######## deconcatenate ########
Figure 1. Where the registers sit (deconcatenate).
The bar under the picture is 20 um long. Other sequential cells in the stronger grey, the rest of the logic in the fainter grey.
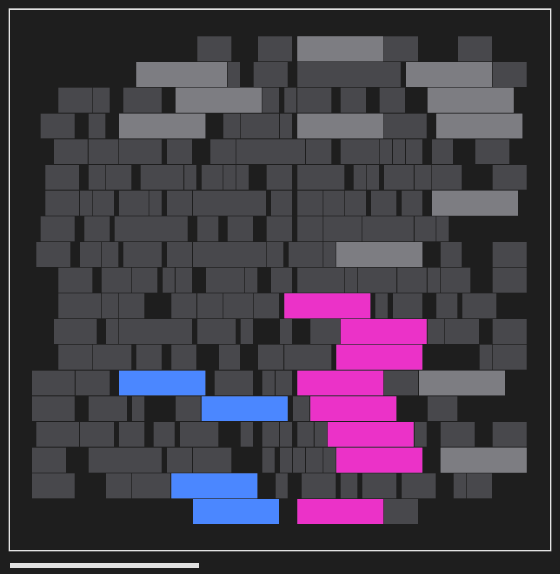

**config.mk**
```make
export PLATFORM = sky130hd
export DESIGN_NAME = deconcatenate
export DESIGN_NICKNAME = d
export VERILOG_FILES = /design/src/rtl/deconcatenate.sv
export SDC_FILE = /design/constraint.sdc
export NUM_CORES = 1
export LEC_CHECK = 0
export CORE_MARGIN = 2
export CORE_UTILIZATION = 48
export CTS_BUF_LIST = sky130_fd_sc_hd__clkbuf_8
export DETAILED_ROUTE_END_ITERATION = 10
export GPL_ROUTABILITY_DRIVEN = 0
export HOLD_SLACK_MARGIN = 0.05
export PLACE_DENSITY = 0.82
export SYNTH_ARGS = -nofsm -noshare
export SYNTH_HDL_FRONTEND = slang
export SYNTH_SLANG_ARGS = --single-unit
export TNS_END_PERCENT = 10
```
**constraint.sdc**
```tcl
create_clock -name clk -period 2.1 [get_ports clk]
set_input_delay 0.315 -clock clk [delete_from_list [all_inputs] [get_ports clk]]
set_output_delay 0.315 -clock clk [all_outputs]
set_load 0.05 [all_outputs]
```
**src/rtl/deconcatenate.sv**
```systemverilog
// Unpacks frame words (nibble pairs -> byte) and replicated words (2-bit code); counts malformed words.
// Latency: one cycle from the accept of the completing word to out_valid.
// Backpressure: in_ready = !out_valid || out_ready; a stalled output freezes state, nibble and counter.
module deconcatenate #(
    parameter int ERR_W = 8
) (
    input  logic             clk,
    input  logic             rst,
    input  logic [15:0]      in_data,
    input  logic             in_kind,
    input  logic             in_valid,
    output logic             in_ready,
    output logic [7:0]       out_data,
    output logic             out_tag,
    output logic             out_valid,
    input  logic             out_ready,
    output logic             err_pulse,
    output logic [ERR_W-1:0] err_cnt,
    output logic             half_pending
);

    typedef enum logic {
        S_EMPTY = 1'b0,
        S_HALF  = 1'b1
    } state_t;

    state_t           r_state;
    state_t           w_state_nxt;
    logic [3:0]       r_hi;
    logic [3:0]       w_hi_nxt;
    logic [7:0]       r_out_data;
    logic             r_out_tag;
    logic             r_out_vld;
    logic             r_err_pulse;
    logic [ERR_W-1:0] r_err_cnt;

    logic             w_accept;
    logic             w_frame_ok;
    logic             w_rep_ok;
    logic [3:0]       w_nibble;
    logic [1:0]       w_code;
    logic             w_load;
    logic [7:0]       w_load_data;
    logic             w_load_tag;
    logic             w_err;

    // A slot is free when the output is empty or being drained this cycle.
    assign in_ready     = !r_out_vld || out_ready;
    assign w_accept     = in_valid && in_ready;

    // Format checks for both packing styles.
    assign w_frame_ok   = (in_data[15:6] == 10'd0) && (in_data[1:0] == 2'b11);
    assign w_rep_ok     = (in_data == {8{in_data[1:0]}});
    assign w_nibble     = in_data[5:2];
    assign w_code       = in_data[1:0];

    assign out_data     = r_out_data;
    assign out_tag      = r_out_tag;
    assign out_valid    = r_out_vld;
    assign err_pulse    = r_err_pulse;
    assign err_cnt      = r_err_cnt;
    assign half_pending = (r_state == S_HALF);

    // Next-state, nibble store, output load and error decisions for an accepted word.
    always_comb begin
        w_state_nxt = r_state;
        w_hi_nxt    = r_hi;
        w_load      = 1'b0;
        w_load_data = 8'd0;
        w_load_tag  = 1'b0;
        w_err       = 1'b0;
        if (w_accept) begin
            if (!in_kind) begin
                if (!w_frame_ok) begin
                    w_err = 1'b1;
                end else if (r_state == S_EMPTY) begin
                    w_hi_nxt    = w_nibble;
                    w_state_nxt = S_HALF;
                end else begin
                    w_load      = 1'b1;
                    w_load_data = {r_hi, w_nibble};
                    w_state_nxt = S_EMPTY;
                end
            end else begin
                if (!w_rep_ok) begin
                    w_err = 1'b1;
                end else begin
                    w_load      = 1'b1;
                    w_load_data = {6'd0, w_code};
                    w_load_tag  = 1'b1;
                    // A code arriving mid-byte orphans the stored nibble.
                    if (r_state == S_HALF) begin
                        w_err       = 1'b1;
                        w_hi_nxt    = 4'd0;
                        w_state_nxt = S_EMPTY;
                    end
                end
            end
        end
    end

    // State register and stored high nibble.
    always_ff @(posedge clk or posedge rst) begin
        if (rst) begin
            r_state <= S_EMPTY;
            r_hi    <= 4'd0;
        end else begin
            r_state <= w_state_nxt;
            r_hi    <= w_hi_nxt;
        end
    end

    // Output register: a load wins over a consume, otherwise a consume empties it.
    always_ff @(posedge clk or posedge rst) begin
        if (rst) begin
            r_out_vld  <= 1'b0;
            r_out_data <= 8'd0;
            r_out_tag  <= 1'b0;
        end else if (w_load) begin
            r_out_vld  <= 1'b1;
            r_out_data <= w_load_data;
            r_out_tag  <= w_load_tag;
        end else if (r_out_vld && out_ready) begin
            r_out_vld  <= 1'b0;
            r_out_data <= 8'd0;
            r_out_tag  <= 1'b0;
        end
    end

    // Registered error pulse and saturating error counter.
    always_ff @(posedge clk or posedge rst) begin
        if (rst) begin
            r_err_pulse <= 1'b0;
            r_err_cnt   <= '0;
        end else begin
            r_err_pulse <= w_err;
            if (w_err && (r_err_cnt != {ERR_W{1'b1}})) begin
                r_err_cnt <= r_err_cnt + {{(ERR_W-1){1'b0}}, 1'b1};
            end
        end
    end

endmodule

```
######## argo_chan_fifo ########
[src/rtl/argo_chan_fifo.sv]
// Single-clock channel FIFO for Argo pipes/channels.
// Read side is either registered (FWFT=0) or first-word-fall-through (FWFT=1).
// Occupancy, almost-full/almost-empty and status flags are all registered.
// Overflow and underflow are sticky error flags.
module argo_chan_fifo #(
  parameter int DATA_WIDTH    = 32,
  parameter int ADDR_WIDTH    = 4,
  parameter int DEPTH         = 16,
  parameter int FWFT          = 0,
  parameter int AFULL_THRESH  = DEPTH - 2,
  parameter int AEMPTY_THRESH = 2
) (
  input  logic                  clk,
  input  logic                  rst,
  input  logic                  wr_en,
  input  logic [DATA_WIDTH-1:0] wr_data,
  input  logic                  rd_en,
  output logic [DATA_WIDTH-1:0] rd_data,
  output logic                  rd_valid,
  output logic                  full,
  output logic                  empty,
  output logic                  almost_full,
  output logic                  almost_empty,
  output logic [ADDR_WIDTH:0]   count,
  output logic                  overflow,
  output logic                  underflow,
  input  logic                  clr_err
);

  localparam int CW = ADDR_WIDTH + 1;
  localparam logic [CW-1:0] C_DEPTH  = CW'(DEPTH);
  localparam logic [CW-1:0] C_AFULL  = CW'(AFULL_THRESH);
  localparam logic [CW-1:0] C_AEMPTY = CW'(AEMPTY_THRESH);

  logic [DATA_WIDTH-1:0] r_mem [DEPTH];
  logic [ADDR_WIDTH-1:0] r_wr_ptr;
  logic [ADDR_WIDTH-1:0] r_rd_ptr;
  logic [CW-1:0]         r_count;
  logic [CW-1:0]         w_count_nxt;
  logic                  r_full;
  logic                  r_empty;
  logic                  r_afull;
  logic                  r_aempty;
  logic                  r_ovf;
  logic                  r_unf;
  logic                  w_wr_acc;
  logic                  w_rd_acc;

  // Accept decisions use the registered flags only, so a write is never
  // allowed on a full FIFO (even with a read) and a read never on an empty one.
  always_comb begin
    w_wr_acc    = wr_en & ~r_full;
    w_rd_acc    = rd_en & ~r_empty;
    w_count_nxt = r_count;
    if (w_wr_acc && !w_rd_acc) begin
      w_count_nxt = r_count + CW'(1);
    end else if (!w_wr_acc && w_rd_acc) begin
      w_count_nxt = r_count - CW'(1);
    end
  end

  // Storage write; contents are deliberately not reset.
  always_ff @(posedge clk) begin
    if (w_wr_acc) begin
      r_mem[r_wr_ptr] <= wr_data;
    end
  end

  // Pointers, occupancy and flags, all derived from the next count value.
  always_ff @(posedge clk or posedge rst) begin
    if (rst) begin
      r_wr_ptr <= '0;
      r_rd_ptr <= '0;
      r_count  <= '0;
      r_full   <= 1'b0;
      r_empty  <= 1'b1;
      r_afull  <= (C_AFULL == '0);
      r_aempty <= 1'b1;
      r_ovf    <= 1'b0;
      r_unf    <= 1'b0;
    end else begin
      if (w_wr_acc) r_wr_ptr <= r_wr_ptr + ADDR_WIDTH'(1);
      if (w_rd_acc) r_rd_ptr <= r_rd_ptr + ADDR_WIDTH'(1);
      r_count  <= w_count_nxt;
      r_full   <= (w_count_nxt == C_DEPTH);
      r_empty  <= (w_count_nxt == '0);
      r_afull  <= (w_count_nxt >= C_AFULL);
      r_aempty <= (w_count_nxt <= C_AEMPTY);
      // A new error in the same cycle as clr_err keeps the flag set.
      r_ovf    <= (wr_en & r_full)  | (r_ovf & ~clr_err);
      r_unf    <= (rd_en & r_empty) | (r_unf & ~clr_err);
    end
  end

  if (FWFT != 0) begin : g_fwft
    // Head word is presented straight from storage; forced to zero when empty.
    assign rd_data  = r_empty ? '0 : r_mem[r_rd_ptr];
    assign rd_valid = ~r_empty;
  end else begin : g_std
    logic [DATA_WIDTH-1:0] r_rd_data;
    logic                  r_rd_valid;

    // Registered read: data captured on the accepting edge, valid pulses once.
    always_ff @(posedge clk or posedge rst) begin
      if (rst) begin
        r_rd_data  <= '0;
        r_rd_valid <= 1'b0;
      end else begin
        r_rd_valid <= w_rd_acc;
        if (w_rd_acc) r_rd_data <= r_mem[r_rd_ptr];
      end
    end

    assign rd_data  = r_rd_data;
    assign rd_valid = r_rd_valid;
  end

  assign full         = r_full;
  assign empty        = r_empty;
  assign almost_full  = r_afull;
  assign almost_empty = r_aempty;
  assign count        = r_count;
  assign overflow     = r_ovf;
  assign underflow    = r_unf;

endmodule

[config.mk]
export PLATFORM = sky130hd
export DESIGN_NAME = argo_chan_fifo
export DESIGN_NICKNAME = d
export VERILOG_FILES = /design/src/rtl/argo_chan_fifo.sv
export SDC_FILE = /design/constraint.sdc
export NUM_CORES = 1
export LEC_CHECK = 0
export CAP_MARGIN = 0
export CORE_MARGIN = 5
export CORE_UTILIZATION = 60
export CTS_CLUSTER_DIAMETER = 60
export DETAILED_ROUTE_END_ITERATION = 10
export DONT_BUFFER_PORTS = 1
export GPL_TIMING_DRIVEN = 0
export PLACE_DENSITY_LB_ADDON = 0.1
export SETUP_SLACK_MARGIN = 0.15
export SLEW_MARGIN = 15
export SYNTH_ARGS = -nofsm -noshare
export SYNTH_HDL_FRONTEND = slang
export SYNTH_SLANG_ARGS = --single-unit
[constraint.sdc]
create_clock -name clk -period 3.1 [get_ports clk]
set_input_delay 0.465 -clock clk [delete_from_list [all_inputs] [get_ports clk]]
set_output_delay 0.465 -clock clk [all_outputs]
set_load 0.02 [all_outputs]
######## mem_access_unit ########
**config.mk**
```make
export PLATFORM = sky130hd
export DESIGN_NAME = mem_access_unit
export DESIGN_NICKNAME = d
export VERILOG_FILES = /design/src/rtl/mem_access_unit_pkg.sv /design/src/rtl/mem_load_extract.sv /design/src/rtl/mem_access_unit.sv
export SDC_FILE = /design/constraint.sdc
export NUM_CORES = 1
export LEC_CHECK = 0
export ABC_CLOCK_PERIOD_IN_PS = 6900
export CORE_MARGIN = 5
export CORE_UTILIZATION = 43
export DETAILED_ROUTE_END_ITERATION = 8
export GPL_TIMING_DRIVEN = 0
export PLACE_DENSITY = 0.85
export SETUP_SLACK_MARGIN = 0.02
export SYNTH_ARGS = -nofsm -noshare
export SYNTH_HDL_FRONTEND = slang
export SYNTH_SLANG_ARGS = --single-unit
```
**constraint.sdc**
```tcl
create_clock -name clk -period 6.9 [get_ports clk]
set_input_delay 1.38 -clock clk [delete_from_list [all_inputs] [get_ports clk]]
set_output_delay 1.38 -clock clk [all_outputs]
set_load 0.03 [all_outputs]
```
**src/rtl/mem_access_unit_pkg.sv**
```systemverilog
`default_nettype none
// ============================================================================
// Module      : mem_access_unit_pkg
// Description : Shared encodings for the MEM-stage load/store unit.
// Revision    : 1.0 - initial release
// ============================================================================
package mem_access_unit_pkg;

    // Access size encodings carried on req_size
    localparam logic [1:0] SIZE_B = 2'd0;
    localparam logic [1:0] SIZE_H = 2'd1;
    localparam logic [1:0] SIZE_W = 2'd2;

    // Response state machine encodings
    typedef logic [1:0] state_t;
    localparam state_t IDLE  = 2'd0;  // no response pending
    localparam state_t LWAIT = 2'd1;  // load data comes straight from dmem_rdata
    localparam state_t HOLD  = 2'd2;  // response held in the internal register

    // Default data memory size in bytes
    localparam int MEM_BYTES_DEFAULT = 1024;

endpackage
`default_nettype wire

```
**src/rtl/mem_load_extract.sv**
```systemverilog
`default_nettype none
// ============================================================================
// Module      : mem_load_extract
// Description : Aligns a memory read word by byte offset and sign- or
//               zero-extends it to 32 bits according to the access size.
// Revision    : 1.0 - initial release
// ============================================================================
module mem_load_extract
    import mem_access_unit_pkg::*;
(
    input  logic [31:0] i_rdata,
    input  logic [1:0]  i_offset,
    input  logic [1:0]  i_size,
    input  logic        i_unsigned,
    output logic [31:0] o_data
);

    logic [31:0] w_shifted;

    assign w_shifted = i_rdata >> {i_offset, 3'b000};

    // Select and extend the addressed byte/half; words pass through
    always_comb begin
        o_data = w_shifted;
        case (i_size)
            SIZE_B: o_data = i_unsigned ? {24'h0, w_shifted[7:0]}
                                        : {{24{w_shifted[7]}}, w_shifted[7:0]};
            SIZE_H: o_data = i_unsigned ? {16'h0, w_shifted[15:0]}
                                        : {{16{w_shifted[15]}}, w_shifted[15:0]};
            default: o_data = w_shifted;
        endcase
    end

endmodule
`default_nettype wire

```
**src/rtl/mem_access_unit.sv**
```systemverilog
`default_nettype none
// ============================================================================
// Module      : mem_access_unit
// Description : MEM-stage load/store unit. Accepts one request per cycle,
//               drives the data memory, and returns aligned/extended load
//               data, store acknowledges or fault responses in order.
// Revision    : 1.0 - initial release
// ============================================================================
module mem_access_unit
    import mem_access_unit_pkg::*;
#(
    parameter int MEM_BYTES = MEM_BYTES_DEFAULT,
    parameter int TAG_W     = 5
) (
    input  logic             clk,
    input  logic             rst,
    input  logic             req_valid,
    output logic             req_ready,
    input  logic             req_we,
    input  logic [1:0]       req_size,
    input  logic             req_unsigned,
    input  logic [31:0]      req_addr,
    input  logic [31:0]      req_wdata,
    input  logic [TAG_W-1:0] req_tag,
    output logic             resp_valid,
    input  logic             resp_ready,
    output logic [31:0]      resp_data,
    output logic [TAG_W-1:0] resp_tag,
    output logic             resp_fault,
    output logic             dmem_we,
    output logic [31:0]      dmem_addr,
    output logic [3:0]       dmem_wdata_sel,
    output logic [31:0]      dmem_wdata,
    input  logic [31:0]      dmem_rdata
);

    localparam logic [31:0] c_mem_limit = 32'(MEM_BYTES);

    state_t            r_state;
    logic [1:0]        r_off;
    logic [1:0]        r_size;
    logic              r_unsigned;
    logic [TAG_W-1:0]  r_tag;
    logic [31:0]       r_resp_data;
    logic              r_resp_fault;

    logic              w_accept;
    logic              w_fault;
    logic [31:0]       w_ext;

    // A new request may enter whenever the current response leaves this cycle
    assign req_ready = !rst && ((r_state == IDLE) || resp_ready);
    assign w_accept  = req_valid && req_ready;

    assign w_fault = (req_size == 2'd3)
                  || ((req_size == SIZE_H) && req_addr[0])
                  || ((req_size == SIZE_W) && (req_addr[1:0] != 2'b00))
                  || (req_addr >= c_mem_limit);

    // Memory side: address passes through, faulting stores never write
    assign dmem_addr = req_addr;
    assign dmem_we   = w_accept && req_we && !w_fault;

    // Byte lane enables and replicated store data
    always_comb begin
        dmem_wdata_sel = 4'b0000;
        dmem_wdata     = req_wdata;
        case (req_size)
            SIZE_B: begin
                dmem_wdata_sel = 4'b0001 << req_addr[1:0];
                dmem_wdata     = {4{req_wdata[7:0]}};
            end
            SIZE_H: begin
                dmem_wdata_sel = 4'b0011 << {req_addr[1], 1'b0};
                dmem_wdata     = {2{req_wdata[15:0]}};
            end
            default: begin
                dmem_wdata_sel = 4'b1111;
                dmem_wdata     = req_wdata;
            end
        endcase
        if (!dmem_we) begin
            dmem_wdata_sel = 4'b0000;
        end
    end

    mem_load_extract u_extract (
        .i_rdata    (dmem_rdata),
        .i_offset   (r_off),
        .i_size     (r_size),
        .i_unsigned (r_unsigned),
        .o_data     (w_ext)
    );

    // In LWAIT the data is live from memory; otherwise it comes from the register
    assign resp_valid = (r_state != IDLE);
    assign resp_data  = (r_state == LWAIT) ? w_ext : r_resp_data;
    assign resp_tag   = r_tag;
    assign resp_fault = (r_state == HOLD) && r_resp_fault;

    // Response state machine and captured request fields
    always_ff @(posedge clk or posedge rst) begin
        if (rst) begin
            r_state      <= IDLE;
            r_off        <= 2'b00;
            r_size       <= 2'b00;
            r_unsigned   <= 1'b0;
            r_tag        <= '0;
            r_resp_data  <= 32'h0;
            r_resp_fault <= 1'b0;
        end else if (w_accept) begin
            r_off      <= req_addr[1:0];
            r_size     <= req_size;
            r_unsigned <= req_unsigned;
            r_tag      <= req_tag;
            if (!req_we && !w_fault) begin
                r_state <= LWAIT;
            end else begin
                r_resp_data  <= w_fault ? req_addr : 32'h0;
                r_resp_fault <= w_fault;
                r_state      <= HOLD;
            end
        end else if ((r_state != IDLE) && resp_ready) begin
            r_state <= IDLE;
        end else if (r_state == LWAIT) begin
            // dmem_rdata moves on the next edge, so keep the stalled load value
            r_resp_data  <= w_ext;
            r_resp_fault <= 1'b0;
            r_state      <= HOLD;
        end
    end

endmodule
`default_nettype wire

```
######## sram_scan_ctrl_p ########
**src/rtl/sram_scan_ctrl_p.sv**
```systemverilog
// Bit-serial scan controller that loads or dumps a block of SRAM words.
// Frame format (LSB first): mode, count, start address, data; ends with an XOR checksum word.
module sram_scan_ctrl_p #(
    parameter int DATA_W = 32,
    parameter int ADDR_W = 11,
    parameter int CNT_W  = 11
) (
    input  logic              clk,
    input  logic              rst,
    input  logic              scan_en,
    input  logic              scan_in,
    output logic              scan_out,
    output logic              scan_out_vld,
    output logic              scan_busy,
    output logic              scan_done,
    output logic              sram_en,
    output logic              sram_we,
    output logic [ADDR_W-1:0] sram_addr,
    output logic [DATA_W-1:0] sram_wdata,
    input  logic [DATA_W-1:0] sram_rdata
);
    localparam int MAX_W = (DATA_W > ADDR_W) ? ((DATA_W > CNT_W) ? DATA_W : CNT_W)
                                             : ((ADDR_W > CNT_W) ? ADDR_W : CNT_W);
    localparam int BIT_W = $clog2(MAX_W + 1);

    localparam logic [BIT_W-1:0]  CNT_LAST  = BIT_W'(CNT_W - 1);
    localparam logic [BIT_W-1:0]  ADDR_LAST = BIT_W'(ADDR_W - 1);
    localparam logic [BIT_W-1:0]  DATA_LAST = BIT_W'(DATA_W - 1);
    localparam logic [BIT_W-1:0]  BIT_ONE   = BIT_W'(1);
    localparam logic [ADDR_W-1:0] ADDR_ONE  = ADDR_W'(1);
    localparam logic [CNT_W-1:0]  CNT_ONE   = CNT_W'(1);

    typedef enum logic [3:0] {
        H_MODE, H_CNT, H_ADDR, WR_SHIFT, RD_REQ, RD_WAIT, RD_SHIFT, CHK, DONE
    } state_t;

    state_t              state;
    logic                mode;
    logic [BIT_W-1:0]    bit_cnt;
    logic [CNT_W-1:0]    cnt_reg;
    logic [ADDR_W-1:0]   addr_reg;
    logic [DATA_W-1:0]   shreg;
    logic [DATA_W-1:0]   chk;

    logic [CNT_W-1:0]    cnt_shift;
    logic [ADDR_W-1:0]   addr_shift;
    logic [DATA_W-1:0]   word_shift;

    assign cnt_shift  = {scan_in, cnt_reg[CNT_W-1:1]};
    assign addr_shift = {scan_in, addr_reg[ADDR_W-1:1]};
    assign word_shift = {scan_in, shreg[DATA_W-1:1]};
    assign scan_out   = shreg[0];

    always_ff @(posedge clk) begin
        if (rst) begin
            state        <= H_MODE;
            mode         <= 1'b0;
            bit_cnt      <= '0;
            cnt_reg      <= '0;
            addr_reg     <= '0;
            shreg        <= '0;
            chk          <= '0;
            scan_out_vld <= 1'b0;
            scan_busy    <= 1'b0;
            scan_done    <= 1'b0;
            sram_en      <= 1'b0;
            sram_we      <= 1'b0;
            sram_addr    <= '0;
            sram_wdata   <= '0;
        end else begin
            sram_en <= 1'b0;
            case (state)
                H_MODE: if (scan_en) begin
                    mode      <= scan_in;
                    scan_busy <= 1'b1;
                    bit_cnt   <= '0;
                    state     <= H_CNT;
                end
                H_CNT: if (scan_en) begin
                    cnt_reg <= cnt_shift;
                    if (bit_cnt == CNT_LAST) begin
                        bit_cnt <= '0;
                        state   <= H_ADDR;
                    end else begin
                        bit_cnt <= bit_cnt + BIT_ONE;
                    end
                end
                H_ADDR: if (scan_en) begin
                    addr_reg <= addr_shift;
                    if (bit_cnt == ADDR_LAST) begin
                        bit_cnt <= '0;
                        if (mode) begin
                            state <= WR_SHIFT;
                        end else begin
                            state     <= RD_REQ;
                            sram_en   <= 1'b1;
                            sram_we   <= 1'b0;
                            sram_addr <= addr_shift;
                        end
                    end else begin
                        bit_cnt <= bit_cnt + BIT_ONE;
                    end
                end
                // The commit is registered, so the next word keeps shifting in with no lost slot.
                WR_SHIFT: if (scan_en) begin
                    shreg <= word_shift;
                    if (bit_cnt == DATA_LAST) begin
                        bit_cnt    <= '0;
                        sram_en    <= 1'b1;
                        sram_we    <= 1'b1;
                        sram_addr  <= addr_reg;
                        sram_wdata <= word_shift;
                        chk        <= chk ^ word_shift;
                        addr_reg   <= addr_reg + ADDR_ONE;
                        if (cnt_reg == '0) begin
                            state        <= CHK;
                            shreg        <= chk ^ word_shift;
                            scan_out_vld <= 1'b1;
                        end else begin
                            cnt_reg <= cnt_reg - CNT_ONE;
                        end
                    end else begin
                        bit_cnt <= bit_cnt + BIT_ONE;
                    end
                end
                // The SRAM handshake consumes no scan bits, so it runs even while scan_en is low.
                RD_REQ: state <= RD_WAIT;
                RD_WAIT: begin
                    shreg        <= sram_rdata;
                    chk          <= chk ^ sram_rdata;
                    scan_out_vld <= 1'b1;
                    bit_cnt      <= '0;
                    state        <= RD_SHIFT;
                end
                RD_SHIFT: if (scan_en) begin
                    shreg <= {1'b0, shreg[DATA_W-1:1]};
                    if (bit_cnt == DATA_LAST) begin
                        bit_cnt  <= '0;
                        addr_reg <= addr_reg + ADDR_ONE;
                        if (cnt_reg == '0) begin
                            state <= CHK;
                            shreg <= chk;
                        end else begin
                            cnt_reg      <= cnt_reg - CNT_ONE;
                            state        <= RD_REQ;
                            sram_en      <= 1'b1;
                            sram_we      <= 1'b0;
                            sram_addr    <= addr_reg + ADDR_ONE;
                            scan_out_vld <= 1'b0;
                        end
                    end else begin
                        bit_cnt <= bit_cnt + BIT_ONE;
                    end
                end
                CHK: if (scan_en) begin
                    shreg <= {1'b0, shreg[DATA_W-1:1]};
                    if (bit_cnt == DATA_LAST) begin
                        bit_cnt      <= '0;
                        state        <= DONE;
                        scan_out_vld <= 1'b0;
                        scan_busy    <= 1'b0;
                        scan_done    <= 1'b1;
                    end else begin
                        bit_cnt <= bit_cnt + BIT_ONE;
                    end
                end
                DONE: state <= DONE;
                default: state <= H_MODE;
            endcase
        end
    end
endmodule

```
**config.mk**
```make
export PLATFORM = sky130hd
export DESIGN_NAME = sram_scan_ctrl_p
export DESIGN_NICKNAME = d
export VERILOG_FILES = /design/src/rtl/sram_scan_ctrl_p.sv
export SDC_FILE = /design/constraint.sdc
export NUM_CORES = 1
export LEC_CHECK = 0
export ABC_CLOCK_PERIOD_IN_PS = 2100
export CAP_MARGIN = 20
export CORE_MARGIN = 2
export CORE_UTILIZATION = 52
export DETAILED_ROUTE_END_ITERATION = 16
export PLACE_DENSITY = 0.77
export SYNTH_ARGS = -nofsm -noshare
export SYNTH_HDL_FRONTEND = slang
export SYNTH_SLANG_ARGS = --single-unit
```
**constraint.sdc**
```tcl
create_clock -name clk -period 2.1 [get_ports clk]
set_clock_uncertainty 0.15 [all_clocks]
set_input_delay 0.63 -clock clk [delete_from_list [all_inputs] [get_ports clk]]
set_output_delay 0.63 -clock clk [all_outputs]
set_load 0.02 [all_outputs]
```
Figure 2. Drive-strength map (mem_access_unit).
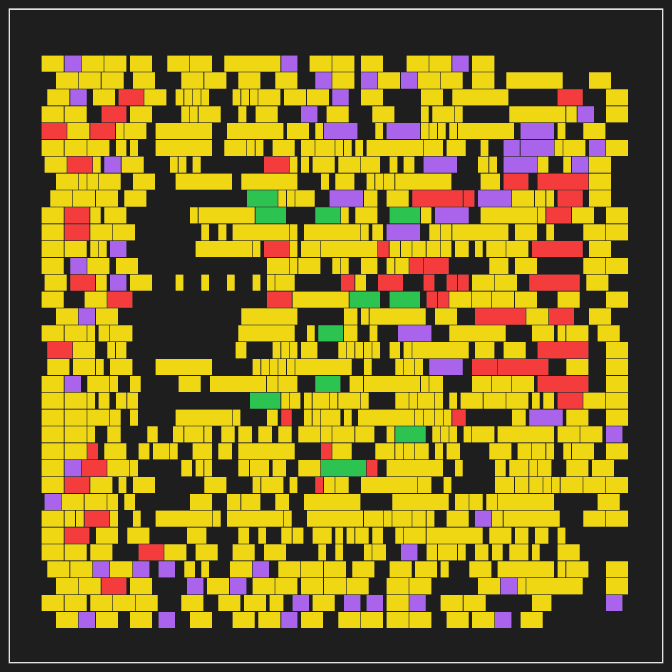
colour	size	cells
yellow	drive 1 or less	571
red	drive 2	51
purple	drive 3 to 4	53
green	drive 6 and up	11
Non-clock buffers: 289
Final WS setup: 942.6 ps
Final Cell Area: 6317 sq um
Layout area overhead: 62.03%

==> reports/metrics.cfg, mem_access_unit <==
[cts]
ctsHoldBuffers=0
clkLatencyLatePin_ps=300

[critical_path]
cp.required_ps=5520
worstPathMaxFanout=9
reg2reg_slack_ps=4570
rr_startpoint=r_state[0]$_DFFE_PP0P_
crit_chain=clkdlybuf4s50_1 > nor4_1 > nand4_1 > nor2_1 > nand3_1 > a21oi_1 > clkdlybuf4s50_1

[synth]
ys_sh_simple_pct=15.21
ys.flops=45
synth.most_common_cell=nand2_1

[layout]
diodes=0
nonClkBufAreaFrac_pct=41.75
layout.nets=794
seq_area_share_pct=17.83

[timing]
setup_tns_ps=0
final-setup-viol-count=0
rsz0062_at_grt=false

[min_path]
hold_start=resp_tag[2]$_DFFE_PP0P_
hold_class=register to register

[grt]
grt_pass1_vias=4574

[outcome]
status=finished, final reports clean

[detailed_routing]
route.antenna.remaining_nets=0

## mem_access_unit: cells in the final DEF, fill, tap and decap left out, types with 16 or more instances in the layout
cell type	instances
clkdlybuf4s50_1	216
nand2_1	58
dfrtp_1	45
inv_1	42
buf_4	40
nor2_1	34
mux2_2	28
mux2i_1	23
o21ai_0	20
clkbuf_1	17
o22ai_1	17
nand3_1	16
## mem_access_unit: registers in the layout (all words and copies together) (netlist names)
signal / count
r_size: 2
r_off: 2
resp_tag: 5
r_resp_fault: 1
r_resp_data: 32
r_state: 2
r_unsigned: 1
## mem_access_unit: stage by stage
stage	setup slack [ps]	total power [W]	cell area (sq um)	std cells	utilization (%)
floorplan	1883	0.001177	3899	461	-
global placement	240.8	0.001595	6196	785	70.70
detailed placement	1058	0.001627	6216	786	70.93
CTS	1034	0.001815	6317	794	72.09
global route	810.0	0.001907	6317	794	72.09
finish	942.6	0.001816	6317	794	72.09
## mem_access_unit: per-layer routing
layer | part of all wire (%) | vias up | GRT usage, %
li1 | - | 2035 | -
met1 | 38 | 2098 | 32.22
met2 | 50 | 297 | 46.56
met3 | 10 | 32 | 6.907
met4 | 1.7 | 0 | 6.575
met5 | 0 | - | 0
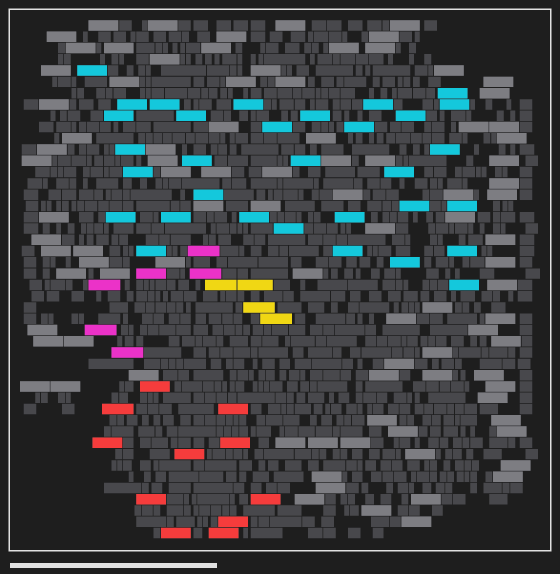
Figure 3: sram_scan_ctrl_p, where the registers sit.
The bar under the picture is 50 um long. Other sequential cells in the stronger grey, the rest of the logic in the fainter grey.
colour	name in the netlist	flops
red	cnt_reg	11
magenta	bit_cnt	6
yellow	state	4
cyan	shreg	32
not coloured	92
Seq. cell area: 2918 sq um
sequential portion of the cell area: 25.56%
fin util: 72.65%
Seq. pwr: 0.00296 W

==> reports/metrics.cfg, sram_scan_ctrl_p <==
[cts]
clkSinkCount=145
ctsHoldBuffers=0

[critical_path]
worstPathArrival_ps=2500
slowest_stage=or4b_4
crit_top_cell=buf_12
cp_num_buf_inv=3
crit_chain=inv_2 > ha_4 > or4b_4 > nor3_4 > buf_12 > buf_12 > a31o_2 > a21oi_1 > o31ai_1

[layout]
area_growth_pct=37.81
reg_top3=chk: 32 flops, shreg: 32 flops, sram_wdata: 32 flops
layout.nets=1237
nonClkBufAreaFrac_pct=19.06
final_layout_size_suffix_gt1_share_pct=22.64

[timing]
fin_ws_ps=-238.1
final-setup-viol-count=51
fmax_mhz=427.7
drv_slew=0

[outcome]
violations=negative setup slack
status=complete, but fails checks

[detailed_routing]
drt_iter0_drc=1213

[die]
nWellTaps=216
die_h_um=130.2

[synth]
yosys_warnings=0
logic_family=AND-OR/OR-AND gates
synthArstFlopShare_pct=0
syn_avg_cell_area_sq_um=7.734

[power_and_ir_drop]
p_comb_w=0.00398

[grt]
antenna_found_initial=0

## sram_scan_ctrl_p: routing by layer
metal	routed length [um]	global-route usage (%)	vias to the layer above
met3	2686	6.888	75
met2	12990	51.19	559
met5	0	0	-
met4	661	10.31	0
li1	-	-	4242
met1	11550	40.95	4404
## sram_scan_ctrl_p: final timing paths
path / from / endpoint / slack (ps) / cells past startpoint
max: cnt_reg[0]$_SDFFE_PP0P_ / shreg[13]$_SDFFE_PP0P_ / -240 / 9
min: scan_done$_SDFFE_PP0P_ / scan_done$_SDFFE_PP0P_ / 300 / 2
max reg2reg: cnt_reg[0]$_SDFFE_PP0P_ / shreg[13]$_SDFFE_PP0P_ / -240 / 9
min reg2reg: scan_done$_SDFFE_PP0P_ / scan_done$_SDFFE_PP0P_ / 300 / 2
## sram_scan_ctrl_p: what timing repair did
item	in CTS	in global routing
gates cloned	4	4
pin swaps	34	34
setup buffers	3	11
gates resized	96	77
setup endpoints to repair	104	107
## sram_scan_ctrl_p: worst reg2reg max path: stages, from the launching register on
cell,delay (ps)
dfxtp_2,330
inv_2,80
ha_4,140
or4b_4,500
nor3_4,180
buf_12,180
buf_12,150
a31o_2,170
a21oi_1,70
o31ai_1,280
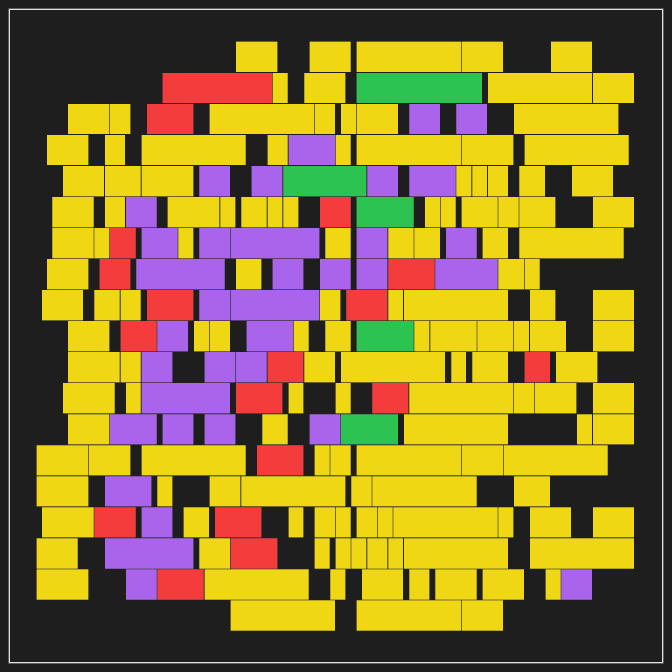
Figure 4: deconcatenate, drive-strength map.
colour	size	cells
yellow	drive 1 or less	142
purple	drive 3 to 4	35
red	drive 2	18
green	drive 6 and up	5
Final WS setup: 84.35 ps
Final Cell Area: 2096 sq um
Non-clock buffers: 64
Layout area overhead: 54.52%

Notes on Figure 1 above:
colour	name in the netlist	flops
blue	r_hi	4
magenta	out_data	8
sequential portion of the cell area: 28.72%
Seq. pwr: 0.000642 W
fin util: 77.33%
Seq. cell area: 601.8 sq um

==> reports/metrics.cfg, deconcatenate <==
[outcome]
status=finished, final reports clean

[layout]
fillers=191
biggestCellCategory=multi-input combinational cells
seq_cell_count=24

[detailed_routing]
viasPerCell=5.446
highest_layer=met4
wl_met1_mm=1.404
routedWlPerCell_um=14.84

[die]
die_h_um=57.16
die_width_um=57.16

[timing]
fmax_mhz=496.1
finalCritPeriodShare_pct=95.98
final-setup-viol-count=0
finClkSkew_ps=2.906
tightest_slew_ps=511.6

[synth]
ys_cells=135
syn_avg_cell_area_sq_um=10.05
yosys-top-cells-count=24 x dfrtp_1, 22 x nand2_1, 8 x nor2_1
synth_top_cell_by_area=dfrtp_1
ys_top_cells_by_area=dfrtp_1 44%, nand2_1 6.1%, mux2_2 5.0%
synth.distinct_cells=43
ys_sh_simple_pct=31.18

[cts]
clockRootBuffer=clkbuf_8
cts.path.max_buffers=2

[placement]
pre_cts_slack_ps=-375.3

[power_and_ir_drop]
pwr-share-seq_pct=36.3
intPower_w=0.001079

[grt]
grt_pass1_vias=1339
grt_pass1_wl_mm=5.685
grt_max_degree=25

[min_path]
hold_class=input pin to asynchronous set/reset pin

[deconcatenate: final timing paths]
kind,from,to,cells after the start
hold / removal,rst,err_cnt[7]$_DFFE_PP0P_,3
hold reg to reg,r_hi[0]$_DFFE_PP0P_,out_data[4]$_DFFE_PP0P_,2
setup / recovery,in_data[9],err_cnt[1]$_DFFE_PP0P_,7
setup reg to reg,out_valid$_DFFE_PP0P_,err_cnt[1]$_DFFE_PP0P_,5
min in group clk,r_hi[0]$_DFFE_PP0P_,out_data[4]$_DFFE_PP0P_,2
max in group asynchronous,rst,out_valid$_DFFE_PP0P_,3
[deconcatenate: worst register-to-register path, stage by stage, from the launching register on]
cell      delay, ps
dfrtp_2         430
or2b_4          240
and2_2          150
nand2b_1        120
or3_4           420
mux2_4          310
[deconcatenate: through the flow]
step	utilization [%]	power, W	hold slack (ps)
after CTS	76.32	0.001776	405.4
after global routing	77.33	0.001840	467.2
after floorplan	-	0.001081	329.6
after global placement	72.07	0.001337	463.9
final	77.33	0.001769	390.1
after detailed placement	72.07	0.001377	470.4
[deconcatenate: registers in the layout, indices dropped and copies added, names as in the netlist]
register / count
err_pulse: 1
out_tag: 1
err_cnt: 8
out_data: 8
out_valid: 1
r_hi: 4
half_pending: 1
Figure 5. Clock network drawn from the DEF (argo_chan_fifo).
The bar under the picture is 50 um long.
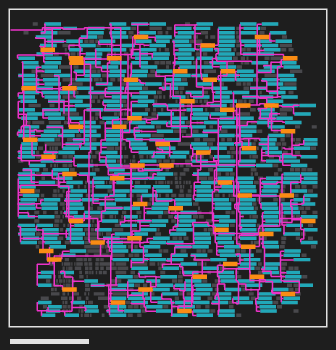
[cyan] flip-flops | count: 564
[orange] cells driving clock nets | count: 54
[magenta] clock wires | length: 5830 um
routed clock nets	55
Clock power frac: 28.9%
Clk. pwr: 0.00679 W
Setup Skew: 15.83 ps

==> reports/metrics.cfg, argo_chan_fifo <==
[cts]
ctsHoldBuffers=36
cts_setup_buffers=0
clkSinkCount=564

[synth]
edf_count=512
synth.distinct_cells=50
ys_sh_xor_pct=0.4357
yosys_warnings=0
fp_nets=1195
ys_cells=1151
compound_area_share_pct=5.636
synth_seq_share_pct=76.42

[layout]
area_growth_pct=14.88
largest_reg_flops=512
stdcell_area_sq_um=25070
layout_top_cell=edfxtp_1
final_layout_size_suffix_gt1_share_pct=17.46
fillers=2288
lay_top_cells=512 x edfxtp_1, 203 x mux2i_1, 57 x clkbuf_16, 50 x dfrtp_1, 36 x dlygate4sd3_1

[placement]
io_buffers=0
hpwl_mm=30.31

[critical_path]
crit_start=full$_DFF_PP0_

[grt]
grt_max_degree=29
grtUsageMet2_pct=39.93
use_met1_pct=34.06

[detailed_routing]
met2_wirelength_mm=24.18
num_vias=11140
routed_wl_mm=49.26

[flow_run]
drv_cap=0

[min_path]
whs_path_depth=3
hold_start=wr_en

[timing]
slew_headroom_pct=37.85
setup_tns_ps=0
fin_ws_ps=689.3
period_needed_ps=2411

[outcome]
status=finished, final reports clean

[die]
fp.coreArea_sq_um=35740

argo_chan_fifo: power by group:
part           switching (W)  leakage (nW)  total [W]  internal, W
logic                0.00390          2.51    0.00657      0.00266
registers           0.000801          5.24     0.0101      0.00932
clock network        0.00272         0.925    0.00679      0.00408
total                0.00742          8.67     0.0235       0.0161
argo_chan_fifo: area by class of cell:
class | instances | area [sq um] | share of cell area (%)
Tap cell | 461 | 576.8 | 2.301
Inverter | 9 | 36.28 | 0.1447
Antenna cell | 1 | 2.502 | 0.009982
Clock inverter | 23 | 245.2 | 0.9782
Clock buffer | 79 | 1639 | 6.538
Multi-Input combinational cell | 514 | 4657 | 18.58
Buffer | 64 | 474.2 | 1.892
Sequential cell | 564 | 16680 | 66.53
Timing Repair Buffer | 53 | 760.7 | 3.034
argo_chan_fifo: critical path, cell delays in order, from the launching register on:
cell and delay (ps):
dfrtp_1 480, nand2b_1 310, nor3_1 310, and2_2 760, buf_16 230

==> gallery <==
Wiring heat map.
(a)
The die is cut into 11 by 11 equal tiles; dark blue is low, red is high, scaled to the fullest tile. Values are wire area over tile area, all layers added.
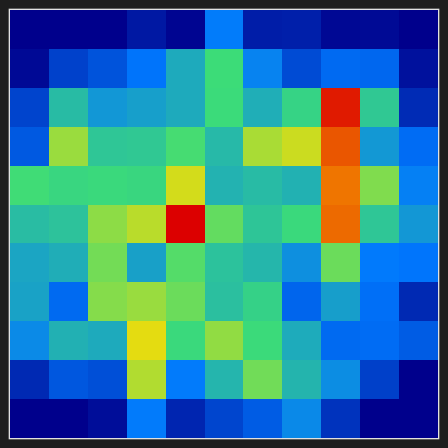
(b)
The die is cut into 26 by 26 equal tiles; dark blue is low, red is high, scaled to the fullest tile. Values are wire area over tile area, all layers added.
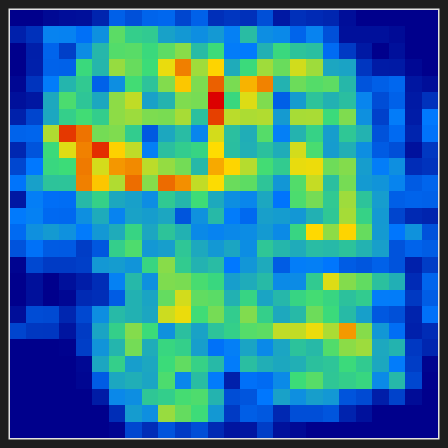
(c)
The die is cut into 20 by 20 equal tiles; dark blue is low, red is high, scaled to the fullest tile. Values are wire area over tile area, all layers added.
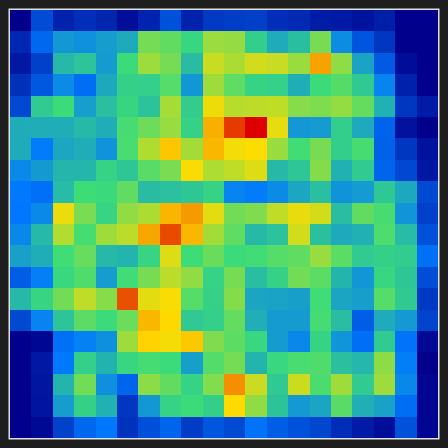
(d)
The die is cut into 21 by 21 equal tiles; dark blue is low, red is high, scaled to the fullest tile. Values are wire area over tile area, all layers added.
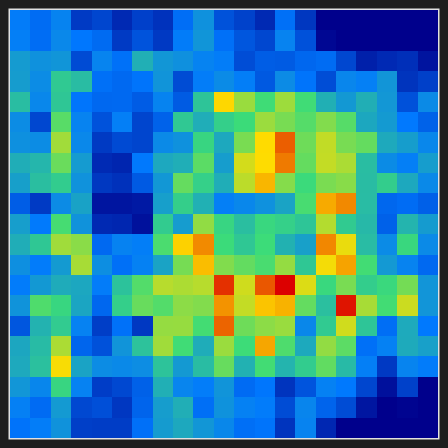
For deconcatenate, see (a).
For argo_chan_fifo, see (c).
For mem_access_unit, see (d).
For sram_scan_ctrl_p, see (b).

Key to (b):
mean over tiles	0.28
densest ninth of the die	top middle
tiles over half the peak	21%
fullest tile	0.84
emptiest ninth of the die	bottom left
nearly empty tiles	11%


######## deser_rr_arbiter ########
### src/rtl/deser_rr_arbiter.sv
// Round-robin arbiter that lends one 16-bit serial deserializer to N_SRC serial sources,
// one frame at a time, with frame tagging and stall timeout/flush.
module deser_rr_arbiter #(
    parameter int N_SRC     = 4,
    parameter int FRAME_LEN = 16,
    parameter int TIMEOUT   = 64,
    parameter int ID_W      = $clog2(N_SRC)
) (
    input  logic             clk_i,
    input  logic             srst_i,
    input  logic [N_SRC-1:0] req_i,
    input  logic [N_SRC-1:0] data_i,
    input  logic [N_SRC-1:0] data_val_i,
    output logic [N_SRC-1:0] gnt_o,
    output logic             ser_data_o,
    output logic             ser_data_val_o,
    output logic             deser_srst_o,
    output logic [ID_W-1:0]  frame_id_o,
    output logic             frame_done_o,
    output logic             abort_o
);

    localparam int BIT_W  = $clog2(FRAME_LEN) + 1;
    localparam int IDLE_W = $clog2(TIMEOUT) + 1;

    typedef enum logic {
        IDLE,
        ACTIVE
    } state_t;

    state_t              state_q, state_d;
    logic [N_SRC-1:0]    gnt_q, gnt_d;
    logic [ID_W-1:0]     id_q, id_d;
    logic [ID_W-1:0]     last_q, last_d;
    logic [BIT_W-1:0]    bit_cnt_q, bit_cnt_d;
    logic [IDLE_W-1:0]   idle_cnt_q, idle_cnt_d;
    logic                done_q, done_d;
    logic                abort_q, abort_d;

    logic                found;
    logic [ID_W-1:0]     winner;
    logic [ID_W-1:0]     cand;
    logic                active;

    // Search starts one past the previous winner, so the last-served source ranks lowest.
    always_comb begin
        found  = 1'b0;
        winner = '0;
        cand   = '0;
        for (int k = 1; k <= N_SRC; k++) begin
            cand = ID_W'((int'(last_q) + k) % N_SRC);
            if (!found && req_i[cand]) begin
                found  = 1'b1;
                winner = cand;
            end
        end
    end

    assign active         = (state_q == ACTIVE);
    assign ser_data_o     = active & data_i[id_q];
    assign ser_data_val_o = active & data_val_i[id_q];

    always_comb begin
        // NOTE: every next-state signal is defaulted first so no path leaves one unassigned (no latches).
        state_d    = state_q;
        gnt_d      = gnt_q;
        id_d       = id_q;
        last_d     = last_q;
        bit_cnt_d  = bit_cnt_q;
        idle_cnt_d = idle_cnt_q;
        done_d     = 1'b0;
        abort_d    = 1'b0;

        unique case (state_q)
            IDLE: begin
                gnt_d = '0;
                if (found) begin
                    state_d         = ACTIVE;
                    gnt_d[winner]   = 1'b1;
                    id_d            = winner;
                    last_d          = winner;
                    bit_cnt_d       = '0;
                    idle_cnt_d      = '0;
                end
            end
            ACTIVE: begin
                // A valid bit always beats the timeout, so a final bit on the last stall cycle completes.
                if (ser_data_val_o) begin
                    idle_cnt_d = '0;
                    if (bit_cnt_q == BIT_W'(FRAME_LEN - 1)) begin
                        state_d   = IDLE;
                        gnt_d     = '0;
                        done_d    = 1'b1;
                        bit_cnt_d = '0;
                    end else begin
                        bit_cnt_d = bit_cnt_q + 1'b1;
                    end
                end else if (idle_cnt_q == IDLE_W'(TIMEOUT - 1)) begin
                    state_d    = IDLE;
                    gnt_d      = '0;
                    abort_d    = 1'b1;
                    bit_cnt_d  = '0;
                    idle_cnt_d = '0;
                end else begin
                    idle_cnt_d = idle_cnt_q + 1'b1;
                end
            end
            default: state_d = IDLE;
        endcase
    end

    always_ff @(posedge clk_i) begin
        // NOTE: non-blocking assignments so every register updates from the same pre-edge values.
        if (srst_i) begin
            state_q    <= IDLE;
            gnt_q      <= '0;
            id_q       <= '0;
            last_q     <= ID_W'(N_SRC - 1);
            bit_cnt_q  <= '0;
            idle_cnt_q <= '0;
            done_q     <= 1'b0;
            abort_q    <= 1'b0;
        end else begin
            state_q    <= state_d;
            gnt_q      <= gnt_d;
            id_q       <= id_d;
            last_q     <= last_d;
            bit_cnt_q  <= bit_cnt_d;
            idle_cnt_q <= idle_cnt_d;
            done_q     <= done_d;
            abort_q    <= abort_d;
        end
    end

    // The abort pulse doubles as the registered flush; srst_i passes straight through.
    assign deser_srst_o = srst_i | abort_q;
    assign gnt_o        = gnt_q;
    assign frame_id_o   = id_q;
    assign frame_done_o = done_q;
    assign abort_o      = abort_q;

endmodule

### config.mk
export PLATFORM = sky130hd
export DESIGN_NAME = deser_rr_arbiter
export DESIGN_NICKNAME = d
export VERILOG_FILES = /design/src/rtl/deser_rr_arbiter.sv
export SDC_FILE = /design/constraint.sdc
export NUM_CORES = 1
export LEC_CHECK = 0
export CAP_MARGIN = 20
export CORE_MARGIN = 2
export CORE_UTILIZATION = 45
export DETAILED_ROUTE_END_ITERATION = 8
export PLACE_DENSITY = 0.74
export SLEW_MARGIN = 20
export SYNTH_ARGS = -nofsm -noshare
export SYNTH_HDL_FRONTEND = slang
export SYNTH_SLANG_ARGS = --single-unit
export TNS_END_PERCENT = 1
### constraint.sdc
create_clock -name clk_i -period 1.7 [get_ports clk_i]
set_input_delay 0.255 -clock clk_i [delete_from_list [all_inputs] [get_ports clk_i]]
set_output_delay 0.255 -clock clk_i [all_outputs]
set_load 0.05 [all_outputs]
######## countdown_scheduler ########
**src/rtl/countdown_scheduler.sv**
```systemverilog
// Batched start/ready sequencer for the countdown counter: queues run requests and replays the counter.
// Optional COUNTDOWN_SCHED_STATS_EN adds the stat_runs completed-run counter output.
module countdown_scheduler #(
  parameter int DEPTH       = 4,
  parameter int RUN_W       = 8,
  parameter int ACK_TIMEOUT = 16
) (
  input  logic             clk,
  input  logic             rst,
  input  logic             req_valid,
  output logic             req_ready,
  input  logic [RUN_W-1:0] req_runs,
  output logic             start,
  input  logic             ready,
  output logic             busy,
  output logic [RUN_W-1:0] runs_left,
  output logic             batch_done,
`ifdef COUNTDOWN_SCHED_STATS_EN
  output logic [31:0]      stat_runs,
`endif
  output logic             timeout_err
);

  localparam int AW = $clog2(DEPTH);
  localparam int CW = AW + 1;
  localparam int TW = $clog2(ACK_TIMEOUT + 1);

  localparam logic [CW-1:0] FULL_CNT = CW'(DEPTH);
  localparam logic [TW-1:0] TMO_LAST = TW'(ACK_TIMEOUT - 1);

  localparam logic [2:0] S_IDLE      = 3'd0;
  localparam logic [2:0] S_LOAD      = 3'd1;
  localparam logic [2:0] S_FIRE      = 3'd2;
  localparam logic [2:0] S_WAIT_ACK  = 3'd3;
  localparam logic [2:0] S_WAIT_DONE = 3'd4;
  localparam logic [2:0] S_ERROR     = 3'd5;

  logic [RUN_W-1:0] mem [DEPTH];
  logic [AW-1:0]    wr_ptr;
  logic [AW-1:0]    rd_ptr;
  logic [CW-1:0]    count;
  logic [2:0]       state;
  logic [TW-1:0]    timer;
  logic [RUN_W-1:0] head;
  logic             push;
  logic             pop;

  assign req_ready = (count != FULL_CNT) && (state != S_ERROR);
  assign push      = req_valid && req_ready;
  assign pop       = (state == S_LOAD);
  assign busy      = (state != S_IDLE) || (count != {CW{1'b0}});
  assign head      = mem[rd_ptr];

  // Request storage; contents need no reset since occupancy gates every read.
  always_ff @(posedge clk) begin
    if (push) begin
      mem[wr_ptr] <= req_runs;
    end
  end

  // FIFO pointers and occupancy; pointers wrap naturally with a power-of-two depth.
  always_ff @(posedge clk) begin
    if (rst) begin
      wr_ptr <= {AW{1'b0}};
      rd_ptr <= {AW{1'b0}};
      count  <= {CW{1'b0}};
    end else begin
      if (push) begin
        wr_ptr <= wr_ptr + AW'(1);
      end
      if (pop) begin
        rd_ptr <= rd_ptr + AW'(1);
      end
      case ({push, pop})
        2'b10:   count <= count + CW'(1);
        2'b01:   count <= count - CW'(1);
        default: count <= count;
      endcase
    end
  end

  // Sequencer: start is raised one cycle ahead so it is high while the FSM sits in FIRE.
  always_ff @(posedge clk) begin
    if (rst) begin
      state       <= S_IDLE;
      start       <= 1'b0;
      batch_done  <= 1'b0;
      runs_left   <= {RUN_W{1'b0}};
      timeout_err <= 1'b0;
      timer       <= {TW{1'b0}};
    end else begin
      start      <= 1'b0;
      batch_done <= 1'b0;
      case (state)
        S_IDLE: begin
          if (count != {CW{1'b0}}) begin
            state <= S_LOAD;
          end
        end
        S_LOAD: begin
          runs_left <= head;
          if (head == {RUN_W{1'b0}}) begin
            state <= S_IDLE;
          end else begin
            state <= S_FIRE;
            start <= ready;
          end
        end
        S_FIRE: begin
          if (start) begin
            state <= S_WAIT_ACK;
            timer <= TW'(1);
          end else if (ready) begin
            start <= 1'b1;
          end
        end
        S_WAIT_ACK: begin
          if (!ready) begin
            state <= S_WAIT_DONE;
          end else if (timer >= TMO_LAST) begin
            timeout_err <= 1'b1;
            state       <= S_ERROR;
          end else begin
            timer <= timer + TW'(1);
          end
        end
        S_WAIT_DONE: begin
          if (ready) begin
            if (runs_left <= RUN_W'(1)) begin
              runs_left  <= {RUN_W{1'b0}};
              batch_done <= 1'b1;
              state      <= S_IDLE;
            end else begin
              runs_left <= runs_left - RUN_W'(1);
              start     <= 1'b1;
              state     <= S_FIRE;
            end
          end
        end
        S_ERROR: begin
          state <= S_ERROR;
        end
        default: begin
          state <= S_IDLE;
        end
      endcase
    end
  end

`ifdef COUNTDOWN_SCHED_STATS_EN
  // Saturating tally of counter runs that reported completion.
  always_ff @(posedge clk) begin
    if (rst) begin
      stat_runs <= 32'd0;
    end else if ((state == S_WAIT_DONE) && ready && (stat_runs != 32'hFFFF_FFFF)) begin
      stat_runs <= stat_runs + 32'd1;
    end else begin
      stat_runs <= stat_runs;
    end
  end
`endif

endmodule

```
**config.mk**
```make
export PLATFORM = sky130hd
export DESIGN_NAME = countdown_scheduler
export DESIGN_NICKNAME = d
export VERILOG_FILES = /design/src/rtl/countdown_scheduler.sv
export SDC_FILE = /design/constraint.sdc
export NUM_CORES = 1
export LEC_CHECK = 0
export CAP_MARGIN = 20
export CORE_MARGIN = 2
export CORE_UTILIZATION = 50
export CTS_CLUSTER_SIZE = 10
export DETAILED_ROUTE_END_ITERATION = 12
export PLACE_DENSITY = 0.78
export SYNTH_ARGS = -nofsm -noshare
export SYNTH_HDL_FRONTEND = slang
export SYNTH_SLANG_ARGS = --single-unit
export TNS_END_PERCENT = 100
```
**constraint.sdc**
```tcl
create_clock -name clk -period 3.2 [get_ports clk]
set_clock_uncertainty 0.15 [all_clocks]
set_input_delay 0.8 -clock clk [delete_from_list [all_inputs] [get_ports clk]]
set_output_delay 0.8 -clock clk [all_outputs]
set_load 0.02 [all_outputs]
```
######## sram_arbiter_flat ########
$ cat config.mk
export PLATFORM = sky130hd
export DESIGN_NAME = sram_arbiter_flat
export DESIGN_NICKNAME = d
export VERILOG_FILES = /design/src/rtl/sram_arbiter_if.sv /design/src/rtl/sram_arbiter.sv /design/src/flat_wrapper.sv
export SDC_FILE = /design/constraint.sdc
export NUM_CORES = 1
export LEC_CHECK = 0
export ABC_CLOCK_PERIOD_IN_PS = 6000
export CAP_MARGIN = 40
export CORE_UTILIZATION = 40
export DETAILED_ROUTE_END_ITERATION = 8
export PLACE_DENSITY_LB_ADDON = 0.1
export RECOVER_POWER = 100
export SYNTH_ARGS = -nofsm -noshare
export SYNTH_HDL_FRONTEND = slang
export SYNTH_SLANG_ARGS = --single-unit
$ cat constraint.sdc
create_clock -name clk -period 6 [get_ports clk]
set_input_delay 1.2 -clock clk [delete_from_list [all_inputs] [get_ports clk]]
set_output_delay 1.2 -clock clk [all_outputs]
set_load 0.005 [all_outputs]
$ cat src/rtl/sram_arbiter_if.sv
// Bus bundle between two requesters, the arbiter and the SRAM controller.
// The slave modport is the arbiter's view; master is the surrounding environment.
interface sram_arbiter_if #(
  parameter int ADDR_W = 32,
  parameter int DATA_W = 32
);
  logic              r0_r_en, r0_w_en, r0_ready;
  logic [ADDR_W-1:0] r0_address;
  logic [DATA_W-1:0] r0_wdata, r0_rdata;
  logic              r1_r_en, r1_w_en, r1_ready;
  logic [ADDR_W-1:0] r1_address;
  logic [DATA_W-1:0] r1_wdata, r1_rdata;
  logic              sram_r_en, sram_w_en, sram_ready;
  logic [ADDR_W-1:0] sram_address;
  logic [DATA_W-1:0] sram_wdata, sram_rdata;
  logic              busy, grant;

  modport slave (
    input  r0_r_en, r0_w_en, r0_address, r0_wdata,
    input  r1_r_en, r1_w_en, r1_address, r1_wdata,
    input  sram_rdata, sram_ready,
    output r0_rdata, r0_ready, r1_rdata, r1_ready,
    output sram_r_en, sram_w_en, sram_address, sram_wdata,
    output busy, grant
  );

  modport master (
    output r0_r_en, r0_w_en, r0_address, r0_wdata,
    output r1_r_en, r1_w_en, r1_address, r1_wdata,
    output sram_rdata, sram_ready,
    input  r0_rdata, r0_ready, r1_rdata, r1_ready,
    input  sram_r_en, sram_w_en, sram_address, sram_wdata,
    input  busy, grant
  );
endinterface

$ cat src/rtl/sram_arbiter.sv
// Two-requester arbiter in front of a single-port SRAM controller (IDLE/BUSY/RESP).
// Define SRAM_ARB_ROUND_ROBIN_EN for round-robin arbitration; default is fixed priority to requester 0.
module sram_arbiter #(
  parameter int ADDR_W = 32,
  parameter int DATA_W = 32
) (
  input logic           clk,
  input logic           rst,
  sram_arbiter_if.slave bus
);
  localparam logic [1:0] IDLE = 2'd0;
  localparam logic [1:0] BUSY = 2'd1;
  localparam logic [1:0] RESP = 2'd2;

  logic [1:0]        state_q, state_d;
  logic [ADDR_W-1:0] addr_q, addr_d;
  logic [DATA_W-1:0] wdata_q, wdata_d;
  logic              wr_q, wr_d;
  logic              owner_q, owner_d;
  logic [DATA_W-1:0] rdata0_q, rdata0_d, rdata1_q, rdata1_d;
  logic              pend0, pend1, win;

  assign pend0 = bus.r0_r_en | bus.r0_w_en;
  assign pend1 = bus.r1_r_en | bus.r1_w_en;

`ifdef SRAM_ARB_ROUND_ROBIN_EN
  logic last_q, last_d;

  // On contention the requester that did not own the previous transaction wins.
  assign win = (pend0 & pend1) ? ~last_q : pend1;

  always_comb begin
    last_d = last_q;
    if (state_q == IDLE && (pend0 | pend1)) last_d = win;
  end

  always_ff @(posedge clk or posedge rst) begin
    if (rst) last_q <= 1'b1;
    else     last_q <= last_d;
  end
`else
  assign win = ~pend0;
`endif

  always_comb begin
    state_d  = state_q;
    addr_d   = addr_q;
    wdata_d  = wdata_q;
    wr_d     = wr_q;
    owner_d  = owner_q;
    rdata0_d = rdata0_q;
    rdata1_d = rdata1_q;
    case (state_q)
      IDLE: if (pend0 | pend1) begin
        state_d = BUSY;
        owner_d = win;
        // A write takes precedence when both enables are set; the read is dropped.
        if (win) begin
          addr_d  = bus.r1_address;
          wdata_d = bus.r1_wdata;
          wr_d    = bus.r1_w_en;
        end else begin
          addr_d  = bus.r0_address;
          wdata_d = bus.r0_wdata;
          wr_d    = bus.r0_w_en;
        end
      end
      BUSY: if (bus.sram_ready) begin
        state_d = RESP;
        if (!wr_q) begin
          if (owner_q) rdata1_d = bus.sram_rdata;
          else         rdata0_d = bus.sram_rdata;
        end
      end
      RESP:    state_d = IDLE;
      default: state_d = IDLE;
    endcase
  end

  always_ff @(posedge clk or posedge rst) begin
    if (rst) begin
      state_q  <= IDLE;
      addr_q   <= '0;
      wdata_q  <= '0;
      wr_q     <= 1'b0;
      owner_q  <= 1'b0;
      rdata0_q <= '0;
      rdata1_q <= '0;
    end else begin
      state_q  <= state_d;
      addr_q   <= addr_d;
      wdata_q  <= wdata_d;
      wr_q     <= wr_d;
      owner_q  <= owner_d;
      rdata0_q <= rdata0_d;
      rdata1_q <= rdata1_d;
    end
  end

  // Enables decode straight from the state register so reset drops them asynchronously.
  assign bus.sram_r_en    = (state_q == BUSY) & ~wr_q;
  assign bus.sram_w_en    = (state_q == BUSY) &  wr_q;
  assign bus.sram_address = addr_q;
  assign bus.sram_wdata   = wdata_q;
  assign bus.r0_ready     = (state_q == RESP) & ~owner_q;
  assign bus.r1_ready     = (state_q == RESP) &  owner_q;
  assign bus.r0_rdata     = rdata0_q;
  assign bus.r1_rdata     = rdata1_q;
  assign bus.busy         = (state_q != IDLE);
  assign bus.grant        = owner_q;
endmodule

$ cat src/flat_wrapper.sv
// flat-port wrapper written by rule: the top's interface ports become plain ports
module sram_arbiter_flat 
#(
  parameter int ADDR_W = 32,
  parameter int DATA_W = 32
)
  (clk, rst, bus_r0_r_en, bus_r0_w_en, bus_r0_address, bus_r0_wdata, bus_r1_r_en, bus_r1_w_en, bus_r1_address, bus_r1_wdata, bus_sram_rdata, bus_sram_ready, bus_r0_rdata, bus_r0_ready, bus_r1_rdata, bus_r1_ready, bus_sram_r_en, bus_sram_w_en, bus_sram_address, bus_sram_wdata, bus_busy, bus_grant);
  sram_arbiter_if #(.ADDR_W(ADDR_W), .DATA_W(DATA_W)) bus_i ();
  input logic clk;
  input logic rst;
  input wire logic [$bits(bus_i.r0_r_en)-1:0] bus_r0_r_en;
  input wire logic [$bits(bus_i.r0_w_en)-1:0] bus_r0_w_en;
  input wire logic [$bits(bus_i.r0_address)-1:0] bus_r0_address;
  input wire logic [$bits(bus_i.r0_wdata)-1:0] bus_r0_wdata;
  input wire logic [$bits(bus_i.r1_r_en)-1:0] bus_r1_r_en;
  input wire logic [$bits(bus_i.r1_w_en)-1:0] bus_r1_w_en;
  input wire logic [$bits(bus_i.r1_address)-1:0] bus_r1_address;
  input wire logic [$bits(bus_i.r1_wdata)-1:0] bus_r1_wdata;
  input wire logic [$bits(bus_i.sram_rdata)-1:0] bus_sram_rdata;
  input wire logic [$bits(bus_i.sram_ready)-1:0] bus_sram_ready;
  output wire logic [$bits(bus_i.r0_rdata)-1:0] bus_r0_rdata;
  output wire logic [$bits(bus_i.r0_ready)-1:0] bus_r0_ready;
  output wire logic [$bits(bus_i.r1_rdata)-1:0] bus_r1_rdata;
  output wire logic [$bits(bus_i.r1_ready)-1:0] bus_r1_ready;
  output wire logic [$bits(bus_i.sram_r_en)-1:0] bus_sram_r_en;
  output wire logic [$bits(bus_i.sram_w_en)-1:0] bus_sram_w_en;
  output wire logic [$bits(bus_i.sram_address)-1:0] bus_sram_address;
  output wire logic [$bits(bus_i.sram_wdata)-1:0] bus_sram_wdata;
  output wire logic [$bits(bus_i.busy)-1:0] bus_busy;
  output wire logic [$bits(bus_i.grant)-1:0] bus_grant;
  assign bus_i.r0_r_en = bus_r0_r_en;
  assign bus_i.r0_w_en = bus_r0_w_en;
  assign bus_i.r0_address = bus_r0_address;
  assign bus_i.r0_wdata = bus_r0_wdata;
  assign bus_i.r1_r_en = bus_r1_r_en;
  assign bus_i.r1_w_en = bus_r1_w_en;
  assign bus_i.r1_address = bus_r1_address;
  assign bus_i.r1_wdata = bus_r1_wdata;
  assign bus_i.sram_rdata = bus_sram_rdata;
  assign bus_i.sram_ready = bus_sram_ready;
  assign bus_r0_rdata = bus_i.r0_rdata;
  assign bus_r0_ready = bus_i.r0_ready;
  assign bus_r1_rdata = bus_i.r1_rdata;
  assign bus_r1_ready = bus_i.r1_ready;
  assign bus_sram_r_en = bus_i.sram_r_en;
  assign bus_sram_w_en = bus_i.sram_w_en;
  assign bus_sram_address = bus_i.sram_address;
  assign bus_sram_wdata = bus_i.sram_wdata;
  assign bus_busy = bus_i.busy;
  assign bus_grant = bus_i.grant;
  sram_arbiter #(.ADDR_W(ADDR_W), .DATA_W(DATA_W)) u_core (.clk(clk), .rst(rst), .bus(bus_i));
endmodule
######## instr_fetch_flat ########
==> src/rtl/instr_fetch_if.sv <==
// Fetch-unit bus: fetch control and decode handshake, plus the instruction memory port.
// The master modport is the fetch unit, and the slave modport is its environment.
interface instr_fetch_if #(
    parameter int ADDR_W = 32,
    parameter int INST_W = 16
) ();
    logic              i_en;
    logic              i_branch;
    logic [ADDR_W-1:0] i_branch_target;
    logic              i_ready;
    logic [ADDR_W-1:0] o_pc;
    logic [INST_W-1:0] i_inst;
    logic              o_valid;
    logic [INST_W-1:0] o_inst;
    logic [ADDR_W-1:0] o_inst_pc;

    modport master (
        input  i_en, i_branch, i_branch_target, i_ready, i_inst,
        output o_pc, o_valid, o_inst, o_inst_pc
    );

    modport slave (
        output i_en, i_branch, i_branch_target, i_ready, i_inst,
        input  o_pc, o_valid, o_inst, o_inst_pc
    );
endinterface

==> src/rtl/instr_fetch.sv <==
// Instruction fetch stage: one read in flight against a 1-cycle-latency memory,
// a registered output to decode, branch redirect with flush, and stall replay.
module instr_fetch #(
    parameter int ADDR_W    = 32,
    parameter int INST_W    = 16,
    parameter int MEM_DEPTH = 4,
    parameter int RESET_PC  = 0
) (
    input  logic          clk,
    input  logic          rst_n,
    instr_fetch_if.master bus
);
    localparam logic [ADDR_W-1:0] LAST_ADDR  = ADDR_W'(MEM_DEPTH - 1);
    localparam logic [ADDR_W-1:0] DEPTH_ADDR = ADDR_W'(MEM_DEPTH);
    localparam logic [ADDR_W-1:0] RESET_ADDR = ADDR_W'(RESET_PC);

    // Sequential increment that wraps at the memory depth, not at 2^ADDR_W.
    function automatic logic [ADDR_W-1:0] inc_addr(input logic [ADDR_W-1:0] a);
        logic [ADDR_W-1:0] r;
        if (a == LAST_ADDR) begin
            r = '0;
        end else begin
            r = a + ADDR_W'(1);
        end
        return r;
    endfunction

    // Branch targets outside the memory range are redirected to address 0.
    function automatic logic [ADDR_W-1:0] legal_target(input logic [ADDR_W-1:0] a);
        logic [ADDR_W-1:0] r;
        if (a < DEPTH_ADDR) begin
            r = a;
        end else begin
            r = '0;
        end
        return r;
    endfunction

    logic [ADDR_W-1:0] pc_r, pc_nxt_s;
    logic              f_vld_r, f_vld_nxt_s;
    logic [ADDR_W-1:0] f_pc_r, f_pc_nxt_s;
    logic              out_valid_r, out_valid_nxt_s;
    logic [INST_W-1:0] out_inst_r, out_inst_nxt_s;
    logic [ADDR_W-1:0] out_pc_r, out_pc_nxt_s;
    logic              advance_s;
    logic [ADDR_W-1:0] tgt_s;

    assign advance_s = !out_valid_r || bus.i_ready;
    assign tgt_s     = legal_target(bus.i_branch_target);

    // Memory address: a branch wins, a stall replays the in-flight address.
    always_comb begin
        bus.o_pc = pc_r;
        if (bus.i_branch) begin
            bus.o_pc = tgt_s;
        end else if (advance_s) begin
            bus.o_pc = pc_r;
        end else begin
            bus.o_pc = f_pc_r;
        end
    end

    // Next-state logic for the fetch pointer, the in-flight read and the output register.
    always_comb begin
        pc_nxt_s        = pc_r;
        f_vld_nxt_s     = f_vld_r;
        f_pc_nxt_s      = f_pc_r;
        out_valid_nxt_s = out_valid_r;
        out_inst_nxt_s  = out_inst_r;
        out_pc_nxt_s    = out_pc_r;
        if (bus.i_branch) begin
            out_valid_nxt_s = 1'b0;
            f_vld_nxt_s     = 1'b1;
            f_pc_nxt_s      = tgt_s;
            pc_nxt_s        = inc_addr(tgt_s);
        end else if (advance_s) begin
            out_valid_nxt_s = f_vld_r;
            out_inst_nxt_s  = bus.i_inst;
            out_pc_nxt_s    = f_pc_r;
            if (bus.i_en) begin
                f_vld_nxt_s = 1'b1;
                f_pc_nxt_s  = pc_r;
                pc_nxt_s    = inc_addr(pc_r);
            end else begin
                f_vld_nxt_s = 1'b0;
            end
        end else begin
            // Hold: decode is stalled, and the memory keeps returning the same word.
            pc_nxt_s    = pc_r;
            f_vld_nxt_s = f_vld_r;
        end
    end

    // State registers.
    always_ff @(posedge clk or negedge rst_n) begin
        if (!rst_n) begin
            pc_r        <= RESET_ADDR;
            f_vld_r     <= 1'b0;
            f_pc_r      <= '0;
            out_valid_r <= 1'b0;
            out_inst_r  <= '0;
            out_pc_r    <= '0;
        end else begin
            pc_r        <= pc_nxt_s;
            f_vld_r     <= f_vld_nxt_s;
            f_pc_r      <= f_pc_nxt_s;
            out_valid_r <= out_valid_nxt_s;
            out_inst_r  <= out_inst_nxt_s;
            out_pc_r    <= out_pc_nxt_s;
        end
    end

    assign bus.o_valid   = out_valid_r;
    assign bus.o_inst    = out_inst_r;
    assign bus.o_inst_pc = out_pc_r;
endmodule

==> src/flat_wrapper.sv <==
// flat-port wrapper written by rule: the top's interface ports become plain ports
module instr_fetch_flat 
#(
    parameter int ADDR_W    = 32,
    parameter int INST_W    = 16,
    parameter int MEM_DEPTH = 4,
    parameter int RESET_PC  = 0
)
  (clk, rst_n, bus_i_en, bus_i_branch, bus_i_branch_target, bus_i_ready, bus_i_inst, bus_o_pc, bus_o_valid, bus_o_inst, bus_o_inst_pc);
  instr_fetch_if #(.ADDR_W(ADDR_W), .INST_W(INST_W)) bus_i ();
  input  logic clk;
  input  logic rst_n;
  input wire logic [$bits(bus_i.i_en)-1:0] bus_i_en;
  input wire logic [$bits(bus_i.i_branch)-1:0] bus_i_branch;
  input wire logic [$bits(bus_i.i_branch_target)-1:0] bus_i_branch_target;
  input wire logic [$bits(bus_i.i_ready)-1:0] bus_i_ready;
  input wire logic [$bits(bus_i.i_inst)-1:0] bus_i_inst;
  output wire logic [$bits(bus_i.o_pc)-1:0] bus_o_pc;
  output wire logic [$bits(bus_i.o_valid)-1:0] bus_o_valid;
  output wire logic [$bits(bus_i.o_inst)-1:0] bus_o_inst;
  output wire logic [$bits(bus_i.o_inst_pc)-1:0] bus_o_inst_pc;
  assign bus_i.i_en = bus_i_en;
  assign bus_i.i_branch = bus_i_branch;
  assign bus_i.i_branch_target = bus_i_branch_target;
  assign bus_i.i_ready = bus_i_ready;
  assign bus_i.i_inst = bus_i_inst;
  assign bus_o_pc = bus_i.o_pc;
  assign bus_o_valid = bus_i.o_valid;
  assign bus_o_inst = bus_i.o_inst;
  assign bus_o_inst_pc = bus_i.o_inst_pc;
  instr_fetch #(.ADDR_W(ADDR_W), .INST_W(INST_W), .MEM_DEPTH(MEM_DEPTH), .RESET_PC(RESET_PC)) u_core (.clk(clk), .rst_n(rst_n), .bus(bus_i));
endmodule
==> config.mk <==
export PLATFORM = sky130hd
export DESIGN_NAME = instr_fetch_flat
export DESIGN_NICKNAME = d
export VERILOG_FILES = /design/src/rtl/instr_fetch_if.sv /design/src/rtl/instr_fetch.sv /design/src/flat_wrapper.sv
export SDC_FILE = /design/constraint.sdc
export NUM_CORES = 1
export LEC_CHECK = 0
export ABC_AREA = 1
export ABC_CLOCK_PERIOD_IN_PS = 5600
export CAP_MARGIN = 20
export CELL_PAD_IN_SITES_DETAIL_PLACEMENT = 1
export CELL_PAD_IN_SITES_GLOBAL_PLACEMENT = 1
export CORE_ASPECT_RATIO = 0.8
export CORE_MARGIN = 2
export CORE_UTILIZATION = 35
export DETAILED_ROUTE_END_ITERATION = 10
export PLACE_DENSITY = 0.74
export REMOVE_ABC_BUFFERS = 1
export SYNTH_ARGS = -nofsm -noshare
export SYNTH_HDL_FRONTEND = slang
export SYNTH_SLANG_ARGS = --single-unit
==> constraint.sdc <==
create_clock -name clk -period 5.6 [get_ports clk]
set_clock_uncertainty 0.05 [all_clocks]
set_input_delay 1.68 -clock clk [delete_from_list [all_inputs] [get_ports clk]]
set_output_delay 1.68 -clock clk [all_outputs]
set_load 0.03 [all_outputs]
Figure 6. Where the registers sit (countdown_scheduler).
The bar under the picture is 20 um long. Other sequential cells in the stronger grey, the rest of the logic in the fainter grey.
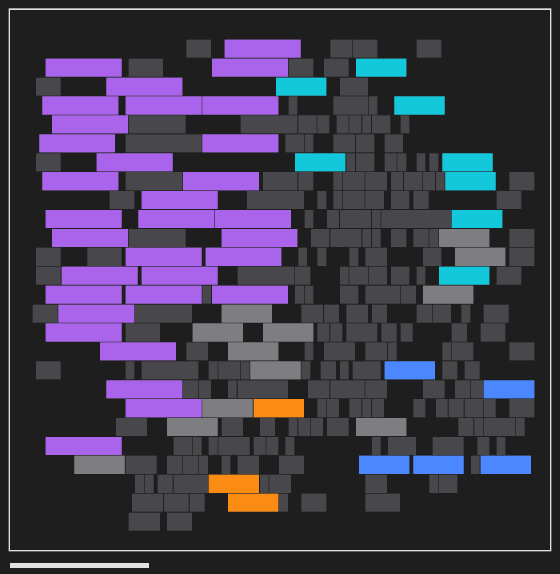
colour	name in the netlist	flops
cyan	runs_left	8
orange	count	3
purple	mem	32
blue	timer	5
not coloured	12
fin util: 61.71%
sequential portion of the cell area: 47.67%
Seq. pwr: 0.00108 W
Seq. cell area: 1521 sq um

==> reports/metrics.cfg, countdown_scheduler <==
[power_and_ir_drop]
p_sw_w=0.0009063
pwr-share-seq_pct=41.3
p_sw_share_pct=34.77
combPwrFrac_pct=32.4
clock_net_power_w=0.000685

[synth]
ys_area_sq_um=2713
ys_top_cells_by_area=edfxtp_1 35%, dfxtp_1 21%, mux4_2 6.6%
synth_seq_share_pct=56.09
fp_nets=250
syn_area_sq_um=2713
mux_share_pct=7.426
synthAdderAreaFrac_pct=4.889
synth_top_cell_by_area=edfxtp_1

[timing]
hold_viol=0
drv_slew=0
whs_ps=341.9
period_needed_ps=3101

[flow_run]
warnings=30

[die]
chipArea_sq_um=6030
initCoreUtil_pct=52.44

[cts]
cts.path.max_buffers=2
clockRootBuffer=clkbuf_8
cts_resized=0

[grt]
grt_pass1_wl_mm=7.921
use_met1_pct=21.76

[critical_path]
rr_startpoint=state[1]$_SDFFE_PP0P_
crit_path_end=req_ready
cp.required_ps=2250
worstPathMaxFanout=12

[placement]
pre_cts_slack_ps=160.5
dpl_cell_area_sq_um=2993
hpwl_mm=3.282
dp_cells=312

[min_path]
hold_class=register to register

[layout]
reg_top3=mem: 32 flops, runs_left: 8 flops, timer: 5 flops
final_layout_size_suffix_gt1_share_pct=12.40
lay_top_cells=32 x edfxtp_1, 31 x nor2_1, 28 x dfxtp_1, 24 x clkdlybuf4s50_1, 14 x nand2_1
layout.nets=275

[detailed_routing]
wl_met1_mm=2.146
viasPerCell=5.558
met2_wirelength_mm=2.302

[outcome]
status=finished, final reports clean

countdown_scheduler: layout make-up:
type / instances / area [sq um] / share of cell area (%)
Inverter: 8 / 30.03 / 0.9408
Tap cell: 70 / 87.58 / 2.744
Sequential cell: 60 / 1521 / 47.67
Multi-Input combinational cell: 149 / 1106 / 34.65
Clock inverter: 7 / 75.07 / 2.352
Clock buffer: 9 / 123.9 / 3.881
Timing Repair Buffer: 25 / 247.7 / 7.762
countdown_scheduler: critical path, stage by stage (launching register included):
cell and delay [ps]:
dfxtp_1 560, and3b_1 240, a21oi_1 320, clkdlybuf4s50_1 680
countdown_scheduler: worst min-delay path by stage:
stage,end,depth (start not counted),startpoint
floorplan,timer[3]$_SDFFE_PP0P_,2,timer[3]$_SDFFE_PP0P_
global placement,timeout_err$_SDFFE_PP0P_,2,timeout_err$_SDFFE_PP0P_
global route,timer[3]$_SDFFE_PP0P_,2,timer[3]$_SDFFE_PP0P_
detailed placement,timeout_err$_SDFFE_PP0P_,2,timeout_err$_SDFFE_PP0P_
finish,timeout_err$_SDFFE_PP0P_,2,timeout_err$_SDFFE_PP0P_
CTS,timer[3]$_SDFFE_PP0P_,2,timer[3]$_SDFFE_PP0P_
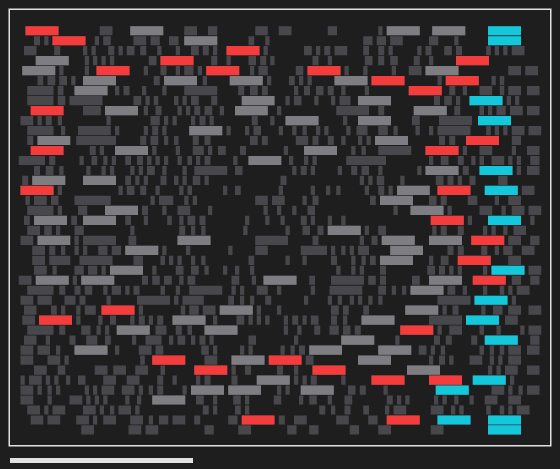
Figure 7: instr_fetch_flat, where the registers sit.
The bar under the picture is 50 um long. Other sequential cells in the stronger grey, the rest of the logic in the fainter grey.
colour	name in the netlist	flops
red	u_core.bus.o_inst_pc	32
cyan	u_core.bus.o_inst	16
not coloured	66
sequential portion of the cell area: 36.27%
Seq. pwr: 0.000867 W

==> reports/metrics.cfg, instr_fetch_flat <==
[layout]
area_growth_pct=37.06
fin_util_pct=49.46
layout.nets=929
lay_top_cells=237 x nand2_1, 114 x dfrtp_1, 100 x clkdlybuf4s50_1, 92 x o21ai_0, 75 x inv_1

[synth]
synth.most_common_cell=nand2_1
syn_avg_cell_area_sq_um=7.693
synth_seq_share_pct=49.71
logic_family=simple AND/OR/NAND/NOR gates
synthArstFlopShare_pct=100.0
ys_cells=746
mux_share_pct=0

[detailed_routing]
drt-pass1-iter-count=4
drc_errors=0
highest_layer=met4
route.antenna.remaining_nets=0
num_vias=5585
routed_wl_mm=18.75

[grt]
grt_pass1_wl_mm=31.34
grt_util_all_layers_pct=22.70
grt_use_met3_pct=4.710
use_met1_pct=30.98

[timing]
drv_slew=0
fmax_mhz=195.5
slew_headroom_pct=50.97

[min_path]
hold_end=u_core.bus.o_inst[12]$_DFFE_PN0P_

[placement]
io_buffers=133

[flow_run]
warnings=25
drv_cap=0

[die]
die_h_um=118.5
chipArea_sq_um=17440
fp.coreArea_sq_um=15900

[cts]
cts.path.max_buffers=2
cts_resized=0
cts_made_buffers=17
cts_setup_buffers=0
path_clk_slew_ps=60
clkLatencyLatePin_ps=420

[critical_path]
criticalPathCategory=input pin to output pin
ff2ff_path_depth=8

[outcome]
status=finished, final reports clean

[power_and_ir_drop]
p_leak_nw=3.470
p_comb_w=0.000261
irDropWorstVdd_mv=0.2063
clock_net_power_w=0.00107
p_sw_w=0.0005816

## instr_fetch_flat: per-stage QoR
step	worst slack (ps)	power, W	setup TNS (ps)	instances	cell area (sq um)
2_1_floorplan	-931.2	0.0009971	-1667	714	5573
6_report	484.2	0.002197	0	1103	7866
4_1_cts	487.5	0.002220	0	1102	7839
5_1_grt	416.4	0.002285	0	1103	7866
3_5_place_dp	488.6	0.001142	0	1070	7258
3_3_place_gp	603.4	0.001134	0	1070	7258
## instr_fetch_flat: registers in the layout, indices dropped and copies added, names as in the netlist
name,cells
u_core.f_pc_r,32
u_core.pc_r,32
u_core.bus.o_valid,1
u_core.bus.o_inst_pc,32
u_core.bus.o_inst,16
u_core.f_vld_r,1
## instr_fetch_flat: area by class of cell
cell class | count | area (sq um)
clock buffers | 20 | 446.7
clock inverters | 12 | 133.9
fillers | 1935 | 8036
inverters | 84 | 315.3
multi-input cells | 516 | 2412
flip-flops and latches | 114 | 2853
well taps | 215 | 269.0
repair buffers | 142 | 1436
## instr_fetch_flat: worst max-delay path: stages
cell and delay, ps:
clkdlybuf4s50_1 610, nor2_4 230, buf_4 350, nand2_1 140, o21ai_0 140, buf_4 210
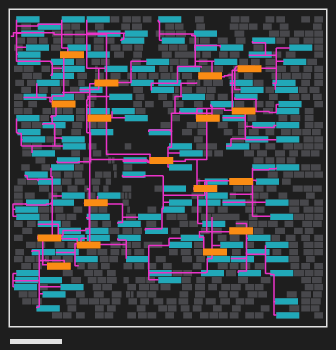
Figure 8: sram_arbiter_flat, clock network drawn from the DEF.
The bar under the picture is 20 um long.
[magenta] clock wires | length: 1650 um
[orange] cells driving clock nets | count: 17
[cyan] flip-flops | count: 132
flops lie	widely spread
routed clock nets	18
Setup Skew: 6.939 ps
Clk. pwr: 0.000974 W
Clock power frac: 22.7%

==> reports/metrics.cfg, sram_arbiter_flat <==
[cts]
cts_resized=0
cts_tree=yes
cts_made_buffers=17
clkLatencyLatePin_ps=410

[synth]
syn_area_sq_um=5758
edf_count=0
yosysTopAreaCellShare_pct=57.37
ys_area_sq_um=5758
compound_area_share_pct=0.4781
synthAdderAreaFrac_pct=0
logic_family=multiplexers
ys_cells=365
fp_nets=532
synth.distinct_cells=20
synth_top_cell_by_area=dfrtp_1

[grt]
grt.overflow.total=0
grt_use_met3_pct=7.818
grt_max_degree=64

[critical_path]
max_stage_delay_ps=1660
reg2reg_to=u_core.bus.r0_rdata[25]$_DFFE_PP0P_
worstPathArrival_ps=4520
rr_startpoint=u_core.state_q[1]$_DFFE_PP0P_
cp_num_buf_inv=2
criticalPathCategory=input pin to register
cp.required_ps=6290
reg2reg_slack_ps=2610

[power_and_ir_drop]
maxPowerGroup=combinational cells
irDropWorstVdd_mv=0.2571
power_density_nw_per_um2=452.9
p_sw_w=0.001174
p_seq_w=0.00155

[min_path]
hold_class=register to register
whs_path_depth=1

[layout]
fin_util_pct=67.73
stdcell_count=865
layout.nets=840
stdcell_area_sq_um=9474
layout_top_cell=mux2_2
area_growth_pct=64.54
fillers=1045

[timing]
drv_slew=115
fin_ws_ps=1769
fmax_mhz=236.3
whs_ps=495.5
rsz0062_at_grt=false

[die]
initCoreUtil_pct=41.16
fp.coreArea_sq_um=13990
num_rows=43
die_width_um=122.0
die_h_um=122.0

[flow_run]
drv_cap=4

[placement]
dpl_cell_area_sq_um=8949
hpwl_mm=11.96

[outcome]
status=complete, but fails checks
violations=max-capacitance violations, max-slew violations

[detailed_routing]
routedWlPerCell_um=18.28
drt_iter0_drc=99

-- sram_arbiter_flat: worst register-to-register path: stages, from the launching register on --
cell	delay, ps
dfrtp_1	430
and3b_1	280
nor3b_1	1660
buf_4	510
mux2_2	390
-- sram_arbiter_flat: cell type report --
cell class                 instances  share of cell area (%)
clock inverter                     9                  0.8320
clock buffer                      22                   5.111
sequential                       132                   34.87
inverter                           4                  0.1717
tap                              180                   2.377
timing repair buffer             309                   32.55
multi-input combinational        209                   24.09
-- sram_arbiter_flat: how the worst max path moves through the flow --
stage / startpoint / slack [ps] / to / cells after the start
3_3_place_gp: bus_r0_w_en / 2230 / u_core.bus.sram_wdata[3]$_DFFE_PP0P_ / 5
3_5_place_dp: bus_sram_ready / 2480 / u_core.bus.r0_rdata[25]$_DFFE_PP0P_ / 5
5_1_grt: bus_sram_ready / 1520 / u_core.bus.r0_rdata[25]$_DFFE_PP0P_ / 5
2_1_floorplan: rst / 1270 / u_core.bus.grant$_DFFE_PP0P_ / 1
6_report: bus_sram_ready / 1770 / u_core.bus.r0_rdata[25]$_DFFE_PP0P_ / 5
4_1_cts: bus_sram_ready / 2930 / u_core.bus.r0_rdata[25]$_DFFE_PP0P_ / 5
Figure 9. Clock network drawn from the DEF (deser_rr_arbiter).
The bar under the picture is 20 um long.
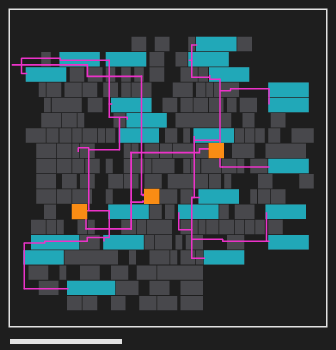
[magenta] clock wires | length: 298 um
[cyan] flip-flops | count: 23
[orange] cells driving clock nets | count: 3
routed clock nets	4
flops lie	widely spread
Clock power frac: 14.2%
Insertion Delay late pin: 320 ps
Clk. pwr: 0.000262 W
Setup Skew: 5.959 ps

Figure 10. Wiring heat map (deser_rr_arbiter).
The die is cut into 11 by 11 equal tiles; dark blue is low, red is high, scaled to the fullest tile. Values are wire area over tile area, all layers added.
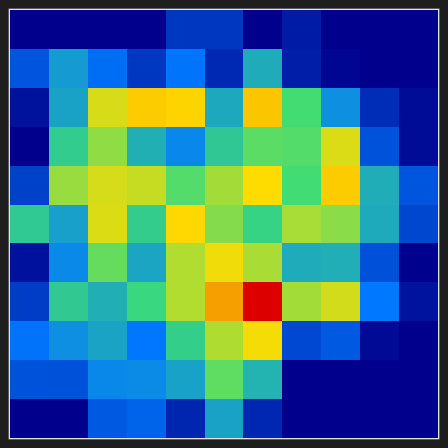
tiles over half the peak	28%
densest ninth of the die	middle
emptiest ninth of the die	bottom right
nearly empty tiles	20%
GR Util All Layers: 19.65%
mean routed wirelength per cell: 14.15 um
final wirelength: 2.943 mm

==> reports/metrics.cfg, deser_rr_arbiter <==
[placement]
io_buffers=24
dpl_cell_area_sq_um=1604
dp_cells=201

[synth]
synth_top_cell_by_area=dfxtp_1
synth_seq_share_pct=37.28
edf_count=0
yosys_warnings=0
synth.distinct_cells=46
synthCells=136
syn_area_sq_um=1235

[detailed_routing]
num_vias=1175
met2_wirelength_mm=1.520
viasPerCell=5.649
drt-pass1-iter-count=4

[timing]
drv_slew=0
finalCritPeriodShare_pct=109.0
fmax_mhz=539.8
fin_ws_ps=-152.6
final-setup-viol-count=9
hold_viol=0
slew_headroom_pct=76.96

[outcome]
status=complete, but fails checks
violations=negative setup slack

[cts]
clkSinkCount=23
path_clk_slew_ps=130

[die]
die_width_um=56.39
chipArea_sq_um=3179
num_rows=18
initCoreUtil_pct=48.53
boundaryPins=25
fp.coreArea_sq_um=2545

[critical_path]
rr_startpoint=frame_id_o[0]$_SDFFE_PP0P_
cp_top_family=multiplexers
endpoint_kind=output pin
crit_start=frame_id_o[0]$_SDFFE_PP0P_
ff2ff_path_depth=6
cp_num_buf_inv=1
worstPathArrival_ps=1600
criticalPathCategory=register to output pin

[layout]
diodes=0
stdcell_area_sq_um=1677
largest_reg_flops=7

[grt]
antenna_found_initial=0
grtUsageMet2_pct=33.95
grt_pass1_wl_mm=4.981
grt_pass1_vias=1190

[power_and_ir_drop]
p_leak_nw=0.6570
power_density_nw_per_um2=1099

[flow_run]
drv_cap=0

## deser_rr_arbiter: final cells by class
| class | instances | area, sq um | share of cell area, % |
|---|---|---|---|
| Clock buffer | 4 | 26.28 | 1.567 |
| Multi-Input combinational cell | 107 | 765.7 | 45.67 |
| Inverter | 2 | 7.507 | 0.4478 |
| Sequential cell | 23 | 467.9 | 27.91 |
| Tap cell | 30 | 37.54 | 2.239 |
| Timing Repair Buffer | 42 | 371.6 | 22.16 |
## deser_rr_arbiter: report_power, final
part	internal, W	switching, W
combinational	0.000395	0.000480
clock	0.0000920	0.000170
sequential	0.000617	0.0000887
total	0.00110	0.000739
## deser_rr_arbiter: cells by family (layout without fill, tap and decap cells)
family | count (synthesis) | after routing | synth area share (%)
AND/OR/NAND/NOR | 59 | 59 | 27.56
AND-OR/OR-AND | 36 | 36 | 20.97
flip-flops | 23 | 23 | 37.28
multiplexers | 6 | 6 | 7.396
buffers and inverters | 6 | 48 | 1.925
XOR/XNOR | 4 | 4 | 2.837
adder cells (fa/ha/maj) | 2 | 2 | 2.026


==> notes/layouts.md <==
Pictures saved along the way, in no particular order.

Where the registers sit.
image #1
The bar under the picture is 20 um long. Other sequential cells in the stronger grey, the rest of the logic in the fainter grey.
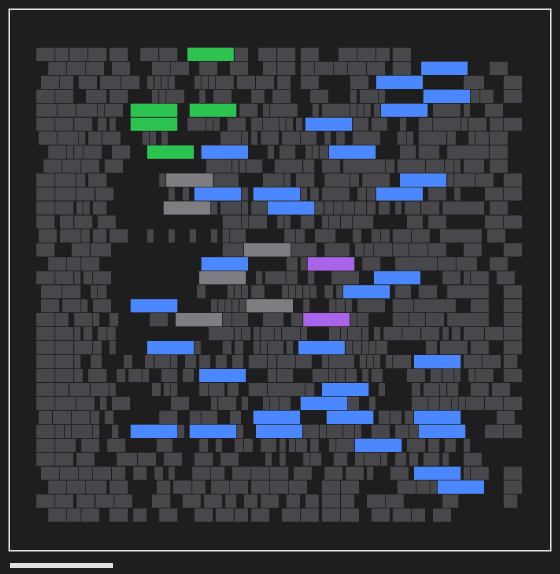
image #2
The bar under the picture is 20 um long. Other sequential cells in the stronger grey, the rest of the logic in the fainter grey.
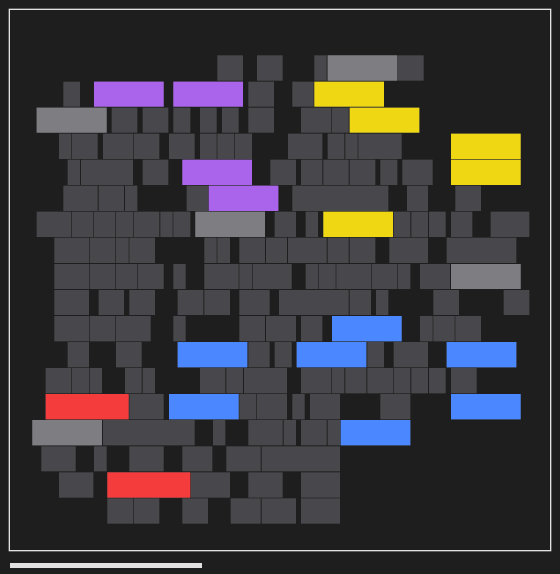
image #3
The bar under the picture is 50 um long. Other sequential cells in the stronger grey, the rest of the logic in the fainter grey.
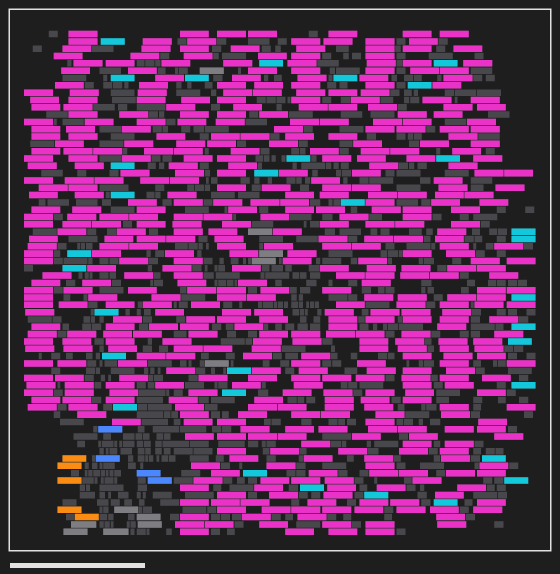
image #4
The bar under the picture is 20 um long. Other sequential cells in the stronger grey, the rest of the logic in the fainter grey.
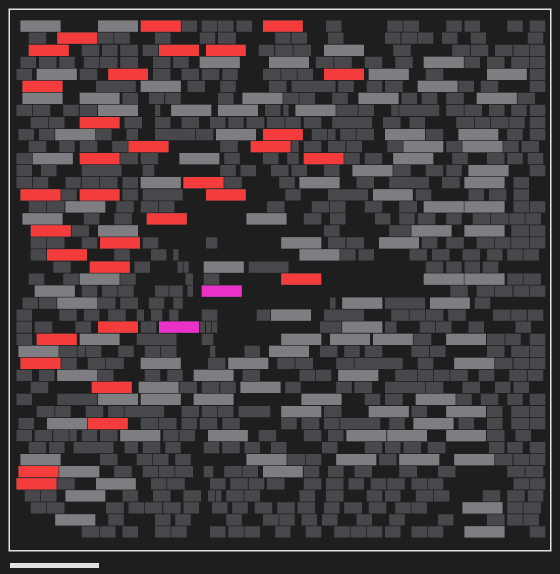
Image #1 comes from mem_access_unit.
Image #4 comes from sram_arbiter_flat.
Image #3 comes from argo_chan_fifo.
Image #2 comes from deser_rr_arbiter.
Of these, fewest sequential cells: image #2
Of these, most cells: image #3


==> screenshots <==
Wiring heat map.
Plate I
The die is cut into 16 by 16 equal tiles; dark blue is low, red is high, scaled to the fullest tile. Values are wire area over tile area, all layers added.
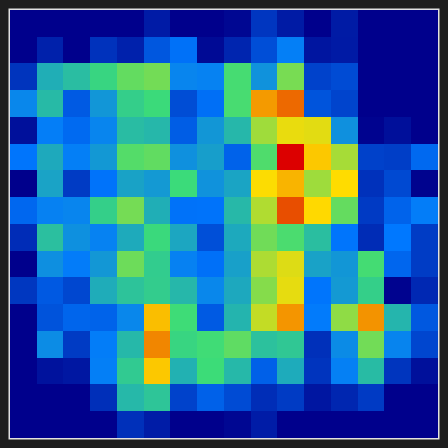
Plate II
The die is cut into 29 by 24 equal tiles; dark blue is low, red is high, scaled to the fullest tile. Values are wire area over tile area, all layers added.
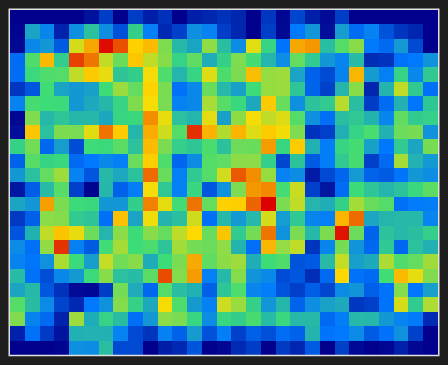
Plate III
The die is cut into 24 by 24 equal tiles; dark blue is low, red is high, scaled to the fullest tile. Values are wire area over tile area, all layers added.
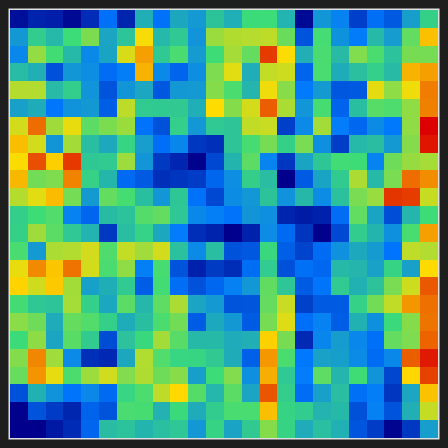
| picture | from |
|---|---|
| Plate III | sram_arbiter_flat |
| Plate I | countdown_scheduler |
| Plate II | instr_fetch_flat |

Key to Plate III:
tiles over half the peak	37%
mean over tiles	0.17
nearly empty tiles	1.7%
emptiest ninth of the die	middle
fullest tile	0.40

Power and IR drop assume default switching activity.
